=== design 1 ===
**Design 1: sequential cells grouped by signal name**

(1 px per um) Other sequential cells in the stronger grey, the rest of the logic in the fainter grey.
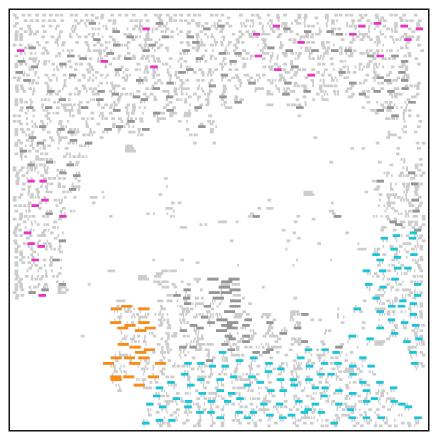
**Design 1: metal 1**

(1 px per um)
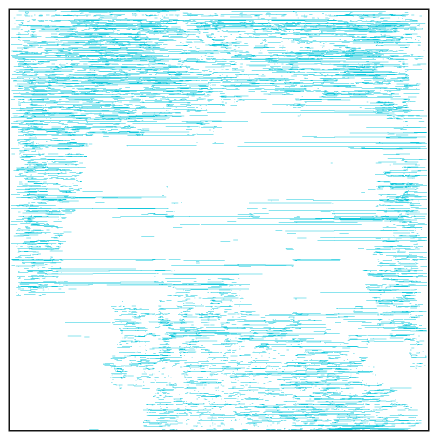
`config.mk`:
```
export PLATFORM = sky130hd
export DESIGN_NAME = mem_req_arbiter
export DESIGN_NICKNAME = d
export VERILOG_FILES = /design/src/rtl/mem_req_arbiter.sv
export SDC_FILE = /design/constraint.sdc
export NUM_CORES = 1
export LEC_CHECK = 0
export CELL_PAD_IN_SITES_DETAIL_PLACEMENT = 1
export CELL_PAD_IN_SITES_GLOBAL_PLACEMENT = 1
export CORE_AREA = 2 2 416 418
export CTS_BUF_LIST = sky130_fd_sc_hd__clkbuf_16
export DETAILED_ROUTE_END_ITERATION = 10
export DIE_AREA = 0 0 418 420
export PLACE_DENSITY_LB_ADDON = 0.2
export SYNTH_ARGS = -nofsm -noshare
export SYNTH_HDL_FRONTEND = slang
export SYNTH_SLANG_ARGS = --single-unit
```
`constraint.sdc`:
```
create_clock -name clk -period 4 [get_ports clk]
set_clock_uncertainty 0.15 [all_clocks]
set_input_delay 0.8 -clock clk [delete_from_list [all_inputs] [get_ports clk]]
set_output_delay 0.8 -clock clk [all_outputs]
set_load 0.02 [all_outputs]
```
`src/rtl/mem_req_arbiter.sv`:
```
// Four-port DDR command arbiter. Starvation-aware priority, one command in flight, and a tag FIFO
// that routes in-order read returns back to the port that issued each read.
module mem_req_arbiter #(
  parameter int unsigned ADDR_W    = 27,
  parameter int unsigned DATA_W    = 128,
  parameter int unsigned AGE_LIMIT = 32,
  parameter int unsigned MAX_RD    = 8
) (
  input  logic                clk,
  input  logic                ui_rst,
  input  logic [3:0]          req,
  input  logic [3:0]          req_wr,
  input  logic [4*ADDR_W-1:0] req_addr,
  input  logic [4*DATA_W-1:0] req_wdata,
  output logic [3:0]          grant,
  output logic                out_valid,
  output logic                out_wr,
  output logic [ADDR_W-1:0]   out_addr,
  output logic [DATA_W-1:0]   out_wdata,
  input  logic                out_ack,
  input  logic [DATA_W-1:0]   rd_data_in,
  input  logic                rd_valid_in,
  output logic [DATA_W-1:0]   rd_data,
  output logic [3:0]          rd_valid,
  output logic                busy,
  output logic                rd_err
);

  localparam int unsigned PtrW = (MAX_RD > 1) ? $clog2(MAX_RD) : 1;
  localparam int unsigned CntW = $clog2(MAX_RD + 1);
  localparam int unsigned AgeW = $clog2(AGE_LIMIT + 1);
  localparam logic [CntW-1:0] RdMax  = CntW'(MAX_RD);
  localparam logic [AgeW-1:0] AgeMax = AgeW'(AGE_LIMIT);

  typedef enum logic {StIdle, StIssue} state_e;
  state_e state_q, state_d;

  logic [3:0]        elig, starve;
  logic [1:0]        sel, win_q;
  logic              any_elig, launch, accept, push, pop, cool_q;
  logic [AgeW-1:0]   age_q [4];
  logic              out_wr_q;
  logic [ADDR_W-1:0] out_addr_q;
  logic [DATA_W-1:0] out_wdata_q;
  logic [1:0]        tag_mem [MAX_RD];
  logic [PtrW-1:0]   wr_ptr_q, rd_ptr_q;
  logic [CntW-1:0]   rd_cnt_q;
  logic [DATA_W-1:0] rd_data_q;
  logic [3:0]        rd_valid_q;
  logic              rd_err_q;

  // Lowest-index starving port wins; otherwise lowest-index eligible port.
  always_comb begin
    elig   = '0;
    starve = '0;
    for (int i = 0; i < 4; i++) begin
      elig[i]   = req[i] & (req_wr[i] | (rd_cnt_q < RdMax));
      starve[i] = elig[i] & (age_q[i] >= AgeMax);
    end
    sel = 2'd0;
    for (int i = 3; i >= 0; i--) begin
      if (elig[i]) sel = 2'(i);
    end
    if (|starve) begin
      for (int i = 3; i >= 0; i--) begin
        if (starve[i]) sel = 2'(i);
      end
    end
    any_elig = |elig;
  end

  // cool_q holds off arbitration the cycle after a grant, while the granted req may still be stale.
  assign launch = (state_q == StIdle) && any_elig && !cool_q;
  assign accept = (state_q == StIssue) && out_ack;
  assign push   = accept && !out_wr_q;
  assign pop    = rd_valid_in && (rd_cnt_q != '0);

  always_ff @(posedge clk) begin
    if (ui_rst) state_q <= StIdle;
    else        state_q <= state_d;
  end

  always_comb begin
    state_d = state_q;
    unique case (state_q)
      StIdle:  if (launch)  state_d = StIssue;
      StIssue: if (out_ack) state_d = StIdle;
      default: state_d = StIdle;
    endcase
  end

  always_comb begin
    grant     = '0;
    out_valid = 1'b0;
    busy      = 1'b0;
    if (state_q == StIssue) begin
      out_valid = 1'b1;
      busy      = 1'b1;
      if (out_ack && !ui_rst) grant = 4'b0001 << win_q;
    end
  end

  always_ff @(posedge clk) begin
    if (ui_rst) begin
      cool_q      <= 1'b0;
      win_q       <= '0;
      out_wr_q    <= 1'b0;
      out_addr_q  <= '0;
      out_wdata_q <= '0;
      for (int i = 0; i < 4; i++) age_q[i] <= '0;
      wr_ptr_q    <= '0;
      rd_ptr_q    <= '0;
      rd_cnt_q    <= '0;
      rd_data_q   <= '0;
      rd_valid_q  <= '0;
      rd_err_q    <= 1'b0;
    end else begin
      cool_q <= accept;
      if (launch) begin
        win_q       <= sel;
        out_wr_q    <= req_wr[sel];
        out_addr_q  <= req_addr[int'(sel)*ADDR_W +: ADDR_W];
        out_wdata_q <= req_wdata[int'(sel)*DATA_W +: DATA_W];
      end
      for (int i = 0; i < 4; i++) begin
        if (!req[i] || grant[i])     age_q[i] <= '0;
        else if (age_q[i] < AgeMax)  age_q[i] <= age_q[i] + 1'b1;
      end
      if (push) wr_ptr_q <= wr_ptr_q + 1'b1;
      if (pop)  rd_ptr_q <= rd_ptr_q + 1'b1;
      if (push && !pop)      rd_cnt_q <= rd_cnt_q + 1'b1;
      else if (pop && !push) rd_cnt_q <= rd_cnt_q - 1'b1;
      rd_valid_q <= pop ? (4'b0001 << tag_mem[rd_ptr_q]) : 4'b0000;
      if (pop) rd_data_q <= rd_data_in;
      if (rd_valid_in && (rd_cnt_q == '0)) rd_err_q <= 1'b1;
    end
  end

  always_ff @(posedge clk) begin
    if (push && !ui_rst) tag_mem[wr_ptr_q] <= win_q;
  end

  assign out_wr    = out_wr_q;
  assign out_addr  = out_addr_q;
  assign out_wdata = out_wdata_q;
  assign rd_data   = rd_data_q;
  assign rd_valid  = rd_valid_q;
  assign rd_err    = rd_err_q;

endmodule

```
==> reports/qor.yml <==
hold_path:
  hold_path_class: "reg -> reg"
  worstHoldEndpoint: "rd_data[69]$_SDFFE_PP0N_"
  min_path_cells: 2
setup_path:
  crit_path_start_kind: "input port"
  worst_ep_arrival_time_ns: 2.70
  cp_top_family: "buffers and inverters"
final_timing:
  fin_tns_setup_ns: 0
  relSlewSlack_pct: 39.01
  fmaxAchievable_mhz: 274.3
  slew_viol_final: 0
  period_used_pct: 91.14
yosys:
  yosysTopAreaCell: "dfxtp_1"
cells_and_area:
  mostFrequentLayoutCells: "clkdlybuf4s50_1, nand2_1, dfxtp_1, a21oi_1, nand3_1"
  inv_count: 21
  drive_gt1_share_pct: 8.254
  logic_area_um2: 9001
  fillers: 19830
global_route:
  use_met1_pct: 16.71
drt:
  wl_met2_um: 70690
  drc: 0
  wl_per_cell_um: 25.86
clocking:
  h-tree-depth: 2
floorplanning:
  fp.dieW_um: 418
pwr:
  p_switching_mw: 5.952
outcome:
  status: "complete, no violations"
Notes on 'sequential cells grouped by signal name' of design 1 above:
- cyan: `rd_data` (flops 128)
- orange: `age_q` (flops 24)
- magenta: `out_addr` (flops 27)
- not coloured: 167
sequential cell area share: 22.46%
Storage cell area: 7327 um2
Layout Utilization: 19.08%
sequential logic power: 4.72 mW

Notes on 'metal 1' of design 1 above:
- nets with wire on the layer: 3432
- longest straight run: 188 um
- wire length on this layer: 52.6 mm


=== design 2 ===
**Design 2: routing congestion map**

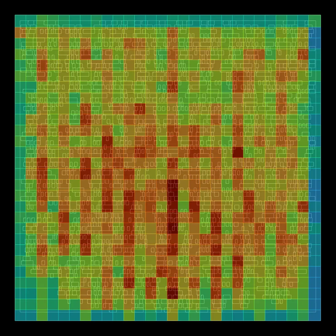
[config.mk]
export PLATFORM = sky130hd
export DESIGN_NAME = hazard_scoreboard_flat
export DESIGN_NICKNAME = d
export VERILOG_FILES = /design/src/rtl/hazard_scoreboard_if.sv /design/src/rtl/hazard_scoreboard.sv /design/src/flat_wrapper.sv
export SDC_FILE = /design/constraint.sdc
export NUM_CORES = 1
export LEC_CHECK = 0
export ABC_AREA = 1
export CAP_MARGIN = 20
export CELL_PAD_IN_SITES_DETAIL_PLACEMENT = 1
export CELL_PAD_IN_SITES_GLOBAL_PLACEMENT = 2
export CORE_MARGIN = 3
export CORE_UTILIZATION = 36
export DETAILED_ROUTE_END_ITERATION = 8
export GPL_TIMING_DRIVEN = 0
export PLACE_DENSITY_LB_ADDON = 0.1
export SYNTH_ARGS = -nofsm -noshare
export SYNTH_HDL_FRONTEND = slang
export SYNTH_SLANG_ARGS = --single-unit
[constraint.sdc]
create_clock -name clk_i -period 11.41 [get_ports clk_i]
set_clock_uncertainty 0.1 [all_clocks]
set_input_delay 1.7115 -clock clk_i [delete_from_list [all_inputs] [get_ports clk_i]]
set_output_delay 1.7115 -clock clk_i [all_outputs]
set_load 0.01 [all_outputs]
[src/rtl/hazard_scoreboard_if.sv]
// Purpose: bundles the decode/EX/MEM hazard inputs and the pipeline-control
//   outputs exchanged between the 5-stage datapath and hazard_scoreboard.
// Ports: master = datapath side (drives hazard inputs, sees controls);
//   slave = hazard_scoreboard side (sees hazard inputs, drives controls).
interface hazard_scoreboard_if #(
  parameter int NREGS  = 32,
  parameter int MAXLAT = 4
);
  localparam int REGW = $clog2(NREGS);
  localparam int LATW = $clog2(MAXLAT + 1);

  // Decode-stage consumer
  logic            id_valid;
  logic [REGW-1:0] id_rs;
  logic [REGW-1:0] id_rt;
  // EX-stage producer
  logic            ex_valid;
  logic            ex_regwen;
  logic [REGW-1:0] ex_rd;
  logic [LATW-1:0] ex_lat;
  // MEM-stage events and memory stalls
  logic            mem_redirect;
  logic            halt;
  logic            imem_wait;
  logic            dmem_wait;
  // Pipeline controls
  logic            pcen;
  logic            if_id_en;
  logic            id_ex_en;
  logic            ex_mem_en;
  logic            mem_wb_en;
  logic            if_id_flush;
  logic            id_ex_flush;
  logic            ex_mem_flush;
  logic            halted;
  logic [31:0]     stall_cnt;
  logic [31:0]     flush_cnt;

  modport master (
    output id_valid, id_rs, id_rt, ex_valid, ex_regwen, ex_rd, ex_lat,
           mem_redirect, halt, imem_wait, dmem_wait,
    input  pcen, if_id_en, id_ex_en, ex_mem_en, mem_wb_en,
           if_id_flush, id_ex_flush, ex_mem_flush, halted, stall_cnt, flush_cnt
  );

  modport slave (
    input  id_valid, id_rs, id_rt, ex_valid, ex_regwen, ex_rd, ex_lat,
           mem_redirect, halt, imem_wait, dmem_wait,
    output pcen, if_id_en, id_ex_en, ex_mem_en, mem_wb_en,
           if_id_flush, id_ex_flush, ex_mem_flush, halted, stall_cnt, flush_cnt
  );
endinterface

[src/rtl/hazard_scoreboard.sv]
// Purpose: pipeline hazard controller; per-register countdown scoreboard for
//   variable-latency producers, redirect flush, cache freeze, halt drain, perf counters.
// Latency: all controls combinational from inputs and current state (0 cycles).
// Backpressure: dmem_wait freezes every stage and the scoreboard; imem_wait and
//   RAW stalls hold the front end only.
// Ports: clk_i, rst_i (sync, active-high); sb_if (slave modport) carries the
//   decode/EX/MEM hazard inputs and the enable/flush/pcen/halted/counter outputs.
module hazard_scoreboard #(
  parameter int NREGS  = 32,
  parameter int MAXLAT = 4,
  parameter int DRAIN  = 2
) (
  input  logic                  clk_i,
  input  logic                  rst_i,
  hazard_scoreboard_if.slave    sb_if
);
  localparam int REGW = $clog2(NREGS);
  localparam int LATW = $clog2(MAXLAT + 1);
  localparam int DW   = (DRAIN > 1) ? $clog2(DRAIN) : 1;

  typedef enum logic [1:0] {RUN, DRAIN_S, HALTED} state_t;

  state_t          state_q, state_d;
  logic [DW-1:0]   drain_q, drain_d;
  logic [LATW-1:0] cnt_q [NREGS];
  logic [LATW-1:0] cnt_d [NREGS];
  logic [31:0]     stall_q, stall_d;
  logic [31:0]     flush_q, flush_d;

  logic [LATW-1:0] lat_eff;
  logic            ex_wr;
  logic            haz_rs, haz_rt, raw_stall;
  logic            rule_redir, rule_stall;
  logic            sb_load;

  logic pcen, if_id_en, id_ex_en, ex_mem_en, mem_wb_en;
  logic if_id_flush, id_ex_flush, ex_mem_flush, halted;

  // Effective producer latency, clamped into [1, MAXLAT].
  always_comb begin
    if (sb_if.ex_lat == '0)
      lat_eff = LATW'(1);
    else if (sb_if.ex_lat > LATW'(MAXLAT))
      lat_eff = LATW'(MAXLAT);
    else
      lat_eff = sb_if.ex_lat;
  end

  // A source is hazardous while its counter runs, or when the producer sitting
  // in EX right now needs at least one bubble (L>=2). r0 is never a hazard.
  always_comb begin
    ex_wr     = sb_if.ex_valid & sb_if.ex_regwen;
    haz_rs    = (sb_if.id_rs != '0) &&
                ((cnt_q[sb_if.id_rs] != '0) ||
                 (ex_wr && (sb_if.ex_rd == sb_if.id_rs) && (lat_eff >= LATW'(2))));
    haz_rt    = (sb_if.id_rt != '0) &&
                ((cnt_q[sb_if.id_rt] != '0) ||
                 (ex_wr && (sb_if.ex_rd == sb_if.id_rt) && (lat_eff >= LATW'(2))));
    raw_stall = sb_if.id_valid & (haz_rs | haz_rt);
  end

  // Control outputs in strict priority order, plus FSM next state.
  always_comb begin
    pcen         = 1'b1;
    if_id_en     = 1'b1;
    id_ex_en     = 1'b1;
    ex_mem_en    = 1'b1;
    mem_wb_en    = 1'b1;
    if_id_flush  = 1'b0;
    id_ex_flush  = 1'b0;
    ex_mem_flush = 1'b0;
    halted       = 1'b0;
    rule_redir   = 1'b0;
    rule_stall   = 1'b0;
    state_d      = state_q;
    drain_d      = drain_q;

    if (rst_i) begin
      pcen         = 1'b0;
      if_id_flush  = 1'b1;
      id_ex_flush  = 1'b1;
      ex_mem_flush = 1'b1;
    end else if (state_q == HALTED) begin
      pcen      = 1'b0;
      if_id_en  = 1'b0;
      id_ex_en  = 1'b0;
      ex_mem_en = 1'b0;
      mem_wb_en = 1'b0;
      halted    = 1'b1;
    end else if (sb_if.dmem_wait) begin
      pcen      = 1'b0;
      if_id_en  = 1'b0;
      id_ex_en  = 1'b0;
      ex_mem_en = 1'b0;
      mem_wb_en = 1'b0;
    end else if ((sb_if.halt && state_q == RUN) || state_q == DRAIN_S) begin
      // Squash everything younger than MEM; MEM/WB keep retiring.
      pcen         = 1'b0;
      if_id_flush  = 1'b1;
      id_ex_flush  = 1'b1;
      ex_mem_flush = 1'b1;
    end else if (sb_if.mem_redirect) begin
      rule_redir   = 1'b1;
      if_id_flush  = 1'b1;
      id_ex_flush  = 1'b1;
      ex_mem_flush = 1'b1;
    end else if (raw_stall) begin
      rule_stall  = 1'b1;
      pcen        = 1'b0;
      if_id_en    = 1'b0;
      id_ex_flush = 1'b1;
    end else if (sb_if.imem_wait) begin
      pcen        = 1'b0;
      if_id_flush = 1'b1;
    end

    // Drain counter starts at DRAIN-1 on the halt cycle; the last DRAIN_S
    // cycle is the one whose decrement reaches zero.
    case (state_q)
      RUN: begin
        if (sb_if.halt && !sb_if.dmem_wait) begin
          state_d = DRAIN_S;
          drain_d = DW'(DRAIN - 1);
        end
      end
      DRAIN_S: begin
        if (!sb_if.dmem_wait) begin
          if (drain_q <= DW'(1)) begin
            state_d = HALTED;
            drain_d = '0;
          end else begin
            drain_d = drain_q - DW'(1);
          end
        end
      end
      default: state_d = HALTED;
    endcase
  end

  // Only a producer that actually moves into MEM arms its destination counter.
  assign sb_load = ex_mem_en & ~ex_mem_flush & ex_wr & (sb_if.ex_rd != '0);

  always_comb begin
    for (int i = 0; i < NREGS; i++) begin
      logic [LATW-1:0] dec;
      dec      = (cnt_q[i] == '0) ? '0 : (cnt_q[i] - LATW'(1));
      cnt_d[i] = cnt_q[i];
      if (!sb_if.dmem_wait) begin
        cnt_d[i] = dec;
        if (sb_load && (sb_if.ex_rd == REGW'(i)) && (lat_eff >= LATW'(2)) &&
            ((lat_eff - LATW'(2)) > dec))
          cnt_d[i] = lat_eff - LATW'(2);
      end
    end
    stall_d = stall_q + {31'd0, rule_stall};
    flush_d = flush_q + {31'd0, rule_redir};
  end

  always_ff @(posedge clk_i) begin
    if (rst_i) begin
      state_q <= RUN;
      drain_q <= '0;
      stall_q <= '0;
      flush_q <= '0;
      for (int i = 0; i < NREGS; i++) cnt_q[i] <= '0;
    end else begin
      state_q <= state_d;
      drain_q <= drain_d;
      stall_q <= stall_d;
      flush_q <= flush_d;
      for (int i = 0; i < NREGS; i++) cnt_q[i] <= cnt_d[i];
    end
  end

  assign sb_if.pcen         = pcen;
  assign sb_if.if_id_en     = if_id_en;
  assign sb_if.id_ex_en     = id_ex_en;
  assign sb_if.ex_mem_en    = ex_mem_en;
  assign sb_if.mem_wb_en    = mem_wb_en;
  assign sb_if.if_id_flush  = if_id_flush;
  assign sb_if.id_ex_flush  = id_ex_flush;
  assign sb_if.ex_mem_flush = ex_mem_flush;
  assign sb_if.halted       = halted;
  assign sb_if.stall_cnt    = stall_q;
  assign sb_if.flush_cnt    = flush_q;
endmodule
[src/flat_wrapper.sv]
// flat-port wrapper written by rule: the top's interface ports become plain ports
module hazard_scoreboard_flat 
#(
  parameter int NREGS  = 32,
  parameter int MAXLAT = 4,
  parameter int DRAIN  = 2
)
  (clk_i, rst_i, sb_if_id_valid, sb_if_id_rs, sb_if_id_rt, sb_if_ex_valid, sb_if_ex_regwen, sb_if_ex_rd, sb_if_ex_lat, sb_if_mem_redirect, sb_if_halt, sb_if_imem_wait, sb_if_dmem_wait, sb_if_pcen, sb_if_if_id_en, sb_if_id_ex_en, sb_if_ex_mem_en, sb_if_mem_wb_en, sb_if_if_id_flush, sb_if_id_ex_flush, sb_if_ex_mem_flush, sb_if_halted, sb_if_stall_cnt, sb_if_flush_cnt);
  hazard_scoreboard_if #(.NREGS(NREGS), .MAXLAT(MAXLAT)) sb_if_i ();
  input  logic clk_i;
  input  logic rst_i;
  input wire logic [$bits(sb_if_i.id_valid)-1:0] sb_if_id_valid;
  input wire logic [$bits(sb_if_i.id_rs)-1:0] sb_if_id_rs;
  input wire logic [$bits(sb_if_i.id_rt)-1:0] sb_if_id_rt;
  input wire logic [$bits(sb_if_i.ex_valid)-1:0] sb_if_ex_valid;
  input wire logic [$bits(sb_if_i.ex_regwen)-1:0] sb_if_ex_regwen;
  input wire logic [$bits(sb_if_i.ex_rd)-1:0] sb_if_ex_rd;
  input wire logic [$bits(sb_if_i.ex_lat)-1:0] sb_if_ex_lat;
  input wire logic [$bits(sb_if_i.mem_redirect)-1:0] sb_if_mem_redirect;
  input wire logic [$bits(sb_if_i.halt)-1:0] sb_if_halt;
  input wire logic [$bits(sb_if_i.imem_wait)-1:0] sb_if_imem_wait;
  input wire logic [$bits(sb_if_i.dmem_wait)-1:0] sb_if_dmem_wait;
  output wire logic [$bits(sb_if_i.pcen)-1:0] sb_if_pcen;
  output wire logic [$bits(sb_if_i.if_id_en)-1:0] sb_if_if_id_en;
  output wire logic [$bits(sb_if_i.id_ex_en)-1:0] sb_if_id_ex_en;
  output wire logic [$bits(sb_if_i.ex_mem_en)-1:0] sb_if_ex_mem_en;
  output wire logic [$bits(sb_if_i.mem_wb_en)-1:0] sb_if_mem_wb_en;
  output wire logic [$bits(sb_if_i.if_id_flush)-1:0] sb_if_if_id_flush;
  output wire logic [$bits(sb_if_i.id_ex_flush)-1:0] sb_if_id_ex_flush;
  output wire logic [$bits(sb_if_i.ex_mem_flush)-1:0] sb_if_ex_mem_flush;
  output wire logic [$bits(sb_if_i.halted)-1:0] sb_if_halted;
  output wire logic [$bits(sb_if_i.stall_cnt)-1:0] sb_if_stall_cnt;
  output wire logic [$bits(sb_if_i.flush_cnt)-1:0] sb_if_flush_cnt;
  assign sb_if_i.id_valid = sb_if_id_valid;
  assign sb_if_i.id_rs = sb_if_id_rs;
  assign sb_if_i.id_rt = sb_if_id_rt;
  assign sb_if_i.ex_valid = sb_if_ex_valid;
  assign sb_if_i.ex_regwen = sb_if_ex_regwen;
  assign sb_if_i.ex_rd = sb_if_ex_rd;
  assign sb_if_i.ex_lat = sb_if_ex_lat;
  assign sb_if_i.mem_redirect = sb_if_mem_redirect;
  assign sb_if_i.halt = sb_if_halt;
  assign sb_if_i.imem_wait = sb_if_imem_wait;
  assign sb_if_i.dmem_wait = sb_if_dmem_wait;
  assign sb_if_pcen = sb_if_i.pcen;
  assign sb_if_if_id_en = sb_if_i.if_id_en;
  assign sb_if_id_ex_en = sb_if_i.id_ex_en;
  assign sb_if_ex_mem_en = sb_if_i.ex_mem_en;
  assign sb_if_mem_wb_en = sb_if_i.mem_wb_en;
  assign sb_if_if_id_flush = sb_if_i.if_id_flush;
  assign sb_if_id_ex_flush = sb_if_i.id_ex_flush;
  assign sb_if_ex_mem_flush = sb_if_i.ex_mem_flush;
  assign sb_if_halted = sb_if_i.halted;
  assign sb_if_stall_cnt = sb_if_i.stall_cnt;
  assign sb_if_flush_cnt = sb_if_i.flush_cnt;
  hazard_scoreboard #(.NREGS(NREGS), .MAXLAT(MAXLAT), .DRAIN(DRAIN)) u_core (.clk_i(clk_i), .rst_i(rst_i), .sb_if(sb_if_i));
endmodule
==> reports/qor.yml <==
floorplanning:
  io_pins: 100
  row_count: 68
yosys:
  top_cells_by_area: "dfxtp_1, ha_1, nand2_1, inv_1, a21oi_1"
  syn_area_um2: 12720
  synth.cellmix.adderShare_pct: 15.83
cells_and_area:
  n_all_buffers: 170
  inv_count: 315
  seq_share_pct: 21.78
setup_path:
  reg2reg_depth: 26
  max_stage_delay_ns: 0.61
  reg2reg_to: "u_core.sb_if.stall_cnt[28]$_SDFF_PP0_"
pwr:
  top_power_group: "registers"
  internal_power_mw: 1.002
outcome:
  status: "complete, no violations"
global_route:
  grt_pass1_vias: 13610
  grt_max_degree: 27
drt:
  met3_length_um: 1862
Notes on 'routing congestion map' of design 2 above:
Layout Utilization: 42.90%
global-route usage over all layers: 26.67%
Global Route met3 Usage: 2.989%
busiest grt layer: met2


=== design 3 ===
`config.mk`:
```
export PLATFORM = sky130hd
export DESIGN_NAME = bastim_ch_sched_flat
export DESIGN_NICKNAME = d
export VERILOG_FILES = /design/src/rtl/bastim_pkg.sv /design/src/rtl/bastim_ch_sched_if.sv /design/src/rtl/bastim_ch_sched_slice.sv /design/src/rtl/bastim_ch_sched.sv /design/src/flat_wrapper.sv
export SDC_FILE = /design/constraint.sdc
export NUM_CORES = 1
export LEC_CHECK = 0
export ABC_AREA = 1
export CELL_PAD_IN_SITES_DETAIL_PLACEMENT = 0
export CELL_PAD_IN_SITES_GLOBAL_PLACEMENT = 1
export CORE_MARGIN = 2
export CORE_UTILIZATION = 30
export CTS_BUF_LIST = sky130_fd_sc_hd__clkbuf_8
export CTS_CLUSTER_DIAMETER = 80
export DETAILED_ROUTE_END_ITERATION = 8
export PLACE_DENSITY_LB_ADDON = 0.2
export SETUP_SLACK_MARGIN = 0.1
export SLEW_MARGIN = 10
export SYNTH_ARGS = -nofsm -noshare
export SYNTH_HDL_FRONTEND = slang
export SYNTH_SLANG_ARGS = --single-unit
```
`constraint.sdc`:
```
create_clock -name ch_clk -period 2.1 [get_ports ch_clk]
set_input_delay 0.315 -clock ch_clk [delete_from_list [all_inputs] [get_ports ch_clk]]
set_output_delay 0.315 -clock ch_clk [all_outputs]
set_load 0.02 [all_outputs]
```
`src/rtl/bastim_pkg.sv`:
```
// Shared constants and FSM encoding for the channel scheduler.
// Holds NUM_CH/CW defaults and the per-channel update-state enum.
package bastim_pkg;

  localparam int NUM_CH_DEF = 4;
  localparam int CW_DEF     = 16;

  typedef enum logic [1:0] {
    ST_IDLE        = 2'd0,
    ST_WAIT_RELOAD = 2'd1,
    ST_APPLY       = 2'd2
  } ch_state_e;

endpackage

```
`src/rtl/bastim_ch_sched_if.sv`:
```
// Configuration bus: write strobe, channel select, staged values, busy.
// master drives the write side, slave (scheduler) returns cfg_busy.
interface bastim_ch_sched_if
  import bastim_pkg::*;
#(
  parameter int NUM_CH = NUM_CH_DEF,
  parameter int CW     = CW_DEF
);

  logic              cfg_wr;
  logic [1:0]        cfg_ch;
  logic [CW-1:0]     cfg_psc;
  logic [CW-1:0]     cfg_arr;
  logic [CW-1:0]     cfg_startcnt;
  logic [NUM_CH-1:0] cfg_busy;

  modport master (
    output cfg_wr, cfg_ch, cfg_psc, cfg_arr, cfg_startcnt,
    input  cfg_busy
  );

  modport slave (
    input  cfg_wr, cfg_ch, cfg_psc, cfg_arr, cfg_startcnt,
    output cfg_busy
  );

endinterface

```
`src/rtl/bastim_ch_sched_slice.sv`:
```
// One timer channel: run-enable, pending bit, staged->live config FSM.
// Ports: write hit + cfg values in; enable/reload/clear in; live cfg out.
module bastim_ch_sched_slice
  import bastim_pkg::*;
#(
  parameter int CW = CW_DEF
) (
  input  logic          ch_clk,
  input  logic          ch_rstn,
  input  logic          i_wr,
  input  logic [CW-1:0] i_psc,
  input  logic [CW-1:0] i_arr,
  input  logic [CW-1:0] i_start,
  input  logic          i_sw_en,
  input  logic          i_sw_ar,
  input  logic          i_int_clr,
  input  logic          i_reload,
  output logic          o_en,
  output logic          o_ar,
  output logic [CW-1:0] o_psc,
  output logic [CW-1:0] o_arr,
  output logic [CW-1:0] o_start,
  output logic          o_busy,
  output logic          o_pend
);

  ch_state_e     r_state;
  ch_state_e     w_nxt;
  logic          r_sw_q;
  logic          r_en;
  logic          r_ar;
  logic          r_pend;
  logic [CW-1:0] r_stg_psc;
  logic [CW-1:0] r_stg_arr;
  logic [CW-1:0] r_stg_start;
  logic [CW-1:0] r_psc;
  logic [CW-1:0] r_arr;
  logic [CW-1:0] r_start;
  logic          w_rise;

  assign w_rise = i_sw_en & ~r_sw_q;

  always_comb begin
    w_nxt = r_state;
    unique case (r_state)
      ST_IDLE: begin
        if (i_wr) w_nxt = r_en ? ST_WAIT_RELOAD : ST_APPLY;
      end
      ST_WAIT_RELOAD: begin
        if (i_reload || !r_en) w_nxt = ST_APPLY;
      end
      ST_APPLY: w_nxt = ST_IDLE;
      default:  w_nxt = ST_IDLE;
    endcase
  end

  always_ff @(posedge ch_clk or negedge ch_rstn) begin
    if (!ch_rstn) begin
      r_state     <= ST_IDLE;
      r_sw_q      <= 1'b0;
      r_en        <= 1'b0;
      r_ar        <= 1'b0;
      r_pend      <= 1'b0;
      r_stg_psc   <= '0;
      r_stg_arr   <= '0;
      r_stg_start <= '0;
      r_psc       <= '0;
      r_arr       <= '0;
      r_start     <= '0;
    end else begin
      r_state <= w_nxt;
      r_sw_q  <= i_sw_en;
      r_ar    <= i_sw_ar;
      // a reload beats a same-cycle clear
      r_pend  <= (r_pend & ~i_int_clr) | i_reload;
      // a rising edge restarts even if a one-shot reload coincides
      if (!i_sw_en)
        r_en <= 1'b0;
      else if (w_rise)
        r_en <= 1'b1;
      else if (i_reload && !i_sw_ar)
        r_en <= 1'b0;
      if (i_wr) begin
        r_stg_psc   <= i_psc;
        r_stg_arr   <= i_arr;
        r_stg_start <= i_start;
      end
      // live copy uses pre-edge staging; a write here stays staged
      if (r_state == ST_APPLY) begin
        r_psc   <= r_stg_psc;
        r_arr   <= r_stg_arr;
        r_start <= r_stg_start;
      end
    end
  end

  assign o_en    = r_en;
  assign o_ar    = r_ar;
  assign o_psc   = r_psc;
  assign o_arr   = r_arr;
  assign o_start = r_start;
  assign o_busy  = (r_state != ST_IDLE);
  assign o_pend  = r_pend;

endmodule

```
`src/rtl/bastim_ch_sched.sv`:
```
// Multi-channel timer config scheduler: per-channel slices + shared irq.
// Ports: ch_clk/ch_rstn, cfg bus (if), sw/int controls, live cfg, irq.
module bastim_ch_sched
  import bastim_pkg::*;
#(
  parameter int NUM_CH = NUM_CH_DEF,
  parameter int CW     = CW_DEF
) (
  input  logic                 ch_clk,
  input  logic                 ch_rstn,
  bastim_ch_sched_if.slave     cfg,
  input  logic [NUM_CH-1:0]    sw_enable,
  input  logic [NUM_CH-1:0]    sw_auto_reload,
  input  logic [NUM_CH-1:0]    int_en,
  input  logic [NUM_CH-1:0]    int_clr,
  input  logic [NUM_CH-1:0]    int_status_ch_reload,
  output logic [NUM_CH-1:0]    ch_tim_enable,
  output logic [NUM_CH-1:0]    ch_auto_reload,
  output logic [NUM_CH*CW-1:0] r_psc,
  output logic [NUM_CH*CW-1:0] r_arr,
  output logic [NUM_CH*CW-1:0] r_startcnt,
  output logic [NUM_CH-1:0]    int_pending,
  output logic                 irq
);

  logic r_irq;

  for (genvar i = 0; i < NUM_CH; i++) begin : g_ch
    localparam logic [1:0] CH = 2'(i);
    logic w_hit;

    assign w_hit = cfg.cfg_wr && (cfg.cfg_ch == CH);

    bastim_ch_sched_slice #(.CW(CW)) u_slice (
      .ch_clk    (ch_clk),
      .ch_rstn   (ch_rstn),
      .i_wr      (w_hit),
      .i_psc     (cfg.cfg_psc),
      .i_arr     (cfg.cfg_arr),
      .i_start   (cfg.cfg_startcnt),
      .i_sw_en   (sw_enable[i]),
      .i_sw_ar   (sw_auto_reload[i]),
      .i_int_clr (int_clr[i]),
      .i_reload  (int_status_ch_reload[i]),
      .o_en      (ch_tim_enable[i]),
      .o_ar      (ch_auto_reload[i]),
      .o_psc     (r_psc[i*CW +: CW]),
      .o_arr     (r_arr[i*CW +: CW]),
      .o_start   (r_startcnt[i*CW +: CW]),
      .o_busy    (cfg.cfg_busy[i]),
      .o_pend    (int_pending[i])
    );
  end

  always_ff @(posedge ch_clk or negedge ch_rstn) begin
    if (!ch_rstn) r_irq <= 1'b0;
    else          r_irq <= |(int_pending & int_en);
  end

  assign irq = r_irq;

endmodule
```
`src/flat_wrapper.sv`:
```
// flat-port wrapper written by rule: the top's interface ports become plain ports
module bastim_ch_sched_flat import bastim_pkg::*;
#(
  parameter int NUM_CH = NUM_CH_DEF,
  parameter int CW     = CW_DEF
)
  (ch_clk, ch_rstn, sw_enable, sw_auto_reload, int_en, int_clr, int_status_ch_reload, ch_tim_enable, ch_auto_reload, r_psc, r_arr, r_startcnt, int_pending, irq, cfg_cfg_wr, cfg_cfg_ch, cfg_cfg_psc, cfg_cfg_arr, cfg_cfg_startcnt, cfg_cfg_busy);
  bastim_ch_sched_if #(.NUM_CH(NUM_CH), .CW(CW)) cfg_i ();
  input  logic ch_clk;
  input  logic ch_rstn;
  input  logic [NUM_CH-1:0] sw_enable;
  input  logic [NUM_CH-1:0] sw_auto_reload;
  input  logic [NUM_CH-1:0] int_en;
  input  logic [NUM_CH-1:0] int_clr;
  input  logic [NUM_CH-1:0] int_status_ch_reload;
  output logic [NUM_CH-1:0] ch_tim_enable;
  output logic [NUM_CH-1:0] ch_auto_reload;
  output logic [NUM_CH*CW-1:0] r_psc;
  output logic [NUM_CH*CW-1:0] r_arr;
  output logic [NUM_CH*CW-1:0] r_startcnt;
  output logic [NUM_CH-1:0] int_pending;
  output logic irq;
  input wire logic [$bits(cfg_i.cfg_wr)-1:0] cfg_cfg_wr;
  input wire logic [$bits(cfg_i.cfg_ch)-1:0] cfg_cfg_ch;
  input wire logic [$bits(cfg_i.cfg_psc)-1:0] cfg_cfg_psc;
  input wire logic [$bits(cfg_i.cfg_arr)-1:0] cfg_cfg_arr;
  input wire logic [$bits(cfg_i.cfg_startcnt)-1:0] cfg_cfg_startcnt;
  output wire logic [$bits(cfg_i.cfg_busy)-1:0] cfg_cfg_busy;
  assign cfg_i.cfg_wr = cfg_cfg_wr;
  assign cfg_i.cfg_ch = cfg_cfg_ch;
  assign cfg_i.cfg_psc = cfg_cfg_psc;
  assign cfg_i.cfg_arr = cfg_cfg_arr;
  assign cfg_i.cfg_startcnt = cfg_cfg_startcnt;
  assign cfg_cfg_busy = cfg_i.cfg_busy;
  bastim_ch_sched #(.NUM_CH(NUM_CH), .CW(CW)) u_core (.ch_clk(ch_clk), .ch_rstn(ch_rstn), .cfg(cfg_i), .sw_enable(sw_enable), .sw_auto_reload(sw_auto_reload), .int_en(int_en), .int_clr(int_clr), .int_status_ch_reload(int_status_ch_reload), .ch_tim_enable(ch_tim_enable), .ch_auto_reload(ch_auto_reload), .r_psc(r_psc), .r_arr(r_arr), .r_startcnt(r_startcnt), .int_pending(int_pending), .irq(irq));
endmodule
```
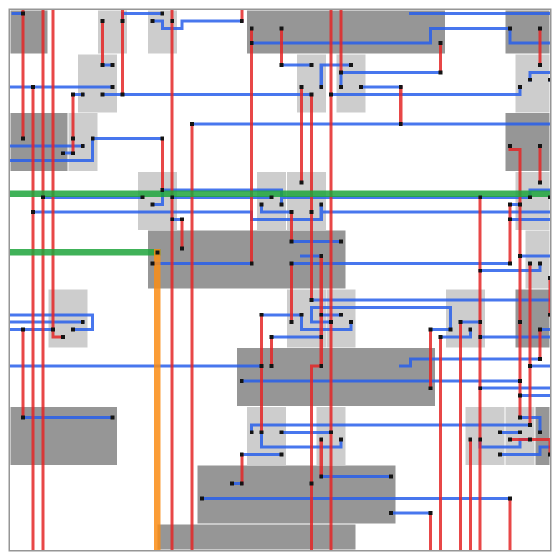
**Above:** design 3 (a small window of the routed layout).
Region (162, 162) to (187, 187) um. Cells in grey, sequential cells in the stronger grey; small squares are vias.
- red: M2
- orange: M4
- blue: M1
- green: M3
- cells with their middle in the window: 25
- most frequent: nand2_1 (9), o21ai_0 (6), dfrtp_1 (5)
- sequential cells in the window: 5
- netlist names of flops here include: `u_core.g_ch.u_slice.r_stg_arr` (4), `u_core.g_ch.u_slice.o_arr` (1)

==> reports/qor.yml <==
clocking:
  cts.repair.resized: 92
  h-tree-depth: 3
drt:
  via_per_inst: 4.571
  vias: 12020
outcome:
  status: "complete, no violations"
setup_path:
  path_class: "reg -> out"
  cp.depth: 1
  endpoint: "r_startcnt[50]"
cells_and_area:
  layout.nonclk_buf_share_pct: 15.98
  fillers: 5238
global_route:
  antenna_found_initial: 3
  use_met1_pct: 25.20
  use_met3_pct: 3.684
yosys:
  fp_nets: 1700
  ys_top_logic_family: "simple AND/OR/NAND/NOR gates"
  yosysCellCount: 1627
  flop_cell: "dfrtp_1"
pwr:
  cellPowerDensity_nw_per_um2: 1139

=== design 4 ===
## config.mk

```make
export PLATFORM = sky130hd
export DESIGN_NAME = rv_dm_wb_bridge
export DESIGN_NICKNAME = d
export VERILOG_FILES = /design/src/rtl/rv_dm_bridge_pkg.sv /design/src/rtl/rv_dm_timeout.sv /design/src/rtl/rv_dm_wb_bridge.sv
export SDC_FILE = /design/constraint.sdc
export NUM_CORES = 1
export LEC_CHECK = 0
export ABC_AREA = 1
export CAP_MARGIN = 20
export CORE_MARGIN = 1.5
export CORE_UTILIZATION = 40
export DETAILED_ROUTE_END_ITERATION = 16
export HOLD_SLACK_MARGIN = 0.08
export PLACE_DENSITY = 0.84
export REMOVE_ABC_BUFFERS = 1
export SLEW_MARGIN = 10
export SYNTH_ARGS = -nofsm -noshare
export SYNTH_HDL_FRONTEND = slang
export SYNTH_SLANG_ARGS = --single-unit
```

## constraint.sdc

```tcl
create_clock -name clk_i -period 8.3 [get_ports clk_i]
set_input_delay 1.66 -clock clk_i [delete_from_list [all_inputs] [get_ports clk_i]]
set_output_delay 1.66 -clock clk_i [all_outputs]
set_load 0.02 [all_outputs]
```

## src/rtl/rv_dm_bridge_pkg.sv

```systemverilog
// Shared definitions for the uRV data-memory to Wishbone bridge.
package rv_dm_bridge_pkg;

  localparam int unsigned WB_ADR_W = 32;
  localparam int unsigned WB_DAT_W = 32;
  localparam int unsigned WB_SEL_W = 4;

  typedef enum logic [1:0] {
    ST_IDLE = 2'd0,
    ST_REQ  = 2'd1,
    ST_WAIT = 2'd2
  } state_e;

endpackage

```

## src/rtl/rv_dm_timeout.sv

```systemverilog
// Bus-cycle watchdog: cleared by start, counts while run is high and flags
// the cycle in which TIMEOUT cycles of activity have elapsed.
// TIMEOUT = 0 disables the watchdog entirely.
module rv_dm_timeout #(
  parameter int unsigned TIMEOUT = 255
) (
  input  logic clk_i,
  input  logic rst_i,
  input  logic start,
  input  logic run,
  output logic expired
);

  localparam int unsigned CW     = (TIMEOUT < 2) ? 1 : $clog2(TIMEOUT);
  localparam bit          ENABLE = (TIMEOUT != 0);
  // Count value seen in the last permitted cycle; the abort takes effect
  // at the following edge so the bus sees exactly TIMEOUT active cycles.
  localparam logic [CW-1:0] LAST = CW'(TIMEOUT - 1);

  logic [CW-1:0] cnt_q;

  // Counter: clear on start, advance while running, saturate at LAST.
  always_ff @(posedge clk_i or posedge rst_i) begin
    if (rst_i) begin
      cnt_q <= '0;
    end else if (start) begin
      cnt_q <= '0;
    end else if (ENABLE && run && (cnt_q != LAST)) begin
      cnt_q <= cnt_q + 1'b1;
    end
  end

  assign expired = ENABLE && run && (cnt_q == LAST);

endmodule

```

## src/rtl/rv_dm_wb_bridge.sv

```systemverilog
// Data-memory bridge: turns uRV single-cycle load/store requests into
// single-beat Wishbone B4 pipelined master cycles, with bus timeout and a
// sticky error flag.
module rv_dm_wb_bridge
  import rv_dm_bridge_pkg::*;
#(
  parameter int unsigned TIMEOUT = 255
) (
  input  logic                clk_i,
  input  logic                rst_i,
  input  logic [WB_ADR_W-1:0] cpu_addr_i,
  input  logic [WB_DAT_W-1:0] cpu_data_s_i,
  input  logic [WB_SEL_W-1:0] cpu_data_select_i,
  input  logic                cpu_load_i,
  input  logic                cpu_store_i,
  output logic                cpu_ready_o,
  output logic [WB_DAT_W-1:0] cpu_data_l_o,
  output logic                cpu_load_done_o,
  output logic                cpu_store_done_o,
  output logic                wb_cyc_o,
  output logic                wb_stb_o,
  output logic                wb_we_o,
  output logic [WB_ADR_W-1:0] wb_adr_o,
  output logic [WB_SEL_W-1:0] wb_sel_o,
  output logic [WB_DAT_W-1:0] wb_dat_o,
  input  logic [WB_DAT_W-1:0] wb_dat_i,
  input  logic                wb_ack_i,
  input  logic                wb_err_i,
  input  logic                wb_stall_i,
  output logic                bus_err_o,
  input  logic                bus_err_clr_i
);

  state_e state_q, state_d;

  logic                  accept;
  logic                  done_ok;
  logic                  done_err;
  logic                  expired;

  logic [WB_ADR_W-1:2]   adr_q;
  logic [WB_DAT_W-1:0]   dat_q;
  logic [WB_SEL_W-1:0]   sel_q;
  logic                  we_q;

  logic                  load_done_q;
  logic                  store_done_q;
  logic [WB_DAT_W-1:0]   data_l_q;
  logic                  bus_err_q;

  // Byte offset never reaches the bus; byte lanes come from the select.
  logic                  unused_addr_bits;
  assign unused_addr_bits = ^cpu_addr_i[1:0];

  rv_dm_timeout #(
    .TIMEOUT(TIMEOUT)
  ) u_timeout (
    .clk_i  (clk_i),
    .rst_i  (rst_i),
    .start  (accept),
    .run    (state_q != ST_IDLE),
    .expired(expired)
  );

  // State register.
  always_ff @(posedge clk_i or posedge rst_i) begin
    if (rst_i) begin
      state_q <= ST_IDLE;
    end else begin
      state_q <= state_d;
    end
  end

  // Next state and completion decode; a real slave response beats the
  // watchdog when both land in the same cycle.
  always_comb begin
    state_d  = state_q;
    accept   = 1'b0;
    done_ok  = 1'b0;
    done_err = 1'b0;
    unique case (state_q)
      ST_IDLE: begin
        if (cpu_load_i || cpu_store_i) begin
          accept  = 1'b1;
          state_d = ST_REQ;
        end
      end
      ST_REQ: begin
        if (!wb_stall_i && wb_ack_i) begin
          done_ok = 1'b1;
        end else if (!wb_stall_i && wb_err_i) begin
          done_err = 1'b1;
        end else if (expired) begin
          done_err = 1'b1;
        end else if (!wb_stall_i) begin
          state_d = ST_WAIT;
        end
      end
      ST_WAIT: begin
        if (wb_ack_i) begin
          done_ok = 1'b1;
        end else if (wb_err_i || expired) begin
          done_err = 1'b1;
        end
      end
      default: state_d = ST_IDLE;
    endcase
    if (done_ok || done_err) begin
      state_d = ST_IDLE;
    end
  end

  // Request latch; a store wins over a simultaneous load.
  always_ff @(posedge clk_i or posedge rst_i) begin
    if (rst_i) begin
      adr_q <= '0;
      dat_q <= '0;
      sel_q <= '0;
      we_q  <= 1'b0;
    end else if (accept) begin
      adr_q <= cpu_addr_i[WB_ADR_W-1:2];
      dat_q <= cpu_data_s_i;
      sel_q <= cpu_data_select_i;
      we_q  <= cpu_store_i;
    end
  end

  // Response register: one-cycle done pulse, load data zeroed on failure.
  always_ff @(posedge clk_i or posedge rst_i) begin
    if (rst_i) begin
      load_done_q  <= 1'b0;
      store_done_q <= 1'b0;
      data_l_q     <= '0;
    end else begin
      load_done_q  <= (done_ok || done_err) && !we_q;
      store_done_q <= (done_ok || done_err) && we_q;
      if ((done_ok || done_err) && !we_q) begin
        data_l_q <= done_ok ? wb_dat_i : '0;
      end
    end
  end

  // Sticky bus error; a new error outranks a clear in the same cycle.
  always_ff @(posedge clk_i or posedge rst_i) begin
    if (rst_i) begin
      bus_err_q <= 1'b0;
    end else if (done_err) begin
      bus_err_q <= 1'b1;
    end else if (bus_err_clr_i) begin
      bus_err_q <= 1'b0;
    end
  end

  assign cpu_ready_o      = (state_q == ST_IDLE);
  assign cpu_data_l_o     = data_l_q;
  assign cpu_load_done_o  = load_done_q;
  assign cpu_store_done_o = store_done_q;
  assign wb_cyc_o         = (state_q != ST_IDLE);
  assign wb_stb_o         = (state_q == ST_REQ);
  assign wb_we_o          = we_q && (state_q != ST_IDLE);
  assign wb_adr_o         = {adr_q, 2'b00};
  assign wb_sel_o         = sel_q;
  assign wb_dat_o         = dat_q;
  assign bus_err_o        = bus_err_q;

endmodule

```

==> reports/qor.yml <==
yosys:
  netlist_instances: 526
  syn_area_um2: 4532
  ys_types: 27
  synthAoiAreaFrac_pct: 1.657
  top_cells_by_area: "dfrtp_1, nand2_1, ha_1, inv_1, nand3_1"
  mux_share_pct: 0
floorplanning:
  fp.dieW_um: 109.4
  taps: 140
clocking:
  clk_latency_ns: 0.34
  cts_num_sinks: 112
drt:
  wirelength_um: 12160
  top_layer_used: "met4"
  met3_length_um: 683
setup_path:
  max_stage_delay_ns: 0.61
  cp.depth: 4
  reg2reg_depth: 8
  endpoint_kind: "output port"
  r2r_start: "state_q[0]$_DFFE_PP0P_"
hold_path:
  holdCritStartpoint: "cpu_data_l_o[5]$_DFFE_PP0P_"
  hold_path_class: "reg -> reg"
outcome:
  status: "complete, no violations"
pwr:
  ir_drop_mv: 0.2792
  cellPowerDensity_nw_per_um2: 379.2
cells_and_area:
  finalInstanceArea_um2: 7049
  final_cells: 874
  seq_cells: 112
final_timing:
  slew_viol_final: 0
placement:
  placedCellCount: 857
  dp_slack_ns: 4.464
global_route:
  antenna_found_initial: 0
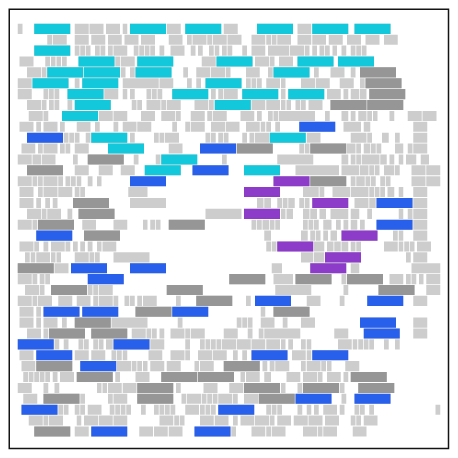
**Above:** design 4 (sequential cells grouped by signal name).
(4 px per um) Other sequential cells in the stronger grey, the rest of the logic in the fainter grey.
- cyan: `cpu_data_l_o` (flops 32)
- purple: `u_timeout.cnt_q` (flops 8)
- blue: `adr_q` (flops 30)

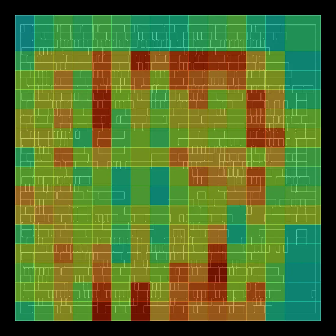
**Above:** design 4 (routing congestion map).
Layout Utilization: 64.46%
met1 usage: 23.32%
global-route usage over all layers: 20.63%
WL/cell: 13.92 um


=== design 5 ===
$ cat src/rtl/clk_div_monitor.sv
// clk_div_monitor
//   Bring-up / self-test monitor for locally generated divided clocks.
//   Samples clk_div as data in the clk_in domain and measures its high time,
//   low time and period in clk_in cycles. Reports lock once consecutive
//   measurements agree, and raises a sticky overflow on out-of-range or
//   stuck inputs.
//
//   Build option: define DIV_DET_SYNC_EN to put a 2-flop synchronizer in
//   front of the edge register when clk_div comes from an unrelated clock
//   domain (adds one cycle of latency, counts are unchanged).
//
// Ports
//   clk_in     : sampling clock
//   rst_n      : asynchronous active-low reset
//   clk_div    : divided clock under test (data only)
//   enable     : 1 = run, 0 = return to IDLE
//   clear      : one-cycle pulse clearing overflow
//   period     : last measured period
//   high_time  : last measured high time
//   low_time   : last measured low time
//   meas_valid : one-cycle pulse when new measurement values are written
//   locked     : LOCK_COUNT consecutive identical measurements seen
//   overflow   : sticky error, period reached MAX_DIV+1

module clk_div_monitor #(
   parameter int unsigned MAX_DIV    = 255,
   parameter int unsigned LOCK_COUNT = 4,
   parameter int unsigned CNT_W      = $clog2(MAX_DIV + 1)
) (
   input  logic             clk_in,
   input  logic             rst_n,
   input  logic             clk_div,
   input  logic             enable,
   input  logic             clear,
   output logic [CNT_W-1:0] period,
   output logic [CNT_W-1:0] high_time,
   output logic [CNT_W-1:0] low_time,
   output logic             meas_valid,
   output logic             locked,
   output logic             overflow
);

   localparam int unsigned SUM_W = CNT_W + 1;
   localparam int unsigned STK_W = $clog2(LOCK_COUNT + 1);

   localparam logic [SUM_W-1:0] SUM_LIMIT = SUM_W'(MAX_DIV + 1);
   localparam logic [STK_W-1:0] STK_LOCK  = STK_W'(LOCK_COUNT);

   typedef enum logic [1:0] {
      IDLE      = 2'd0,
      WAIT_RISE = 2'd1,
      MEASURE   = 2'd2
   } state_t;

   // Input stage: s is the sampled clk_div, s_d the edge register.
   logic s;
   logic s_d;

`ifdef DIV_DET_SYNC_EN
   logic sync_q;

   always_ff @(posedge clk_in or negedge rst_n) begin
      if (!rst_n) begin
         sync_q <= 1'b0;
         s      <= 1'b0;
         s_d    <= 1'b0;
      end else begin
         sync_q <= clk_div;
         s      <= sync_q;
         s_d    <= s;
      end
   end
`else
   always_ff @(posedge clk_in or negedge rst_n) begin
      if (!rst_n) begin
         s   <= 1'b0;
         s_d <= 1'b0;
      end else begin
         s   <= clk_div;
         s_d <= s;
      end
   end
`endif

   logic rise_c;
   assign rise_c = s & ~s_d;

   state_t           state;
   state_t           state_nxt;
   logic [CNT_W-1:0] hi_cnt;
   logic [CNT_W-1:0] hi_cnt_nxt;
   logic [CNT_W-1:0] lo_cnt;
   logic [CNT_W-1:0] lo_cnt_nxt;
   logic [STK_W-1:0] streak;
   logic [STK_W-1:0] streak_nxt;
   logic [CNT_W-1:0] period_nxt;
   logic [CNT_W-1:0] high_time_nxt;
   logic [CNT_W-1:0] low_time_nxt;
   logic             meas_valid_nxt;
   logic             locked_nxt;
   logic             overflow_nxt;

   // One bit wider than the counters so the limit compare cannot wrap.
   logic [SUM_W-1:0] sum_c;
   assign sum_c = SUM_W'(hi_cnt) + SUM_W'(lo_cnt);

   // State and output registers.
   always_ff @(posedge clk_in or negedge rst_n) begin
      if (!rst_n) begin
         state      <= IDLE;
         hi_cnt     <= '0;
         lo_cnt     <= '0;
         streak     <= '0;
         period     <= '0;
         high_time  <= '0;
         low_time   <= '0;
         meas_valid <= 1'b0;
         locked     <= 1'b0;
         overflow   <= 1'b0;
      end else begin
         state      <= state_nxt;
         hi_cnt     <= hi_cnt_nxt;
         lo_cnt     <= lo_cnt_nxt;
         streak     <= streak_nxt;
         period     <= period_nxt;
         high_time  <= high_time_nxt;
         low_time   <= low_time_nxt;
         meas_valid <= meas_valid_nxt;
         locked     <= locked_nxt;
         overflow   <= overflow_nxt;
      end
   end

   // Next-state and output logic.
   always_comb begin
      state_nxt      = state;
      hi_cnt_nxt     = hi_cnt;
      lo_cnt_nxt     = lo_cnt;
      streak_nxt     = streak;
      period_nxt     = period;
      high_time_nxt  = high_time;
      low_time_nxt   = low_time;
      meas_valid_nxt = 1'b0;
      locked_nxt     = locked;
      // An overflow set below in the same cycle overrides the clear.
      overflow_nxt   = overflow & ~clear;

      if (!enable) begin
         state_nxt  = IDLE;
         hi_cnt_nxt = '0;
         lo_cnt_nxt = '0;
         streak_nxt = '0;
         locked_nxt = 1'b0;
      end else begin
         case (state)
            IDLE: begin
               state_nxt  = WAIT_RISE;
               hi_cnt_nxt = '0;
               lo_cnt_nxt = '0;
               streak_nxt = '0;
               locked_nxt = 1'b0;
            end

            // Discard the partial period in progress; the rise cycle is
            // already the first high cycle of the next period.
            WAIT_RISE: begin
               if (rise_c) begin
                  state_nxt  = MEASURE;
                  hi_cnt_nxt = CNT_W'(1);
                  lo_cnt_nxt = '0;
               end
            end

            MEASURE: begin
               if (rise_c) begin
                  period_nxt     = CNT_W'(sum_c);
                  high_time_nxt  = hi_cnt;
                  low_time_nxt   = lo_cnt;
                  meas_valid_nxt = 1'b1;
                  // Streak 0 marks the first measurement after WAIT_RISE.
                  if ((streak == '0) || (CNT_W'(sum_c) != period) ||
                      (hi_cnt != high_time)) begin
                     streak_nxt = STK_W'(1);
                  end else if (streak != STK_LOCK) begin
                     streak_nxt = streak + STK_W'(1);
                  end
                  locked_nxt = (streak_nxt == STK_LOCK);
                  hi_cnt_nxt = CNT_W'(1);
                  lo_cnt_nxt = '0;
               end else if ((sum_c + SUM_W'(1)) == SUM_LIMIT) begin
                  // Period too long or clk_div stuck: abandon and resync.
                  overflow_nxt = 1'b1;
                  locked_nxt   = 1'b0;
                  streak_nxt   = '0;
                  hi_cnt_nxt   = '0;
                  lo_cnt_nxt   = '0;
                  state_nxt    = WAIT_RISE;
               end else if (s) begin
                  hi_cnt_nxt = hi_cnt + CNT_W'(1);
               end else begin
                  lo_cnt_nxt = lo_cnt + CNT_W'(1);
               end
            end

            default: begin
               state_nxt = IDLE;
            end
         endcase
      end
   end

endmodule

$ cat config.mk
export PLATFORM = sky130hd
export DESIGN_NAME = clk_div_monitor
export DESIGN_NICKNAME = d
export VERILOG_FILES = /design/src/rtl/clk_div_monitor.sv
export SDC_FILE = /design/constraint.sdc
export NUM_CORES = 1
export LEC_CHECK = 0
export CAP_MARGIN = 10
export CORE_AREA = 5 5 71 122
export DETAILED_ROUTE_END_ITERATION = 6
export DIE_AREA = 0 0 76 127
export GPL_TIMING_DRIVEN = 0
export SLEW_MARGIN = 20
export SYNTH_ARGS = -nofsm -noshare
export SYNTH_HDL_FRONTEND = slang
export SYNTH_SLANG_ARGS = --single-unit
$ cat constraint.sdc
create_clock -name clk_in -period 6.3 [get_ports clk_in]
set_clock_uncertainty 0.05 [all_clocks]
set_input_delay 1.26 -clock clk_in [delete_from_list [all_inputs] [get_ports clk_in]]
set_output_delay 1.26 -clock clk_in [all_outputs]
set_load 0.01 [all_outputs]
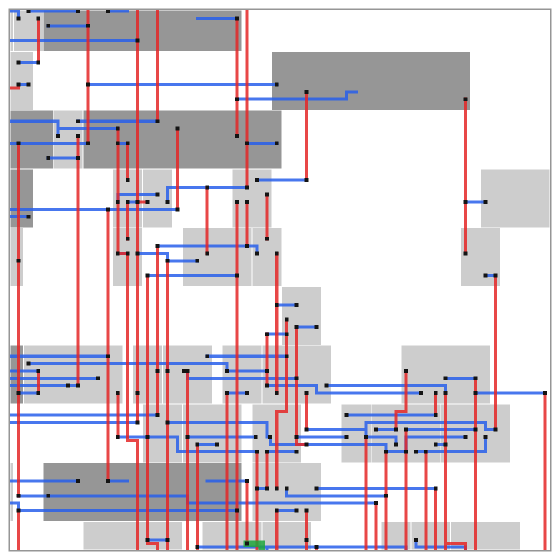
**Above:** design 5 (a small window of the routed layout).
Region (44, 83) to (69, 108) um. Cells in grey, sequential cells in the stronger grey; small squares are vias.
- green: M3
- blue: M1
- red: M2
- netlist names of flops here include: `period` (3), `low_time` (1)
- most frequent: nand2_1 (7), dfrtp_1 (4), buf_2 (3)
- sequential cells in the window: 4
- cells with their middle in the window: 29

==> reports/qor.yml <==
outcome:
  status: "complete, no violations"
cells_and_area:
  flop_area_um2: 1251
  layout_top_cell: "nand2_1"
  final_nets: 417
hold_path:
  worstHoldEndpoint: "low_time[1]$_DFFE_PN0P_"
yosys:
  synthXorXnorAreaFrac_pct: 6.767
  ys_warn_count: 0
  synth_async_sr_flop_share_pct: 100.0
  fp_nets: 380
  synthTopCellsByCount: "nand2_1, dfrtp_1, xor2_1"
final_timing:
  slew_viol_final: 0
setup_path:
  endpoint_kind: "flip-flop"
global_route:
  grtUsageTotal_pct: 17.34
  antenna_found_initial: 0
pwr:
  seqPwrFrac_pct: 42.1
  p_clk_share_pct: 32.7
  p_comb_mw: 0.214
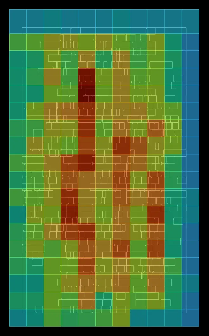
**Above:** design 5 (routing congestion map).
met1 usage: 20.14%
Global Route met3 Usage: 2.324%


=== design 6 ===
**Design 6: a small window of the routed layout**

Region (35, 35) to (60, 60) um. Cells in grey, sequential cells in the stronger grey; small squares are vias.
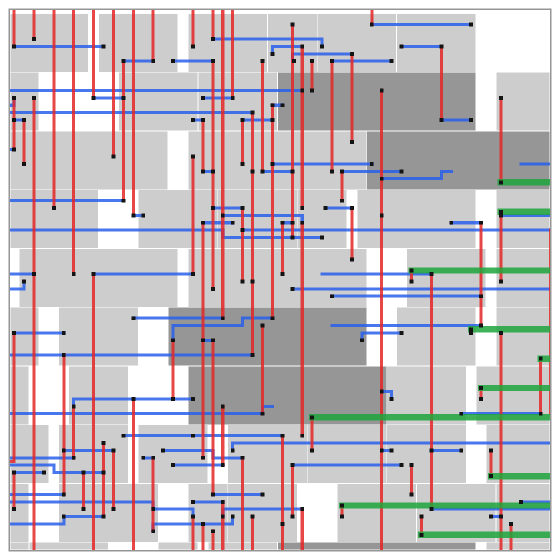
**Design 6: routing congestion map**

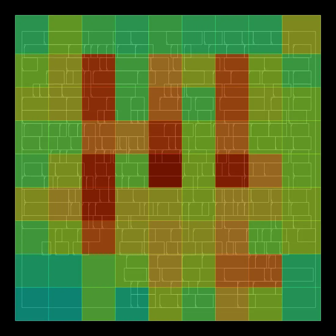
--- src/rtl/phy_pkg.sv ---
// Shared definitions for the phy transmit scheduler: symbols, state codes,
// word layout and lane count.
package phy_pkg;

   localparam int LANES     = 4;
   localparam int VALID_BIT = 8;

   localparam logic [7:0] COM_DEF  = 8'hBC;
   localparam logic [7:0] IDLE_DEF = 8'h7C;

   typedef enum logic [1:0] {
      ST_RESET  = 2'd0,
      ST_TRAIN  = 2'd1,
      ST_ACTIVE = 2'd2,
      ST_BAD    = 2'd3
   } state_e;

   // Build a phy parallel word from a valid flag and a symbol.
   function automatic logic [VALID_BIT:0] mk_word(input logic v, input logic [7:0] s);
      logic [VALID_BIT:0] w;
      w                  = '0;
      w[VALID_BIT]       = v;
      w[VALID_BIT-1:0]   = s;
      return w;
   endfunction

endpackage

--- src/rtl/rr_pick4.sv ---
// Combinational round-robin picker: first requesting lane at or after start,
// wrapping modulo four.
module rr_pick4
   import phy_pkg::*;
(
   input  logic [LANES-1:0] req,
   input  logic [1:0]       start,
   output logic [LANES-1:0] gnt,
   output logic [1:0]       gnt_id,
   output logic             any
);

   // Walk the four lanes starting at start and take the first requester.
   always_comb begin
      gnt    = '0;
      gnt_id = '0;
      any    = 1'b0;
      for (int k = 0; k < LANES; k++) begin
         logic [1:0] idx;
         idx = start + 2'(k);
         if (!any && req[idx]) begin
            gnt[idx] = 1'b1;
            gnt_id   = idx;
            any      = 1'b1;
         end
      end
   end

endmodule

--- src/rtl/phy_tx_sched.sv ---
// Transmit scheduler: trains the link with COM words, then shares one 9-bit
// phy lane among four lane FIFOs using round-robin with a per-lane burst cap.
module phy_tx_sched
   import phy_pkg::*;
#(
   parameter logic [7:0] COM       = COM_DEF,
   parameter logic [7:0] IDLE      = IDLE_DEF,
   parameter int         TRAIN_LEN = 4,
   parameter int         MAX_BURST = 4
) (
   input  logic              clk,
   input  logic              reset_L,
   input  logic [LANES-1:0]  req,
   input  logic [7:0]        data_in0,
   input  logic [7:0]        data_in1,
   input  logic [7:0]        data_in2,
   input  logic [7:0]        data_in3,
   input  logic              link_ok,
   output logic [LANES-1:0]  pop,
   output logic [8:0]        tx_word,
   output logic [1:0]        tx_lane_id,
   output logic [1:0]        state
);

   localparam int CW = $clog2(TRAIN_LEN + 1);
   localparam int BW = $clog2(MAX_BURST + 1);

   state_e          state_q, state_d;
   logic [CW-1:0]   com_cnt_q, com_cnt_d;
   logic [BW-1:0]   burst_q, burst_d;
   logic [1:0]      last_q, last_d;
   logic [8:0]      tx_word_q, tx_word_d;
   logic [1:0]      lane_q, lane_d;

   logic [7:0]       lane_data [LANES];
   logic [LANES-1:0] rr_gnt;
   logic [1:0]       rr_id;
   logic             rr_any;
   logic             others_req;
   logic             hold;
   logic             gnt_vld;
   logic [1:0]       gnt_id;

   assign lane_data[0] = data_in0;
   assign lane_data[1] = data_in1;
   assign lane_data[2] = data_in2;
   assign lane_data[3] = data_in3;

   // Search starts just after the last granted lane; burst hold is decided here.
   rr_pick4 u_pick (
      .req    (req),
      .start  (last_q + 2'd1),
      .gnt    (rr_gnt),
      .gnt_id (rr_id),
      .any    (rr_any)
   );

   // Grant decision: stay on the last lane while under the cap or uncontested.
   always_comb begin
      others_req = |(req & ~(4'b0001 << last_q));
      hold       = req[last_q] && ((burst_q < BW'(MAX_BURST)) || !others_req);
      gnt_vld    = (state_q == ST_ACTIVE) && link_ok && rr_any;
      gnt_id     = hold ? last_q : rr_id;
   end

   // State register.
   always_ff @(posedge clk or negedge reset_L) begin
      if (!reset_L) begin
         state_q <= ST_RESET;
      end else begin
         state_q <= state_d;
      end
   end

   // Next-state logic; ACTIVE needs enough COM words and a locked receiver.
   always_comb begin
      state_d = state_q;
      case (state_q)
         ST_RESET:  state_d = ST_TRAIN;
         ST_TRAIN:  if (link_ok && (com_cnt_q >= CW'(TRAIN_LEN - 1))) state_d = ST_ACTIVE;
         ST_ACTIVE: if (!link_ok) state_d = ST_TRAIN;
         default:   state_d = ST_RESET;
      endcase
   end

   // FIFO pop strobe, Mealy on registered state and live request.
   always_comb begin
      pop = '0;
      if (gnt_vld) begin
         pop = 4'b0001 << gnt_id;
      end
   end

   // Datapath next values: training words, popped data, idle fill, counters.
   always_comb begin
      tx_word_d = tx_word_q;
      lane_d    = lane_q;
      com_cnt_d = com_cnt_q;
      burst_d   = burst_q;
      last_d    = last_q;
      case (state_q)
         ST_RESET: begin
            tx_word_d = '0;
            com_cnt_d = '0;
         end
         ST_TRAIN: begin
            tx_word_d = mk_word(1'b1, COM);
            if (com_cnt_q < CW'(TRAIN_LEN)) begin
               com_cnt_d = com_cnt_q + CW'(1);
            end
         end
         ST_ACTIVE: begin
            if (!link_ok) begin
               // Link loss wins over any request; this COM counts as the first.
               tx_word_d = mk_word(1'b1, COM);
               com_cnt_d = CW'(1);
               burst_d   = '0;
            end else if (gnt_vld) begin
               tx_word_d = mk_word(1'b1, lane_data[gnt_id]);
               lane_d    = gnt_id;
               last_d    = gnt_id;
               if (hold) begin
                  burst_d = (burst_q >= BW'(MAX_BURST)) ? burst_q : burst_q + BW'(1);
               end else begin
                  burst_d = BW'(1);
               end
            end else begin
               tx_word_d = mk_word(1'b0, IDLE);
            end
         end
         default: begin
            tx_word_d = '0;
            lane_d    = '0;
            com_cnt_d = '0;
            burst_d   = '0;
            last_d    = '0;
         end
      endcase
   end

   // Datapath registers.
   always_ff @(posedge clk or negedge reset_L) begin
      if (!reset_L) begin
         tx_word_q <= '0;
         lane_q    <= '0;
         com_cnt_q <= '0;
         burst_q   <= '0;
         last_q    <= '0;
      end else begin
         tx_word_q <= tx_word_d;
         lane_q    <= lane_d;
         com_cnt_q <= com_cnt_d;
         burst_q   <= burst_d;
         last_q    <= last_d;
      end
   end

   assign tx_word    = tx_word_q;
   assign tx_lane_id = lane_q;
   assign state      = state_q;

   logic unused_ok;
   assign unused_ok = ^rr_gnt;

endmodule

--- config.mk ---
export PLATFORM = sky130hd
export DESIGN_NAME = phy_tx_sched
export DESIGN_NICKNAME = d
export VERILOG_FILES = /design/src/rtl/phy_pkg.sv /design/src/rtl/rr_pick4.sv /design/src/rtl/phy_tx_sched.sv
export SDC_FILE = /design/constraint.sdc
export NUM_CORES = 1
export LEC_CHECK = 0
export CAP_MARGIN = 40
export CORE_UTILIZATION = 48
export CTS_BUF_LIST = sky130_fd_sc_hd__clkbuf_16
export CTS_CLUSTER_SIZE = 30
export DETAILED_ROUTE_END_ITERATION = 6
export PLACE_DENSITY_LB_ADDON = 0.25
export SLEW_MARGIN = 20
export SYNTH_ARGS = -nofsm -noshare
export SYNTH_HDL_FRONTEND = slang
export SYNTH_HIERARCHICAL = 1
export SYNTH_SLANG_ARGS = --single-unit
--- constraint.sdc ---
create_clock -name clk -period 6 [get_ports clk]
set_input_delay 1.5 -clock clk [delete_from_list [all_inputs] [get_ports clk]]
set_output_delay 1.5 -clock clk [all_outputs]
set_load 0.05 [all_outputs]
==> reports/qor.yml <==
global_route:
  grt_pass1_vias: 1574
  grt_busiest_layer: "met2"
  grt.met2_usage_pct: 36.42
outcome:
  status: "complete, no violations"
pwr:
  power_mw: 0.8845
  internal_power_mw: 0.4869
  p_switching_mw: 0.3976
  ir_drop_mv: 0.3000
  cellPowerDensity_nw_per_um2: 355.4
floorplanning:
  fp.dieW_um: 63.18
cells_and_area:
  logic_area_um2: 1200
  largest_reg_flops: 9
yosys:
  syn_area_um2: 1797
final_timing:
  clock_skew_ns: 0.003478
  relSlewSlack_pct: 53.84
  setup_viol: 0
  rsz0062_at_grt: "no"
placement:
  hpwl_um: 3338
  placedCellCount: 286
hold_path:
  holdCritStartpoint: "burst_q[1]$_DFFE_PN0P_"
setup_path:
  crit_buf_inv: 2
  endpoint: "pop[3]"
  required_ns: 4.50
  setup.worst_path.start: "req[2]"
drt:
  wirelength_um: 4377
clocking:
  cts.repair.resized: 0
Notes on 'a small window of the routed layout' of design 6 above:
- green: M3
- red: M2
- blue: M1
- sequential cells in the window: 4
- most frequent: clkdlybuf4s50_1 (21), dfrtp_1 (4)
- cells with their middle in the window: 43
- netlist names of flops here include: `tx_word` (4)

Notes on 'routing congestion map' of design 6 above:
Layout Utilization: 71.75%
global-route usage over all layers: 22.52%


=== design 7 ===
**Design 7: sequential cells grouped by signal name**

(6 px per um) Other sequential cells in the stronger grey, the rest of the logic in the fainter grey.
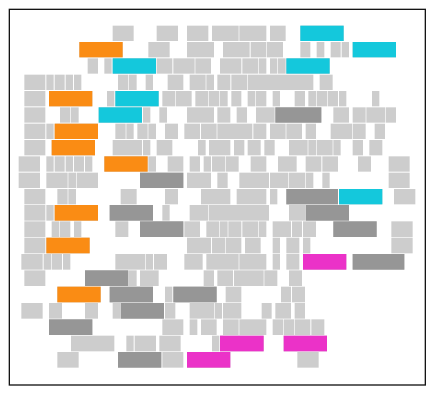
**Design 7: metal 1**

(4 px per um)
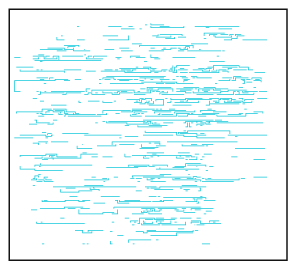
**Design 7: a small window of the routed layout**

Region (39, 34) to (64, 59) um. Cells in grey, sequential cells in the stronger grey; small squares are vias.
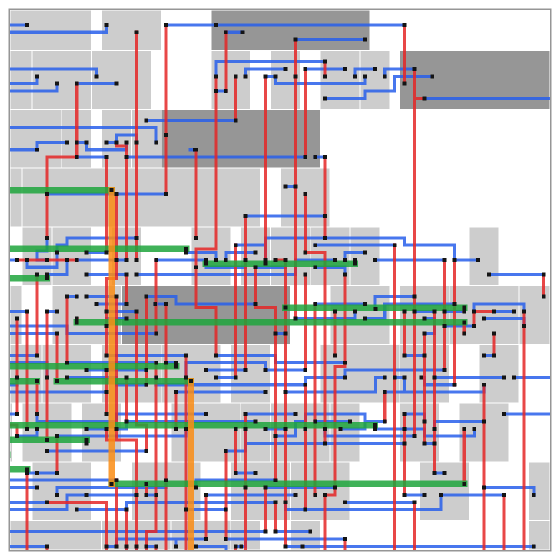
File: config.mk
export PLATFORM = sky130hd
export DESIGN_NAME = wavelet_channel_sequencer
export DESIGN_NICKNAME = d
export VERILOG_FILES = /design/src/rtl/wavelet_channel_sequencer.sv
export SDC_FILE = /design/constraint.sdc
export NUM_CORES = 1
export LEC_CHECK = 0
export ABC_AREA = 0
export CORE_ASPECT_RATIO = 0.9
export CORE_UTILIZATION = 40
export DETAILED_ROUTE_END_ITERATION = 10
export PLACE_DENSITY = 0.71
export REMOVE_ABC_BUFFERS = 1
export SYNTH_ARGS = -nofsm -noshare
export SYNTH_HDL_FRONTEND = slang
export SYNTH_SLANG_ARGS = --single-unit
File: constraint.sdc
create_clock -name clk -period 2.02 [get_ports clk]
set_clock_uncertainty 0.2 [all_clocks]
set_input_delay 0.404 -clock clk [delete_from_list [all_inputs] [get_ports clk]]
set_output_delay 0.404 -clock clk [all_outputs]
set_load 0.01 [all_outputs]
File: src/rtl/wavelet_channel_sequencer.sv
// -----------------------------------------------------------------------------
// wavelet_channel_sequencer
//
// Time-multiplexes one wavelet filter engine across NUM_CH channels. A pad
// strobe (i_data_clk, asynchronous to clk) is synchronised. Its rising edge
// captures one sample and the channel enable mask. The enabled channels are
// then started one after another in ascending index order. Each channel waits
// for the engine's completion pulse, or for a bounded timeout, before the next
// channel is started. A frame-done pulse closes the frame.
//
// Ports
//   clk              sole clock
//   rst              synchronous active-high reset
//   i_data_clk       asynchronous sample strobe from the pad
//   i_value          pad sample data (DATA_W)
//   i_enable_mask    per-channel enable, bit n = process channel n (NUM_CH)
//   i_ch_done        one-cycle completion pulse from the filter engine
//   i_clear_overrun  clears the sticky overrun and timeout flags
//   o_sample         sample captured at the accepted strobe edge (DATA_W)
//   o_ch_index       channel currently scheduled (CH_W)
//   o_ch_start       one-cycle start pulse to the engine
//   o_frame_done     one-cycle pulse at the end of a frame
//   o_active         high whenever the sequencer is not idle
//   o_overrun        sticky: a strobe edge arrived while busy and was dropped
//   o_timeout        sticky: a channel never reported completion
//
// CH_W must equal $clog2(NUM_CH).
// -----------------------------------------------------------------------------
module wavelet_channel_sequencer #(
  parameter int DATA_W  = 8,
  parameter int NUM_CH  = 8,
  parameter int CH_W    = 3,
  parameter int TIMEOUT = 16
) (
  input  logic              clk,
  input  logic              rst,
  input  logic              i_data_clk,
  input  logic [DATA_W-1:0] i_value,
  input  logic [NUM_CH-1:0] i_enable_mask,
  input  logic              i_ch_done,
  input  logic              i_clear_overrun,
  output logic [DATA_W-1:0] o_sample,
  output logic [CH_W-1:0]   o_ch_index,
  output logic              o_ch_start,
  output logic              o_frame_done,
  output logic              o_active,
  output logic              o_overrun,
  output logic              o_timeout
);

  // The WAIT timer only has to reach TIMEOUT-1.
  localparam int               TMR_W    = (TIMEOUT > 1) ? $clog2(TIMEOUT) : 1;
  localparam logic [TMR_W-1:0] TMR_LAST = TMR_W'(TIMEOUT - 1);

  typedef enum logic [2:0] {
    ST_IDLE  = 3'd0,
    ST_START = 3'd1,
    ST_WAIT  = 3'd2,
    ST_NEXT  = 3'd3,
    ST_DONE  = 3'd4
  } state_e;

  // Return {found, index} for the lowest set bit of mask. When above is set,
  // only bits strictly above cur are considered, so the index never wraps.
  function automatic logic [CH_W:0] pick_ch(input logic [NUM_CH-1:0] mask,
                                            input logic [CH_W-1:0]   cur,
                                            input logic              above);
    logic [CH_W:0] res;
    res = '0;
    // Scan downwards so the last hit is the lowest qualifying bit.
    for (int i = NUM_CH - 1; i >= 0; i--) begin
      if (mask[i] && (!above || (i > int'(cur)))) begin
        res = {1'b1, CH_W'(i)};
      end else begin
        res = res;
      end
    end
    return res;
  endfunction

  // Registers
  logic              sync1_q, sync2_q, sync3_q;
  state_e            state_q, state_d;
  logic [DATA_W-1:0] sample_q, sample_d;
  logic [NUM_CH-1:0] mask_q, mask_d;
  logic [CH_W-1:0]   ch_idx_q, ch_idx_d;
  logic [TMR_W-1:0]  timer_q, timer_d;
  logic              ch_start_q;
  logic              frame_done_q;
  logic              active_q;
  logic              overrun_q, overrun_d;
  logic              timeout_q, timeout_d;

  // Combinational helpers
  logic              edge_s;
  logic              overrun_set_s;
  logic              timeout_set_s;
  logic [CH_W:0]     pick_s;

  // Next-state and datapath decode for the sequencer.
  always_comb begin
    edge_s        = sync2_q & ~sync3_q;
    state_d       = state_q;
    sample_d      = sample_q;
    mask_d        = mask_q;
    ch_idx_d      = ch_idx_q;
    timer_d       = timer_q;
    timeout_set_s = 1'b0;
    pick_s        = '0;

    case (state_q)
      ST_IDLE: begin
        if (edge_s) begin
          sample_d = i_value;
          mask_d   = i_enable_mask;
          pick_s   = pick_ch(i_enable_mask, ch_idx_q, 1'b0);
          if (pick_s[CH_W]) begin
            state_d  = ST_START;
            ch_idx_d = pick_s[CH_W-1:0];
          end else begin
            // Empty mask: close the frame without touching the engine.
            state_d = ST_DONE;
          end
        end else begin
          state_d = ST_IDLE;
        end
      end

      ST_START: begin
        state_d = ST_WAIT;
        timer_d = '0;
      end

      ST_WAIT: begin
        timer_d = timer_q + TMR_W'(1);
        if (i_ch_done) begin
          // Completion beats a simultaneous expiry.
          state_d = ST_NEXT;
        end else if (timer_q == TMR_LAST) begin
          timeout_set_s = 1'b1;
          state_d       = ST_NEXT;
        end else begin
          state_d = ST_WAIT;
        end
      end

      ST_NEXT: begin
        pick_s = pick_ch(mask_q, ch_idx_q, 1'b1);
        if (pick_s[CH_W]) begin
          state_d  = ST_START;
          ch_idx_d = pick_s[CH_W-1:0];
        end else begin
          state_d = ST_DONE;
        end
      end

      ST_DONE: begin
        state_d = ST_IDLE;
      end

      default: begin
        state_d = ST_IDLE;
      end
    endcase

    // Edges outside IDLE are dropped and flagged; a set beats a clear.
    overrun_set_s = edge_s & (state_q != ST_IDLE);

    if (overrun_set_s) begin
      overrun_d = 1'b1;
    end else if (i_clear_overrun) begin
      overrun_d = 1'b0;
    end else begin
      overrun_d = overrun_q;
    end

    if (timeout_set_s) begin
      timeout_d = 1'b1;
    end else if (i_clear_overrun) begin
      timeout_d = 1'b0;
    end else begin
      timeout_d = timeout_q;
    end
  end

  // State, synchroniser and registered outputs.
  always_ff @(posedge clk) begin
    if (rst) begin
      // Chain loads ones so a strobe held high through reset is not an edge.
      sync1_q      <= 1'b1;
      sync2_q      <= 1'b1;
      sync3_q      <= 1'b1;
      state_q      <= ST_IDLE;
      sample_q     <= '0;
      mask_q       <= '0;
      ch_idx_q     <= '0;
      timer_q      <= '0;
      ch_start_q   <= 1'b0;
      frame_done_q <= 1'b0;
      active_q     <= 1'b0;
      overrun_q    <= 1'b0;
      timeout_q    <= 1'b0;
    end else begin
      sync1_q      <= i_data_clk;
      sync2_q      <= sync1_q;
      sync3_q      <= sync2_q;
      state_q      <= state_d;
      sample_q     <= sample_d;
      mask_q       <= mask_d;
      ch_idx_q     <= ch_idx_d;
      timer_q      <= timer_d;
      // START and DONE last exactly one cycle, so these are single pulses.
      ch_start_q   <= (state_d == ST_START);
      frame_done_q <= (state_d == ST_DONE);
      active_q     <= (state_d != ST_IDLE);
      overrun_q    <= overrun_d;
      timeout_q    <= timeout_d;
    end
  end

  assign o_sample     = sample_q;
  assign o_ch_index   = ch_idx_q;
  assign o_ch_start   = ch_start_q;
  assign o_frame_done = frame_done_q;
  assign o_active     = active_q;
  assign o_overrun    = overrun_q;
  assign o_timeout    = timeout_q;

endmodule

==> reports/qor.yml <==
setup_path:
  required_ns: 2.03
  crit_chain: "clkdlybuf4s50_1 > nor4_1 > buf_4 > a211oi_2 > o21bai_2 > a221oi_2 > a22o_1"
outcome:
  status: "complete, no violations"
drt:
  ant_nets: 0
  wl_per_cell_um: 13.08
  wl_met1_um: 1796
yosys:
  synth.cellmix.adderShare_pct: 0.7722
  ys_top_logic_family: "AND-OR/OR-AND gates"
  numSynthFlops: 33
  yosysTopAreaCell: "dfxtp_1"
flow_run:
  cap_viol_max_count: 0
  warning_count: 25
clocking:
  hold_buffers: 0
  cts.repair.resized: 2
  cts_tree: "yes"
placement:
  post_dp_cell_area_um2: 2147
  place.gp.congestion: 0.9336
cells_and_area:
  largest_reg_flops: 8
  finalInstanceArea_um2: 2312
  inv_count: 8
pwr:
  p_switching_mw: 0.3230
final_timing:
  hold_ws_ns: 0.2170
  relSlewSlack_pct: 72.03
global_route:
  antenna_found_initial: 0
  grt_busiest_layer: "met2"
floorplanning:
  row_count: 21
  die_h_um: 62.38
About 'sequential cells grouped by signal name' of design 7:
- cyan: `mask_q` (flops 7)
- orange: `o_sample` (flops 8)
- magenta: `timer_q` (flops 4)
- not coloured: 14

About 'metal 1' of design 7:
- wire length on this layer: 1800 um
- share of all routed wire: 45%
drt total wl: 3951 um
met1 usage: 26.44%
via count: 1627

About 'a small window of the routed layout' of design 7:
- blue: M1
- orange: M4
- red: M2
- green: M3
- netlist names of flops here include: `mask_q` (3), `o_ch_index` (1)
- sequential cells in the window: 4
- most frequent: nand2_1 (7), a21oi_1 (7)
- cells with their middle in the window: 57


=== design 8 ===
File: src/rtl/pacman_nav.sv
// pacman_nav: button-driven heading and fixed-rate movement of PacMan around
// a 2x4 grid, plus the digit scan that multiplexes the seven-segment display.
//
// Parameters:
//   MOVE_DIV  - clock cycles per PacMan step (>= 2)
//   SCAN_DIV  - clock cycles each digit stays selected (>= 2)
//   DB_CYCLES - stable cycles needed to accept a button level (>= 2);
//               only used when PACMAN_DEBOUNCE_EN is defined
//
// Ports:
//   clk        in   system clock, rising edge
//   rst        in   synchronous reset, active low
//   btn_up/btn_down/btn_left/btn_right  in  raw asynchronous buttons, active high
//   state      out  [3:0] position code (A=0 B=1 C=3 D=4 / E=5 F=6 G=7 H=8)
//   direction  out  [2:0] heading (up=0 down=1 left=2 right=3)
//   idx        out  [2:0] digit being scanned, 0..3
//   anodes     out  [3:0] active-low digit enables, anodes[3-idx] low
//   move_pulse out  high on the first cycle state holds a new position
//
// Build option:
//   PACMAN_DEBOUNCE_EN - insert a per-button debounce counter after the
//                        synchronizer; otherwise the synchronized level is
//                        used directly.
module pacman_nav #(
  parameter int unsigned MOVE_DIV  = 50_000_000,
  parameter int unsigned SCAN_DIV  = 100_000,
  parameter int unsigned DB_CYCLES = 1_000_000
) (
  input  logic       clk,
  input  logic       rst,
  input  logic       btn_up,
  input  logic       btn_down,
  input  logic       btn_left,
  input  logic       btn_right,
  output logic [3:0] state,
  output logic [2:0] direction,
  output logic [2:0] idx,
  output logic [3:0] anodes,
  output logic       move_pulse
);

  localparam int unsigned MW = $clog2(MOVE_DIV);
  localparam int unsigned SW = $clog2(SCAN_DIV);
  localparam logic [MW-1:0] MOVE_LAST = MW'(MOVE_DIV - 1);
  localparam logic [SW-1:0] SCAN_LAST = SW'(SCAN_DIV - 1);

  typedef enum logic [2:0] {
    DIR_UP    = 3'd0,
    DIR_DOWN  = 3'd1,
    DIR_LEFT  = 3'd2,
    DIR_RIGHT = 3'd3
  } dir_t;

  // Bit order everywhere: {up, down, left, right}
  logic [3:0] btn_raw;
  logic [3:0] sync1, sync2;
  logic [3:0] acc;
  logic [3:0] acc_prev;
  logic [3:0] press;

  dir_t          dir_q, dir_d;
  logic          row_q, row_d;
  logic [1:0]    col_q, col_d;
  logic [3:0]    state_d;
  logic [MW-1:0] move_cnt;
  logic          move_edge;
  logic [SW-1:0] scan_cnt;
  logic          scan_edge;
  logic [1:0]    idx_q, idx_d;

  assign btn_raw   = {btn_up, btn_down, btn_left, btn_right};
  assign press     = acc & ~acc_prev;
  assign direction = dir_q;
  assign idx       = {1'b0, idx_q};

`ifdef PACMAN_DEBOUNCE_EN
  localparam int unsigned DW = $clog2(DB_CYCLES);
  localparam logic [DW-1:0] DB_LAST = DW'(DB_CYCLES - 1);

  logic [DW-1:0] db_cnt [4];
  logic [3:0]    db_lvl;

  // Count consecutive edges on which the synchronized level disagrees with
  // the accepted level; any agreement (a bounce back) restarts the count.
  always_ff @(posedge clk) begin
    if (!rst) begin
      db_lvl <= '0;
      for (int unsigned i = 0; i < 4; i++) db_cnt[i] <= '0;
    end else begin
      for (int unsigned i = 0; i < 4; i++) begin
        if (sync2[i] == db_lvl[i]) begin
          db_cnt[i] <= '0;
        end else if (db_cnt[i] == DB_LAST) begin
          db_lvl[i] <= sync2[i];
          db_cnt[i] <= '0;
        end else begin
          db_cnt[i] <= db_cnt[i] + DW'(1);
        end
      end
    end
  end

  assign acc = db_lvl;
`else
  assign acc = sync2;
`endif

  // The freshly pressed heading is resolved before the step so that a press
  // landing on a move edge steers that very step.
  always_comb begin
    dir_d     = dir_q;
    row_d     = row_q;
    col_d     = col_q;
    state_d   = state;
    move_edge = (move_cnt == MOVE_LAST);
    scan_edge = (scan_cnt == SCAN_LAST);
    idx_d     = scan_edge ? idx_q + 2'd1 : idx_q;

    if (press[3])      dir_d = DIR_UP;
    else if (press[2]) dir_d = DIR_DOWN;
    else if (press[1]) dir_d = DIR_LEFT;
    else if (press[0]) dir_d = DIR_RIGHT;

    if (move_edge) begin
      unique case (dir_d)
        DIR_UP, DIR_DOWN: row_d = ~row_q;
        DIR_LEFT:         col_d = col_q - 2'd1;
        DIR_RIGHT:        col_d = col_q + 2'd1;
        default:          ;
      endcase
      // Top row skips code 2: cols 2,3 map to 3,4. Bottom row is 5 + col.
      if (row_d) state_d = 4'd5 + {2'b00, col_d};
      else       state_d = {2'b00, col_d} + {3'b000, col_d[1]};
    end
  end

  always_ff @(posedge clk) begin
    if (!rst) begin
      sync1      <= '0;
      sync2      <= '0;
      acc_prev   <= '0;
      dir_q      <= DIR_RIGHT;
      row_q      <= 1'b0;
      col_q      <= '0;
      state      <= '0;
      move_cnt   <= '0;
      move_pulse <= 1'b0;
      scan_cnt   <= '0;
      idx_q      <= '0;
      anodes     <= 4'b0111;
    end else begin
      sync1      <= btn_raw;
      sync2      <= sync1;
      acc_prev   <= acc;
      dir_q      <= dir_d;
      row_q      <= row_d;
      col_q      <= col_d;
      state      <= state_d;
      move_pulse <= move_edge;
      move_cnt   <= move_edge ? '0 : move_cnt + MW'(1);
      scan_cnt   <= scan_edge ? '0 : scan_cnt + SW'(1);
      idx_q      <= idx_d;
      anodes     <= ~(4'b1000 >> idx_d);
    end
  end

endmodule

File: config.mk
export PLATFORM = sky130hd
export DESIGN_NAME = pacman_nav
export DESIGN_NICKNAME = d
export VERILOG_FILES = /design/src/rtl/pacman_nav.sv
export SDC_FILE = /design/constraint.sdc
export NUM_CORES = 1
export LEC_CHECK = 0
export ABC_CLOCK_PERIOD_IN_PS = 2000
export CAP_MARGIN = 20
export CORE_AREA = 2 2 78 80
export CTS_BUF_LIST = sky130_fd_sc_hd__clkbuf_2
export DETAILED_ROUTE_END_ITERATION = 12
export DIE_AREA = 0 0 80 82
export PLACE_DENSITY_LB_ADDON = 0.25
export SLEW_MARGIN = 25
export SYNTH_ARGS = -nofsm -noshare
export SYNTH_HDL_FRONTEND = slang
export SYNTH_SLANG_ARGS = --single-unit
File: constraint.sdc
create_clock -name clk -period 2 [get_ports clk]
set_input_delay 0.2 -clock clk [delete_from_list [all_inputs] [get_ports clk]]
set_output_delay 0.2 -clock clk [all_outputs]
set_load 0.05 [all_outputs]
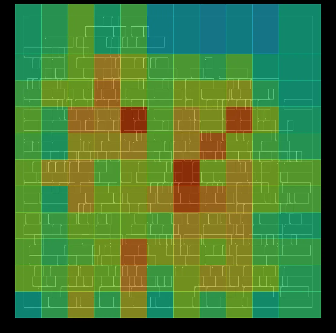
**Above:** design 8 (routing congestion map).
met1 usage: 21.04%
Global Route met3 Usage: 4.066%
met2 GRT Util: 26.33%
Layout Utilization: 60.39%
global-route usage over all layers: 17.04%

==> reports/qor.yml <==
outcome:
  status: "complete, no violations"
final_timing:
  fin_tns_setup_ns: 0
  fmaxAchievable_mhz: 529.5
  fin_ws_ns: 0.1114
  period_used_pct: 94.43
yosys:
  avgSynthCellArea_um2: 9.450
  yosysChipArea_um2: 3024
setup_path:
  cp_top_family: "buffers and inverters"
floorplanning:
  coreArea_um2: 5746
  fp.dieW_um: 80
  fp_util_pct: 52.64
hold_path:
  holdCritStartpoint: "btn_right"
  min_path_cells: 2
  worstHoldEndpoint: "sync1[0]$_SDFF_PN0_"
global_route:
  grt_first_pass_wirelength_um: 8562
cells_and_area:
  combAreaFraction_pct: 43.27
  seq_cells: 72
  logic_area_um2: 1501
  inv_count: 6
drt:
  drc: 0
  top_layer_used: "met4"
placement:
  hpwl_um: 3479
  post_dp_cell_area_um2: 3309
pwr:
  cellPowerDensity_nw_per_um2: 686.1
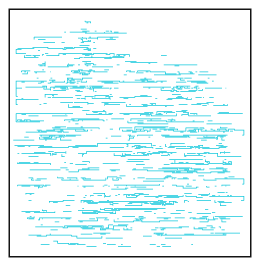
**Above:** design 8 (metal 1).
(3 px per um)
- main direction: horizontal
- nets with wire on the layer: 342
- wire length on this layer: 2570 um
- share of all routed wire: 51%
- longest straight run: 21.6 um


=== design 9 ===
**Design 9: a small window of the routed layout**

Region (132, 132) to (157, 157) um. Cells in grey, sequential cells in the stronger grey; small squares are vias.
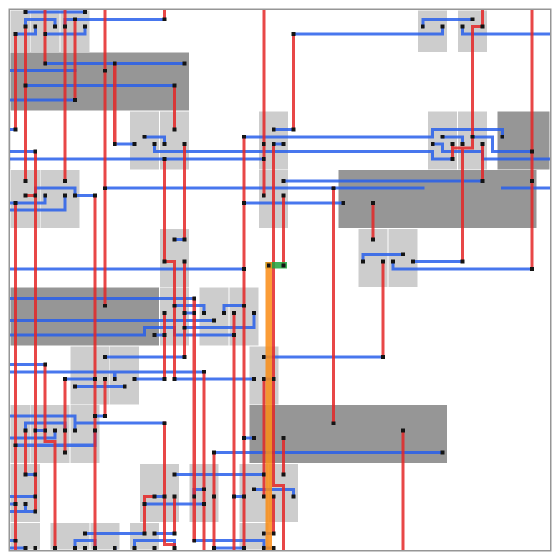
**Design 9: routing congestion map**

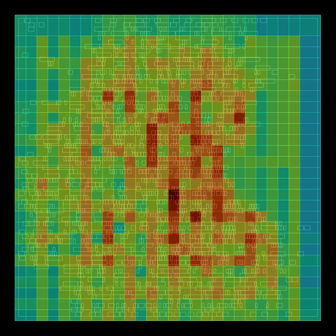
**Design 9: selected gate families**

(1.5 px per um)
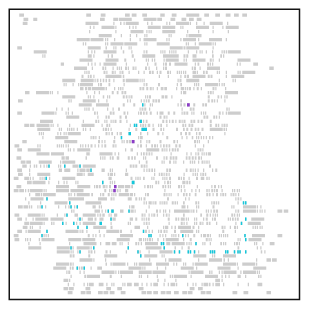
===== src/rtl/alu_shift_sequencer_pkg.sv =====
// Shared encodings and helpers for the shift/rotate sequencer.
// The datapath width and the 6-bit shifter amount match the existing left shifter.
package alu_shift_sequencer_pkg;

    localparam int WIDTH = 32;

    localparam logic [2:0] OP_SHL  = 3'b000;
    localparam logic [2:0] OP_SHR  = 3'b001;
    localparam logic [2:0] OP_SHRA = 3'b010;
    localparam logic [2:0] OP_ROL  = 3'b011;
    localparam logic [2:0] OP_ROR  = 3'b100;

    typedef enum logic [1:0] {
        ST_IDLE  = 2'd0,
        ST_PASS1 = 2'd1,
        ST_PASS2 = 2'd2,
        ST_DONE  = 2'd3
    } state_e;

    function automatic logic [WIDTH-1:0] rev32(input logic [WIDTH-1:0] d);
        logic [WIDTH-1:0] r;
        for (int i = 0; i < WIDTH; i++) begin
            r[i] = d[WIDTH-1-i];
        end
        return r;
    endfunction

endpackage


===== src/rtl/alu_shift_sequencer_shifter.sv =====
// Single 32-bit left barrel shifter; amounts of 32 and above produce zero.
// Purely combinational.
module alu_shift_sequencer_shifter
    import alu_shift_sequencer_pkg::*;
(
    input  logic [WIDTH-1:0] data,
    input  logic [5:0]       amt,
    output logic [WIDTH-1:0] shifted
);

    assign shifted = data << amt;

endmodule


===== src/rtl/alu_shift_sequencer.sv =====
// Sequences one left shifter through one or two passes to implement SHL/SHR/SHRA/ROL/ROR.
// done pulses 2 cycles after accept for single-pass ops, 3 cycles for SHRA/ROL/ROR.
module alu_shift_sequencer
    import alu_shift_sequencer_pkg::*;
(
    input  logic             clk,
    input  logic             clr,
    input  logic             start,
    input  logic [2:0]       op,
    input  logic [WIDTH-1:0] in,
    input  logic [WIDTH-1:0] amount,
    output logic             busy,
    output logic             done,
    output logic [WIDTH-1:0] result
);

    state_e           state, next_state;
    logic [2:0]       op_q;
    logic [WIDTH-1:0] in_q, amount_q, acc, acc_next;
    logic [5:0]       n, sh_amt;
    logic             rev_sel, use_ones, invert, two_pass;
    logic [WIDTH-1:0] src, sh_din, sh_dout, shifted, pass_val;

    always_comb begin
        n = 6'd0;
        case (op_q)
            OP_SHL, OP_SHR, OP_SHRA: n = (|amount_q[31:5]) ? 6'd32 : {1'b0, amount_q[4:0]};
            OP_ROL, OP_ROR:          n = {1'b0, amount_q[4:0]};
            default:                 n = 6'd0;
        endcase
    end

    assign two_pass = (op_q == OP_SHRA) || (op_q == OP_ROL) || (op_q == OP_ROR);

    // Right-going passes reverse around the left shifter; the SHRA sign mask is built from all-ones.
    always_comb begin
        rev_sel  = 1'b0;
        use_ones = 1'b0;
        invert   = 1'b0;
        sh_amt   = n;
        if (state == ST_PASS2) begin
            case (op_q)
                OP_SHRA: begin
                    rev_sel  = 1'b1;
                    use_ones = 1'b1;
                    invert   = 1'b1;
                end
                OP_ROL: begin
                    rev_sel = 1'b1;
                    sh_amt  = 6'd32 - n;
                end
                OP_ROR:  sh_amt = 6'd32 - n;
                default: ;
            endcase
        end else begin
            rev_sel = (op_q == OP_SHR) || (op_q == OP_SHRA) || (op_q == OP_ROR);
        end
    end

    assign src     = use_ones ? {WIDTH{1'b1}} : in_q;
    assign sh_din  = rev_sel ? rev32(src) : src;
    assign shifted = rev_sel ? rev32(sh_dout) : sh_dout;

    alu_shift_sequencer_shifter u_shifter (
        .data    (sh_din),
        .amt     (sh_amt),
        .shifted (sh_dout)
    );

    assign pass_val = invert ? (in_q[31] ? ~shifted : '0) : shifted;
    assign acc_next = (state == ST_PASS2) ? (acc | pass_val) : pass_val;

    always_ff @(posedge clk or posedge clr) begin
        if (clr) state <= ST_IDLE;
        else     state <= next_state;
    end

    always_comb begin
        next_state = state;
        case (state)
            ST_IDLE:  if (start) next_state = ST_PASS1;
            ST_PASS1: next_state = two_pass ? ST_PASS2 : ST_DONE;
            ST_PASS2: next_state = ST_DONE;
            ST_DONE:  next_state = ST_IDLE;
            default:  next_state = ST_IDLE;
        endcase
    end

    always_comb begin
        busy = (state != ST_IDLE);
        done = (state == ST_DONE);
    end

    // result is loaded on the edge entering DONE, so it already holds the final accumulator value.
    always_ff @(posedge clk or posedge clr) begin
        if (clr) begin
            op_q     <= '0;
            in_q     <= '0;
            amount_q <= '0;
            acc      <= '0;
            result   <= '0;
        end else begin
            if (state == ST_IDLE && start) begin
                op_q     <= op;
                in_q     <= in;
                amount_q <= amount;
                acc      <= '0;
            end else if (state == ST_PASS1 || state == ST_PASS2) begin
                acc <= acc_next;
                if (next_state == ST_DONE) result <= acc_next;
            end
        end
    end

endmodule


===== config.mk =====
export PLATFORM = sky130hd
export DESIGN_NAME = alu_shift_sequencer
export DESIGN_NICKNAME = d
export VERILOG_FILES = /design/src/rtl/alu_shift_sequencer_pkg.sv /design/src/rtl/alu_shift_sequencer_shifter.sv /design/src/rtl/alu_shift_sequencer.sv
export SDC_FILE = /design/constraint.sdc
export NUM_CORES = 1
export LEC_CHECK = 0
export ABC_AREA = 1
export CAP_MARGIN = 15
export CORE_MARGIN = 2
export CORE_UTILIZATION = 26
export DETAILED_ROUTE_END_ITERATION = 7
export GPL_ROUTABILITY_DRIVEN = 0
export PLACE_DENSITY = 0.47
export SYNTH_ARGS = -nofsm -noshare
export SYNTH_HDL_FRONTEND = slang
export SYNTH_SLANG_ARGS = --single-unit

===== constraint.sdc =====
create_clock -name clk -period 4.8 [get_ports clk]
set_input_delay 0.48 -clock clk [delete_from_list [all_inputs] [get_ports clk]]
set_output_delay 0.48 -clock clk [all_outputs]
set_load 0.005 [all_outputs]

==> reports/qor.yml <==
outcome:
  status: "complete, no violations"
setup_path:
  cp.depth: 24
  r2r_start: "amount_q[9]$_DFFE_PP0P_"
final_timing:
  min_period_ns: 3.946
drt:
  wl_met2_um: 13950
  top_layer_used: "met4"
cells_and_area:
  area_delta_synth_final_pct: 21.11
  seq_cells: 133
clocking:
  cts_tree: "yes"
yosys:
  ys_types: 30
  fp_nets: 1583
  numSynthFlops: 133
global_route:
  antenna_found_initial: 0
floorplanning:
  fp_util_pct: 26.17
  io_pins: 104
flow_run:
  warning_count: 30
Notes on 'a small window of the routed layout' of design 9 above:
- orange: M4
- green: M3
- blue: M1
- red: M2
- sequential cells in the window: 4
- cells with their middle in the window: 34
- most frequent: nand2_1 (23), nand3_1 (7), dfrtp_1 (4)
- netlist names of flops here include: `acc` (2), `result` (2)

Notes on 'routing congestion map' of design 9 above:
busiest grt layer: met2
Layout Utilization: 31.69%

Notes on 'selected gate families' of design 9 above:
- purple: and/or cells (cells 4; where centre)
- cyan: nor cells (cells 68)
Comb/total area: 46.59%
most frequent logic cell in the layout: nand2_1
Non-Filler Instances: 2031


=== design 10 ===
==> src/rtl/id_ex_issue.sv <==
// id_ex_issue: ID/EX pipeline register with hazard detection.
// Loads decoded operands/control from ID each cycle and inserts bubbles on
// taken-branch flushes and data hazards.
// Optional feature macro: ISSUE_FORWARD_EN. When it is defined, MEM/WB results
// are forwarded into ex_busA/ex_busB, and only load-use hazards stall.
module id_ex_issue #(
    parameter int XLEN = 32,
    parameter int RNUM = 5
) (
    input  logic            clk,
    input  logic            rst_n,
    input  logic            id_valid,
    input  logic [XLEN-1:0] id_pc,
    input  logic [XLEN-1:0] id_busA,
    input  logic [XLEN-1:0] id_busB,
    input  logic [XLEN-1:0] id_imm,
    input  logic [RNUM-1:0] id_rs1,
    input  logic [RNUM-1:0] id_rs2,
    input  logic [RNUM-1:0] id_rd,
    input  logic            id_use_rs1,
    input  logic            id_use_rs2,
    input  logic [3:0]      id_ALUctr,
    input  logic            id_ALUASrc,
    input  logic [1:0]      id_ALUBSrc,
    input  logic            id_MemRead,
    input  logic            id_RegWrite,
    input  logic            ex_flush,
    input  logic            mem_RegWrite,
    input  logic            wb_RegWrite,
    input  logic [RNUM-1:0] mem_rd,
    input  logic [RNUM-1:0] wb_rd,
    input  logic [XLEN-1:0] mem_result,
    input  logic [XLEN-1:0] wb_result,
    output logic            id_stall,
    output logic            ex_valid,
    output logic [XLEN-1:0] ex_PC,
    output logic [XLEN-1:0] ex_busA,
    output logic [XLEN-1:0] ex_busB,
    output logic [XLEN-1:0] ex_imm,
    output logic [RNUM-1:0] ex_rd,
    output logic [3:0]      ex_ALUctr,
    output logic            ex_ALUASrc,
    output logic [1:0]      ex_ALUBSrc,
    output logic            ex_MemRead,
    output logic            ex_RegWrite,
    output logic [31:0]     stall_cnt,
    output logic [31:0]     flush_cnt
);

    logic            ex_valid_q, ex_valid_d;
    logic [XLEN-1:0] ex_pc_q, ex_pc_d;
    logic [XLEN-1:0] ex_busa_q, ex_busa_d;
    logic [XLEN-1:0] ex_busb_q, ex_busb_d;
    logic [XLEN-1:0] ex_imm_q, ex_imm_d;
    logic [RNUM-1:0] ex_rd_q, ex_rd_d;
    logic [RNUM-1:0] ex_rs1_q, ex_rs1_d;
    logic [RNUM-1:0] ex_rs2_q, ex_rs2_d;
    logic [3:0]      ex_aluctr_q, ex_aluctr_d;
    logic            ex_alueasrc_q, ex_alueasrc_d;
    logic [1:0]      ex_alubsrc_q, ex_alubsrc_d;
    logic            ex_memread_q, ex_memread_d;
    logic            ex_regwrite_q, ex_regwrite_d;
    logic [31:0]     stall_cnt_q, stall_cnt_d;
    logic [31:0]     flush_cnt_q, flush_cnt_d;

    logic src1_act, src2_act;
    logic load_use, raw_ex, raw_mem, hazard, stall_cond, do_stall;

    // Hazard detection: ID sources against registered EX state and the MEM writer.
    always_comb begin
        src1_act = id_use_rs1 && (id_rs1 != '0);
        src2_act = id_use_rs2 && (id_rs2 != '0);
        load_use = ex_valid_q && ex_memread_q &&
                   ((src1_act && ex_rd_q == id_rs1) || (src2_act && ex_rd_q == id_rs2));
        raw_ex   = ex_valid_q && ex_regwrite_q &&
                   ((src1_act && ex_rd_q == id_rs1) || (src2_act && ex_rd_q == id_rs2));
        raw_mem  = mem_RegWrite &&
                   ((src1_act && mem_rd == id_rs1) || (src2_act && mem_rd == id_rs2));
`ifdef ISSUE_FORWARD_EN
        hazard   = load_use;
`else
        hazard   = load_use || raw_ex || raw_mem;
`endif
        stall_cond = id_valid && hazard;
        do_stall   = stall_cond && !ex_flush;
        // Reset forces the stall low even though raw_mem does not depend on flops.
        id_stall   = rst_n && do_stall;
    end

    // Next EX contents: bubble on flush or stall, otherwise take the ID fields.
    always_comb begin
        ex_valid_d    = 1'b0;
        ex_pc_d       = '0;
        ex_busa_d     = '0;
        ex_busb_d     = '0;
        ex_imm_d      = '0;
        ex_rd_d       = '0;
        ex_rs1_d      = '0;
        ex_rs2_d      = '0;
        ex_aluctr_d   = 4'b0000;
        ex_alueasrc_d = 1'b0;
        ex_alubsrc_d  = 2'b00;
        ex_memread_d  = 1'b0;
        ex_regwrite_d = 1'b0;
        stall_cnt_d   = stall_cnt_q + {31'd0, do_stall};
        flush_cnt_d   = flush_cnt_q + {31'd0, ex_flush};
        if (!ex_flush && !stall_cond) begin
            ex_valid_d    = id_valid;
            ex_pc_d       = id_pc;
            ex_busa_d     = id_busA;
            ex_busb_d     = id_busB;
            ex_imm_d      = id_imm;
            ex_rd_d       = id_rd;
            ex_rs1_d      = id_rs1;
            ex_rs2_d      = id_rs2;
            ex_aluctr_d   = id_ALUctr;
            ex_alueasrc_d = id_ALUASrc;
            ex_alubsrc_d  = id_ALUBSrc;
            ex_memread_d  = id_MemRead;
            ex_regwrite_d = id_RegWrite;
        end
    end

    // EX-stage register and performance counters.
    always_ff @(posedge clk or negedge rst_n) begin
        if (!rst_n) begin
            ex_valid_q    <= 1'b0;
            ex_pc_q       <= '0;
            ex_busa_q     <= '0;
            ex_busb_q     <= '0;
            ex_imm_q      <= '0;
            ex_rd_q       <= '0;
            ex_rs1_q      <= '0;
            ex_rs2_q      <= '0;
            ex_aluctr_q   <= 4'b0000;
            ex_alueasrc_q <= 1'b0;
            ex_alubsrc_q  <= 2'b00;
            ex_memread_q  <= 1'b0;
            ex_regwrite_q <= 1'b0;
            stall_cnt_q   <= '0;
            flush_cnt_q   <= '0;
        end else begin
            ex_valid_q    <= ex_valid_d;
            ex_pc_q       <= ex_pc_d;
            ex_busa_q     <= ex_busa_d;
            ex_busb_q     <= ex_busb_d;
            ex_imm_q      <= ex_imm_d;
            ex_rd_q       <= ex_rd_d;
            ex_rs1_q      <= ex_rs1_d;
            ex_rs2_q      <= ex_rs2_d;
            ex_aluctr_q   <= ex_aluctr_d;
            ex_alueasrc_q <= ex_alueasrc_d;
            ex_alubsrc_q  <= ex_alubsrc_d;
            ex_memread_q  <= ex_memread_d;
            ex_regwrite_q <= ex_regwrite_d;
            stall_cnt_q   <= stall_cnt_d;
            flush_cnt_q   <= flush_cnt_d;
        end
    end

`ifdef ISSUE_FORWARD_EN
    // Operand forwarding after the register: MEM beats WB beats the captured value.
    always_comb begin
        ex_busA = ex_busa_q;
        if (ex_rs1_q != '0 && mem_RegWrite && mem_rd == ex_rs1_q)
            ex_busA = mem_result;
        else if (ex_rs1_q != '0 && wb_RegWrite && wb_rd == ex_rs1_q)
            ex_busA = wb_result;
        ex_busB = ex_busb_q;
        if (ex_rs2_q != '0 && mem_RegWrite && mem_rd == ex_rs2_q)
            ex_busB = mem_result;
        else if (ex_rs2_q != '0 && wb_RegWrite && wb_rd == ex_rs2_q)
            ex_busB = wb_result;
    end
`else
    // Without forwarding the operand buses come straight from the register.
    logic unused_fwd;
    assign unused_fwd = ^{mem_result, wb_RegWrite, wb_rd, wb_result, ex_rs1_q, ex_rs2_q};
    assign ex_busA = ex_busa_q;
    assign ex_busB = ex_busb_q;
`endif

    assign ex_valid    = ex_valid_q;
    assign ex_PC       = ex_pc_q;
    assign ex_imm      = ex_imm_q;
    assign ex_rd       = ex_rd_q;
    assign ex_ALUctr   = ex_aluctr_q;
    assign ex_ALUASrc  = ex_alueasrc_q;
    assign ex_ALUBSrc  = ex_alubsrc_q;
    assign ex_MemRead  = ex_memread_q;
    assign ex_RegWrite = ex_regwrite_q;
    assign stall_cnt   = stall_cnt_q;
    assign flush_cnt   = flush_cnt_q;

endmodule

==> config.mk <==
export PLATFORM = sky130hd
export DESIGN_NAME = id_ex_issue
export DESIGN_NICKNAME = d
export VERILOG_FILES = /design/src/rtl/id_ex_issue.sv
export SDC_FILE = /design/constraint.sdc
export NUM_CORES = 1
export LEC_CHECK = 0
export ABC_CLOCK_PERIOD_IN_PS = 4200
export CAP_MARGIN = 20
export CORE_AREA = 2 2 173 175
export CTS_BUF_LIST = sky130_fd_sc_hd__clkbuf_4
export DETAILED_ROUTE_END_ITERATION = 10
export DIE_AREA = 0 0 175 177
export GPL_TIMING_DRIVEN = 1
export PLACE_DENSITY = 0.6
export SYNTH_ARGS = -nofsm -noshare
export SYNTH_HDL_FRONTEND = slang
export SYNTH_SLANG_ARGS = --single-unit
export TNS_END_PERCENT = 10
==> constraint.sdc <==
create_clock -name clk -period 4.2 [get_ports clk]
set_input_delay 0.84 -clock clk [delete_from_list [all_inputs] [get_ports clk]]
set_output_delay 0.84 -clock clk [all_outputs]
set_load 0.01 [all_outputs]
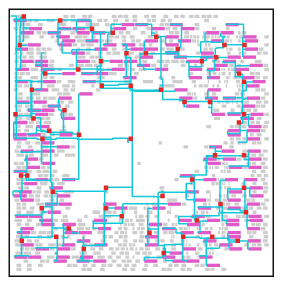
**Above:** design 10 (clock wires, drivers and flops).
(1.5 px per um)
- red: clock-net drivers (count 57)
- magenta: flip-flops (count 207)
- cyan: clock wires (length 3230 um)
- routed clock nets: 58
- flops lie: widely spread

==> reports/qor.yml <==
cells_and_area:
  flop_area_um2: 5180
  final_nets: 1244
  logic_area_um2: 3157
  layout.nonclk_buf_share_pct: 29.06
  n_all_buffers: 390
  layout_top_cell: "clkdlybuf4s50_1"
final_timing:
  hold_viol_final: 0
  setup_viol: 0
  rsz0062_at_grt: "no"
drt:
  wirelength_um: 25450
  top_layer_used: "met4"
yosys:
  synthTopCellsByCount: "dfrtp_1, nor4b_2, nor4b_1"
  top_cells_by_area: "dfrtp_1, nor4b_2, nor4b_1, xnor2_1, xor2_1"
floorplanning:
  row_count: 63
  io_pins: 442
  fp_util_pct: 29.71
setup_path:
  reg2reg_to: "stall_cnt[28]$_DFF_PN0_"
  endpoint_kind: "output port"
placement:
  dp_slack_ns: 0.1039
pwr:
  combPwrFrac_pct: 15.0
  top_power_group: "registers"
  leakagePower_nw: 5.570
  power_mw: 4.694
clocking:
  cts_buffer_depth: 3
  cts_num_sinks: 207
  cts_tree: "yes"
outcome:
  status: "complete, no violations"

=== design 11 ===
## src/rtl/if_stage.sv

```systemverilog
// Instruction-fetch stage: owns the PC, addresses instruction memory and fills IF/ID.
// Define IF_PERF_CNT_EN to add the fetch_cnt / stall_cnt performance counters.
module if_stage #(
   parameter logic [31:0] RESET_PC = 32'h0000_0000,
   parameter int          IMEM_AW  = 6
) (
   input  logic               clk,
   input  logic               rst_n,
   input  logic               stall,
   input  logic               flush,
   input  logic               br_taken,
   input  logic [31:0]        br_target,
   input  logic               jmp,
   input  logic [31:0]        jmp_target,
   input  logic               halt,
   output logic [IMEM_AW-1:0] imem_a,
   input  logic [31:0]        imem_rd,
   output logic [31:0]        pc_if,
   output logic [31:0]        instr_id,
   output logic [31:0]        pc4_id,
   output logic               valid_id
`ifdef IF_PERF_CNT_EN
   ,
   output logic [31:0]        fetch_cnt,
   output logic [31:0]        stall_cnt
`endif
);

   typedef enum logic [1:0] {
      S_BOOT = 2'd0,
      S_RUN  = 2'd1,
      S_HALT = 2'd2
   } state_t;

   state_t      state, state_nxt;
   logic [31:0] pc_nxt;
   logic [31:0] pc4;
   logic [31:0] br_pc;
   logic [31:0] jmp_pc;
   logic        ld_word;
   logic        ld_bubble;
   logic        unused_tgt_lsbs;

   assign imem_a          = pc_if[IMEM_AW+1:2];
   assign pc4             = pc_if + 32'd4;
   assign br_pc           = {br_target[31:2], 2'b00};
   assign jmp_pc          = {jmp_target[31:2], 2'b00};
   assign unused_tgt_lsbs = ^{br_target[1:0], jmp_target[1:0]};

   always_comb begin
      state_nxt = state;
      pc_nxt    = pc_if;
      ld_word   = 1'b0;
      ld_bubble = 1'b0;
      case (state)
         S_BOOT: begin
            state_nxt = S_RUN;
            ld_bubble = 1'b1;
         end
         S_RUN: begin
            if (br_taken)    pc_nxt = br_pc;
            else if (jmp)    pc_nxt = jmp_pc;
            else if (!stall) pc_nxt = pc4;
            // Halting freezes the PC, except that a same-cycle branch still lands first.
            if (halt) begin
               state_nxt = S_HALT;
               ld_bubble = 1'b1;
               if (!br_taken) pc_nxt = pc_if;
            end else if (flush || br_taken) begin
               ld_bubble = 1'b1;
            end else if (!stall) begin
               if (jmp) ld_bubble = 1'b1;
               else     ld_word   = 1'b1;
            end
         end
         S_HALT: begin
            ld_bubble = 1'b1;
         end
         default: begin
            state_nxt = S_HALT;
            ld_bubble = 1'b1;
         end
      endcase
   end

   always_ff @(posedge clk or negedge rst_n) begin
      if (!rst_n) begin
         state <= S_BOOT;
         pc_if <= RESET_PC;
      end else begin
         state <= state_nxt;
         pc_if <= pc_nxt;
      end
   end

   // IF -> ID pipeline register
   always_ff @(posedge clk or negedge rst_n) begin
      if (!rst_n) begin
         instr_id <= 32'd0;
         pc4_id   <= 32'd0;
         valid_id <= 1'b0;
      end else if (ld_bubble) begin
         instr_id <= 32'd0;
         pc4_id   <= 32'd0;
         valid_id <= 1'b0;
      end else if (ld_word) begin
         instr_id <= imem_rd;
         pc4_id   <= pc4;
         valid_id <= 1'b1;
      end
   end

`ifdef IF_PERF_CNT_EN
   always_ff @(posedge clk or negedge rst_n) begin
      if (!rst_n) begin
         fetch_cnt <= 32'd0;
         stall_cnt <= 32'd0;
      end else begin
         if (ld_word) fetch_cnt <= fetch_cnt + 32'd1;
         if ((state == S_RUN) && stall && !flush) stall_cnt <= stall_cnt + 32'd1;
      end
   end
`endif

endmodule
```

## config.mk

```make
export PLATFORM = sky130hd
export DESIGN_NAME = if_stage
export DESIGN_NICKNAME = d
export VERILOG_FILES = /design/src/rtl/if_stage.sv
export SDC_FILE = /design/constraint.sdc
export NUM_CORES = 1
export LEC_CHECK = 0
export ABC_CLOCK_PERIOD_IN_PS = 2270
export CAP_MARGIN = 10
export CORE_AREA = 2 2 109 111
export DETAILED_ROUTE_END_ITERATION = 6
export DIE_AREA = 0 0 111 113
export PLACE_DENSITY_LB_ADDON = 0.05
export RECOVER_POWER = 25
export SETUP_SLACK_MARGIN = 0.15
export SKIP_LAST_GASP = 1
export SLEW_MARGIN = 20
export SYNTH_ARGS = -nofsm -noshare
export SYNTH_HDL_FRONTEND = slang
export SYNTH_SLANG_ARGS = --single-unit
```

## constraint.sdc

```tcl
create_clock -name clk -period 2.27 [get_ports clk]
set_input_delay 0.227 -clock clk [delete_from_list [all_inputs] [get_ports clk]]
set_output_delay 0.227 -clock clk [all_outputs]
set_load 0.05 [all_outputs]
```

==> reports/qor.yml <==
global_route:
  grt.met2_usage_pct: 41.72
  use_met3_pct: 5.410
floorplanning:
  fp.dieW_um: 111
  chipArea_um2: 12540
clocking:
  cts_tree: "yes"
cells_and_area:
  seq_share_pct: 32.52
  combAreaFraction_pct: 30.05
  regMostFlops: "instr_id"
  largest_class: "registers"
yosys:
  synthAoiAreaFrac_pct: 23.96
  ys_top_logic_family: "AND-OR/OR-AND gates"
  flop_cell: "dfrtp_1"
drt:
  drt_first_pass_iters: 4
outcome:
  status: "complete, no violations"
final_timing:
  hold_ws_ns: 0.4731
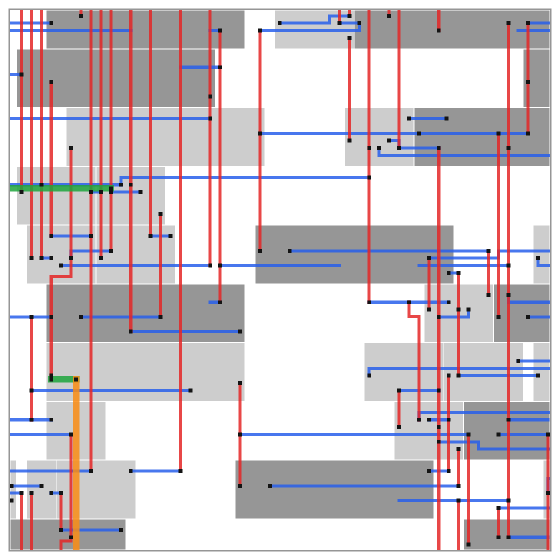
**Above:** design 11 (a small window of the routed layout).
Region (71, 72) to (96, 97) um. Cells in grey, sequential cells in the stronger grey; small squares are vias.
- orange: M4
- red: M2
- blue: M1
- green: M3
- cells with their middle in the window: 23
- netlist names of flops here include: `instr_id` (7), `pc4_id` (1)
- sequential cells in the window: 8
- most frequent: dfrtp_1 (8), clkdlybuf4s50_1 (6), a22o_1 (5)

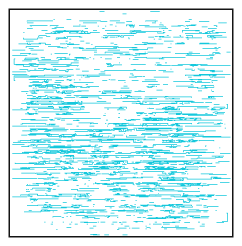
**Above:** design 11 (metal 1).
(2 px per um)
- wire length on this layer: 6200 um
- longest straight run: 29.9 um
- nets with wire on the layer: 671


=== design 12 ===
**Design 12: selected gate families**

(2 px per um)
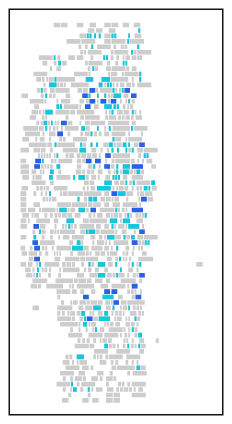
**Design 12: metal 1**

(2 px per um)
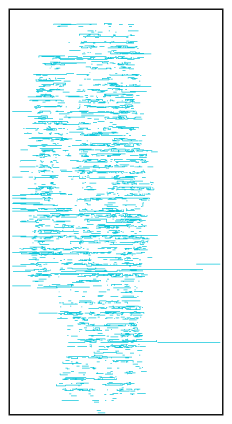
**Design 12: sequential cells grouped by signal name**

(3 px per um) Other sequential cells in the stronger grey, the rest of the logic in the fainter grey.
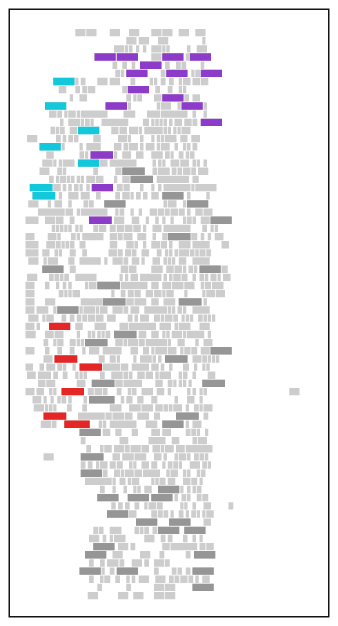
## src/rtl/simon_playback_seq.sv

```systemverilog
// Playback sequencer for the Simon datapath: reads pattern memory entries 0..len-1 and
// shows each for a hold time followed by a blank gap, once or in a continuous loop.
module simon_playback_seq #(
    parameter int ADDR_W = 6,
    parameter int DATA_W = 4,
    parameter int TMR_W  = 16
) (
    input  logic              pclk,
    input  logic              rst,
    input  logic              start,
    input  logic              abort,
    input  logic              loop,
    input  logic [ADDR_W:0]   seq_len,
    input  logic [TMR_W-1:0]  hold_cycles,
    input  logic [TMR_W-1:0]  gap_cycles,
    output logic [ADDR_W-1:0] mem_addr,
    output logic              mem_rd_en,
    input  logic [DATA_W-1:0] mem_rdata,
    output logic [DATA_W-1:0] disp_pattern,
    output logic              disp_valid,
    output logic [ADDR_W-1:0] cur_idx,
    output logic              busy,
    output logic              done
);

    localparam logic [ADDR_W:0] MAX_LEN = (ADDR_W + 1)'(1) << ADDR_W;

    typedef enum logic [2:0] {
        S_IDLE  = 3'd0,
        S_FETCH = 3'd1,
        S_WAIT  = 3'd2,
        S_SHOW  = 3'd3,
        S_GAP   = 3'd4
    } state_t;

    state_t              state_q, state_d;
    logic [ADDR_W-1:0]   idx_q, idx_d;
    logic [TMR_W-1:0]    tmr_q, tmr_d;
    logic [DATA_W-1:0]   disp_q, disp_d;
    logic [ADDR_W:0]     len_q, len_d;
    logic [TMR_W-1:0]    hold_q, hold_d;
    logic [TMR_W-1:0]    gap_q, gap_d;
    logic                loop_q, loop_d;
    logic                done_q, done_d;
    logic                advance;
    logic                last_entry;

    // Lengths beyond the memory depth saturate to the full memory.
    function automatic logic [ADDR_W:0] clamp_len(input logic [ADDR_W:0] l);
        return (l > MAX_LEN) ? MAX_LEN : l;
    endfunction

    always_ff @(posedge pclk) begin
        if (rst) begin
            state_q <= S_IDLE;
            idx_q   <= '0;
            tmr_q   <= '0;
            disp_q  <= '0;
            len_q   <= '0;
            hold_q  <= '0;
            gap_q   <= '0;
            loop_q  <= 1'b0;
            done_q  <= 1'b0;
        end else begin
            state_q <= state_d;
            idx_q   <= idx_d;
            tmr_q   <= tmr_d;
            disp_q  <= disp_d;
            len_q   <= len_d;
            hold_q  <= hold_d;
            gap_q   <= gap_d;
            loop_q  <= loop_d;
            done_q  <= done_d;
        end
    end

    assign last_entry = ({1'b0, idx_q} == (len_q - (ADDR_W + 1)'(1)));

    always_comb begin
        state_d = state_q;
        idx_d   = idx_q;
        tmr_d   = tmr_q;
        disp_d  = disp_q;
        len_d   = len_q;
        hold_d  = hold_q;
        gap_d   = gap_q;
        loop_d  = loop_q;
        done_d  = 1'b0;
        advance = 1'b0;
        unique case (state_q)
            S_IDLE: begin
                if (start && !abort) begin
                    len_d  = clamp_len(seq_len);
                    hold_d = hold_cycles;
                    gap_d  = gap_cycles;
                    loop_d = loop;
                    idx_d  = '0;
                    if (clamp_len(seq_len) == '0) begin
                        done_d = 1'b1;
                    end else begin
                        state_d = S_FETCH;
                    end
                end
            end
            S_FETCH: state_d = S_WAIT;
            S_WAIT: begin
                disp_d  = mem_rdata;
                // A zero hold still shows the entry for one cycle.
                tmr_d   = (hold_q == '0) ? '0 : hold_q - TMR_W'(1);
                state_d = S_SHOW;
            end
            S_SHOW: begin
                if (tmr_q == '0) begin
                    if (gap_q != '0) begin
                        tmr_d   = gap_q - TMR_W'(1);
                        state_d = S_GAP;
                    end else begin
                        advance = 1'b1;
                    end
                end else begin
                    tmr_d = tmr_q - TMR_W'(1);
                end
            end
            S_GAP: begin
                if (tmr_q == '0) begin
                    advance = 1'b1;
                end else begin
                    tmr_d = tmr_q - TMR_W'(1);
                end
            end
            default: state_d = S_IDLE;
        endcase

        if (advance) begin
            if (!last_entry) begin
                idx_d   = idx_q + ADDR_W'(1);
                state_d = S_FETCH;
            end else if (loop_q) begin
                idx_d   = '0;
                state_d = S_FETCH;
            end else begin
                state_d = S_IDLE;
                done_d  = 1'b1;
            end
        end

        if (abort && (state_q != S_IDLE)) begin
            state_d = S_IDLE;
            done_d  = 1'b0;
        end
    end

    always_comb begin
        busy         = (state_q != S_IDLE);
        mem_rd_en    = (state_q == S_FETCH);
        mem_addr     = idx_q;
        cur_idx      = idx_q;
        disp_valid   = (state_q == S_SHOW);
        disp_pattern = (state_q == S_SHOW) ? disp_q : '0;
        done         = done_q;
    end

endmodule
```

## config.mk

```make
export PLATFORM = sky130hd
export DESIGN_NAME = simon_playback_seq
export DESIGN_NICKNAME = d
export VERILOG_FILES = /design/src/rtl/simon_playback_seq.sv
export SDC_FILE = /design/constraint.sdc
export NUM_CORES = 1
export LEC_CHECK = 0
export ABC_AREA = 1
export CAP_MARGIN = 20
export CORE_AREA = 5 5 101 197
export DETAILED_ROUTE_END_ITERATION = 10
export DIE_AREA = 0 0 106 202
export GPL_ROUTABILITY_DRIVEN = 0
export SLEW_MARGIN = 10
export SYNTH_ARGS = -nofsm -noshare
export SYNTH_HDL_FRONTEND = slang
export SYNTH_SLANG_ARGS = --single-unit
```

## constraint.sdc

```tcl
create_clock -name pclk -period 1.7 [get_ports pclk]
set_clock_uncertainty 0.05 [all_clocks]
set_input_delay 0.34 -clock pclk [delete_from_list [all_inputs] [get_ports pclk]]
set_output_delay 0.34 -clock pclk [all_outputs]
set_load 0.01 [all_outputs]
```

==> reports/qor.yml <==
outcome:
  status: "complete, but fails checks"
  violations: "setup timing"
pwr:
  p_clk_share_pct: 17.8
  combPwrFrac_pct: 61.2
  cellPowerDensity_nw_per_um2: 1511
floorplanning:
  coreArea_um2: 18220
cells_and_area:
  logic_area_um2: 3176
  finalInstanceArea_um2: 7151
  clkCellAreaFrac_pct: 4.112
final_timing:
  fin_tns_setup_ns: -0.002892
  fin_ws_ns: -0.002892
  setup_viol: 1
drt:
  wl_met2_um: 9440
  ant_nets: 0
yosys:
  synthXorXnorAreaFrac_pct: 6.837
  top_cells_by_area: "dfxtp_1, nand2_1, nor2_1, nand3_1, a21oi_1"
setup_path:
  endpoint: "tmr_q[11]$_SDFFE_PP0P_"
  crit_path_top_delay_cell: "dfxtp_2"
Notes on 'selected gate families' of design 12 above:
- cyan: nor cells (cells 152)
- blue: xor and xnor cells (cells 36)
Non-Filler Instances: 1104
most frequent logic cell in the layout: nand2_1

Notes on 'metal 1' of design 12 above:
- wire length on this layer: 5590 um
- nets with wire on the layer: 862
drt total wl: 16270 um
met1 usage: 13.28%
via count: 5215

Notes on 'sequential cells grouped by signal name' of design 12 above:
- purple: `hold_q` (flops 16)
- red: `cur_idx` (flops 6; where middle left)
- cyan: `len_q` (flops 7; where upper left)



==> gallery <==
Clock wires, drivers and flops.
panel A
(1 px per um)
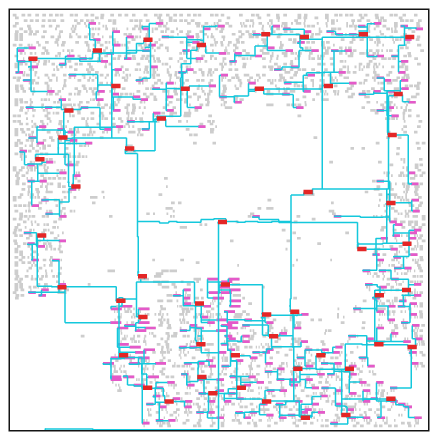
panel B
(2 px per um)
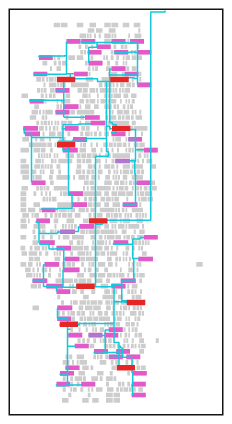
panel C
(1 px per um)
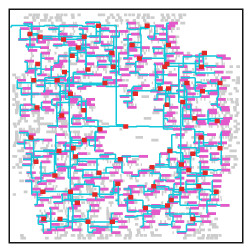
design 1: panel A
design 12: panel B
design 3: panel C
Of these, most sequential cells: panel C


## Gallery

Routing congestion map.
picture 1
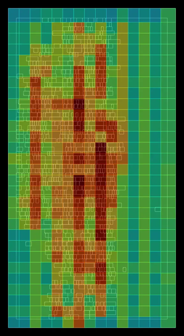
picture 2
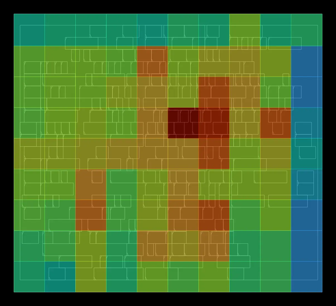
picture 3
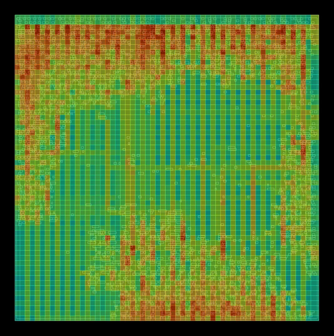
picture 4
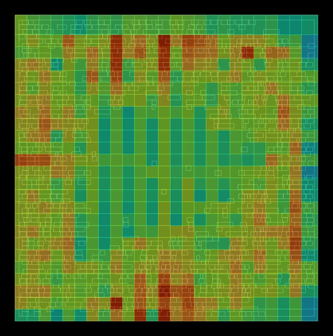
picture 5
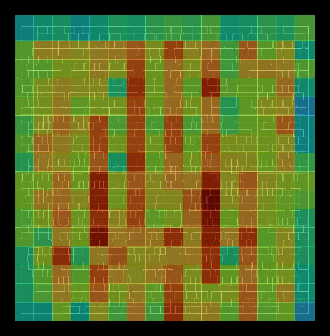
picture 6
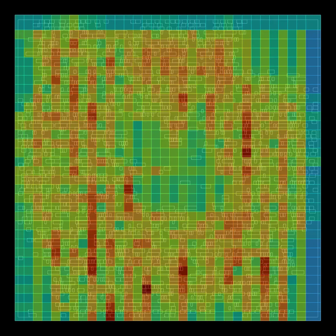
Picture 5 comes from design 11.
Picture 3 comes from design 1.
Picture 1 comes from design 12.
Picture 4 comes from design 10.
Picture 2 comes from design 7.
Picture 6 comes from design 3.
- most wire per cell: picture 3
- highest track usage: picture 5

Power is estimated from default activity; no workload was simulated.
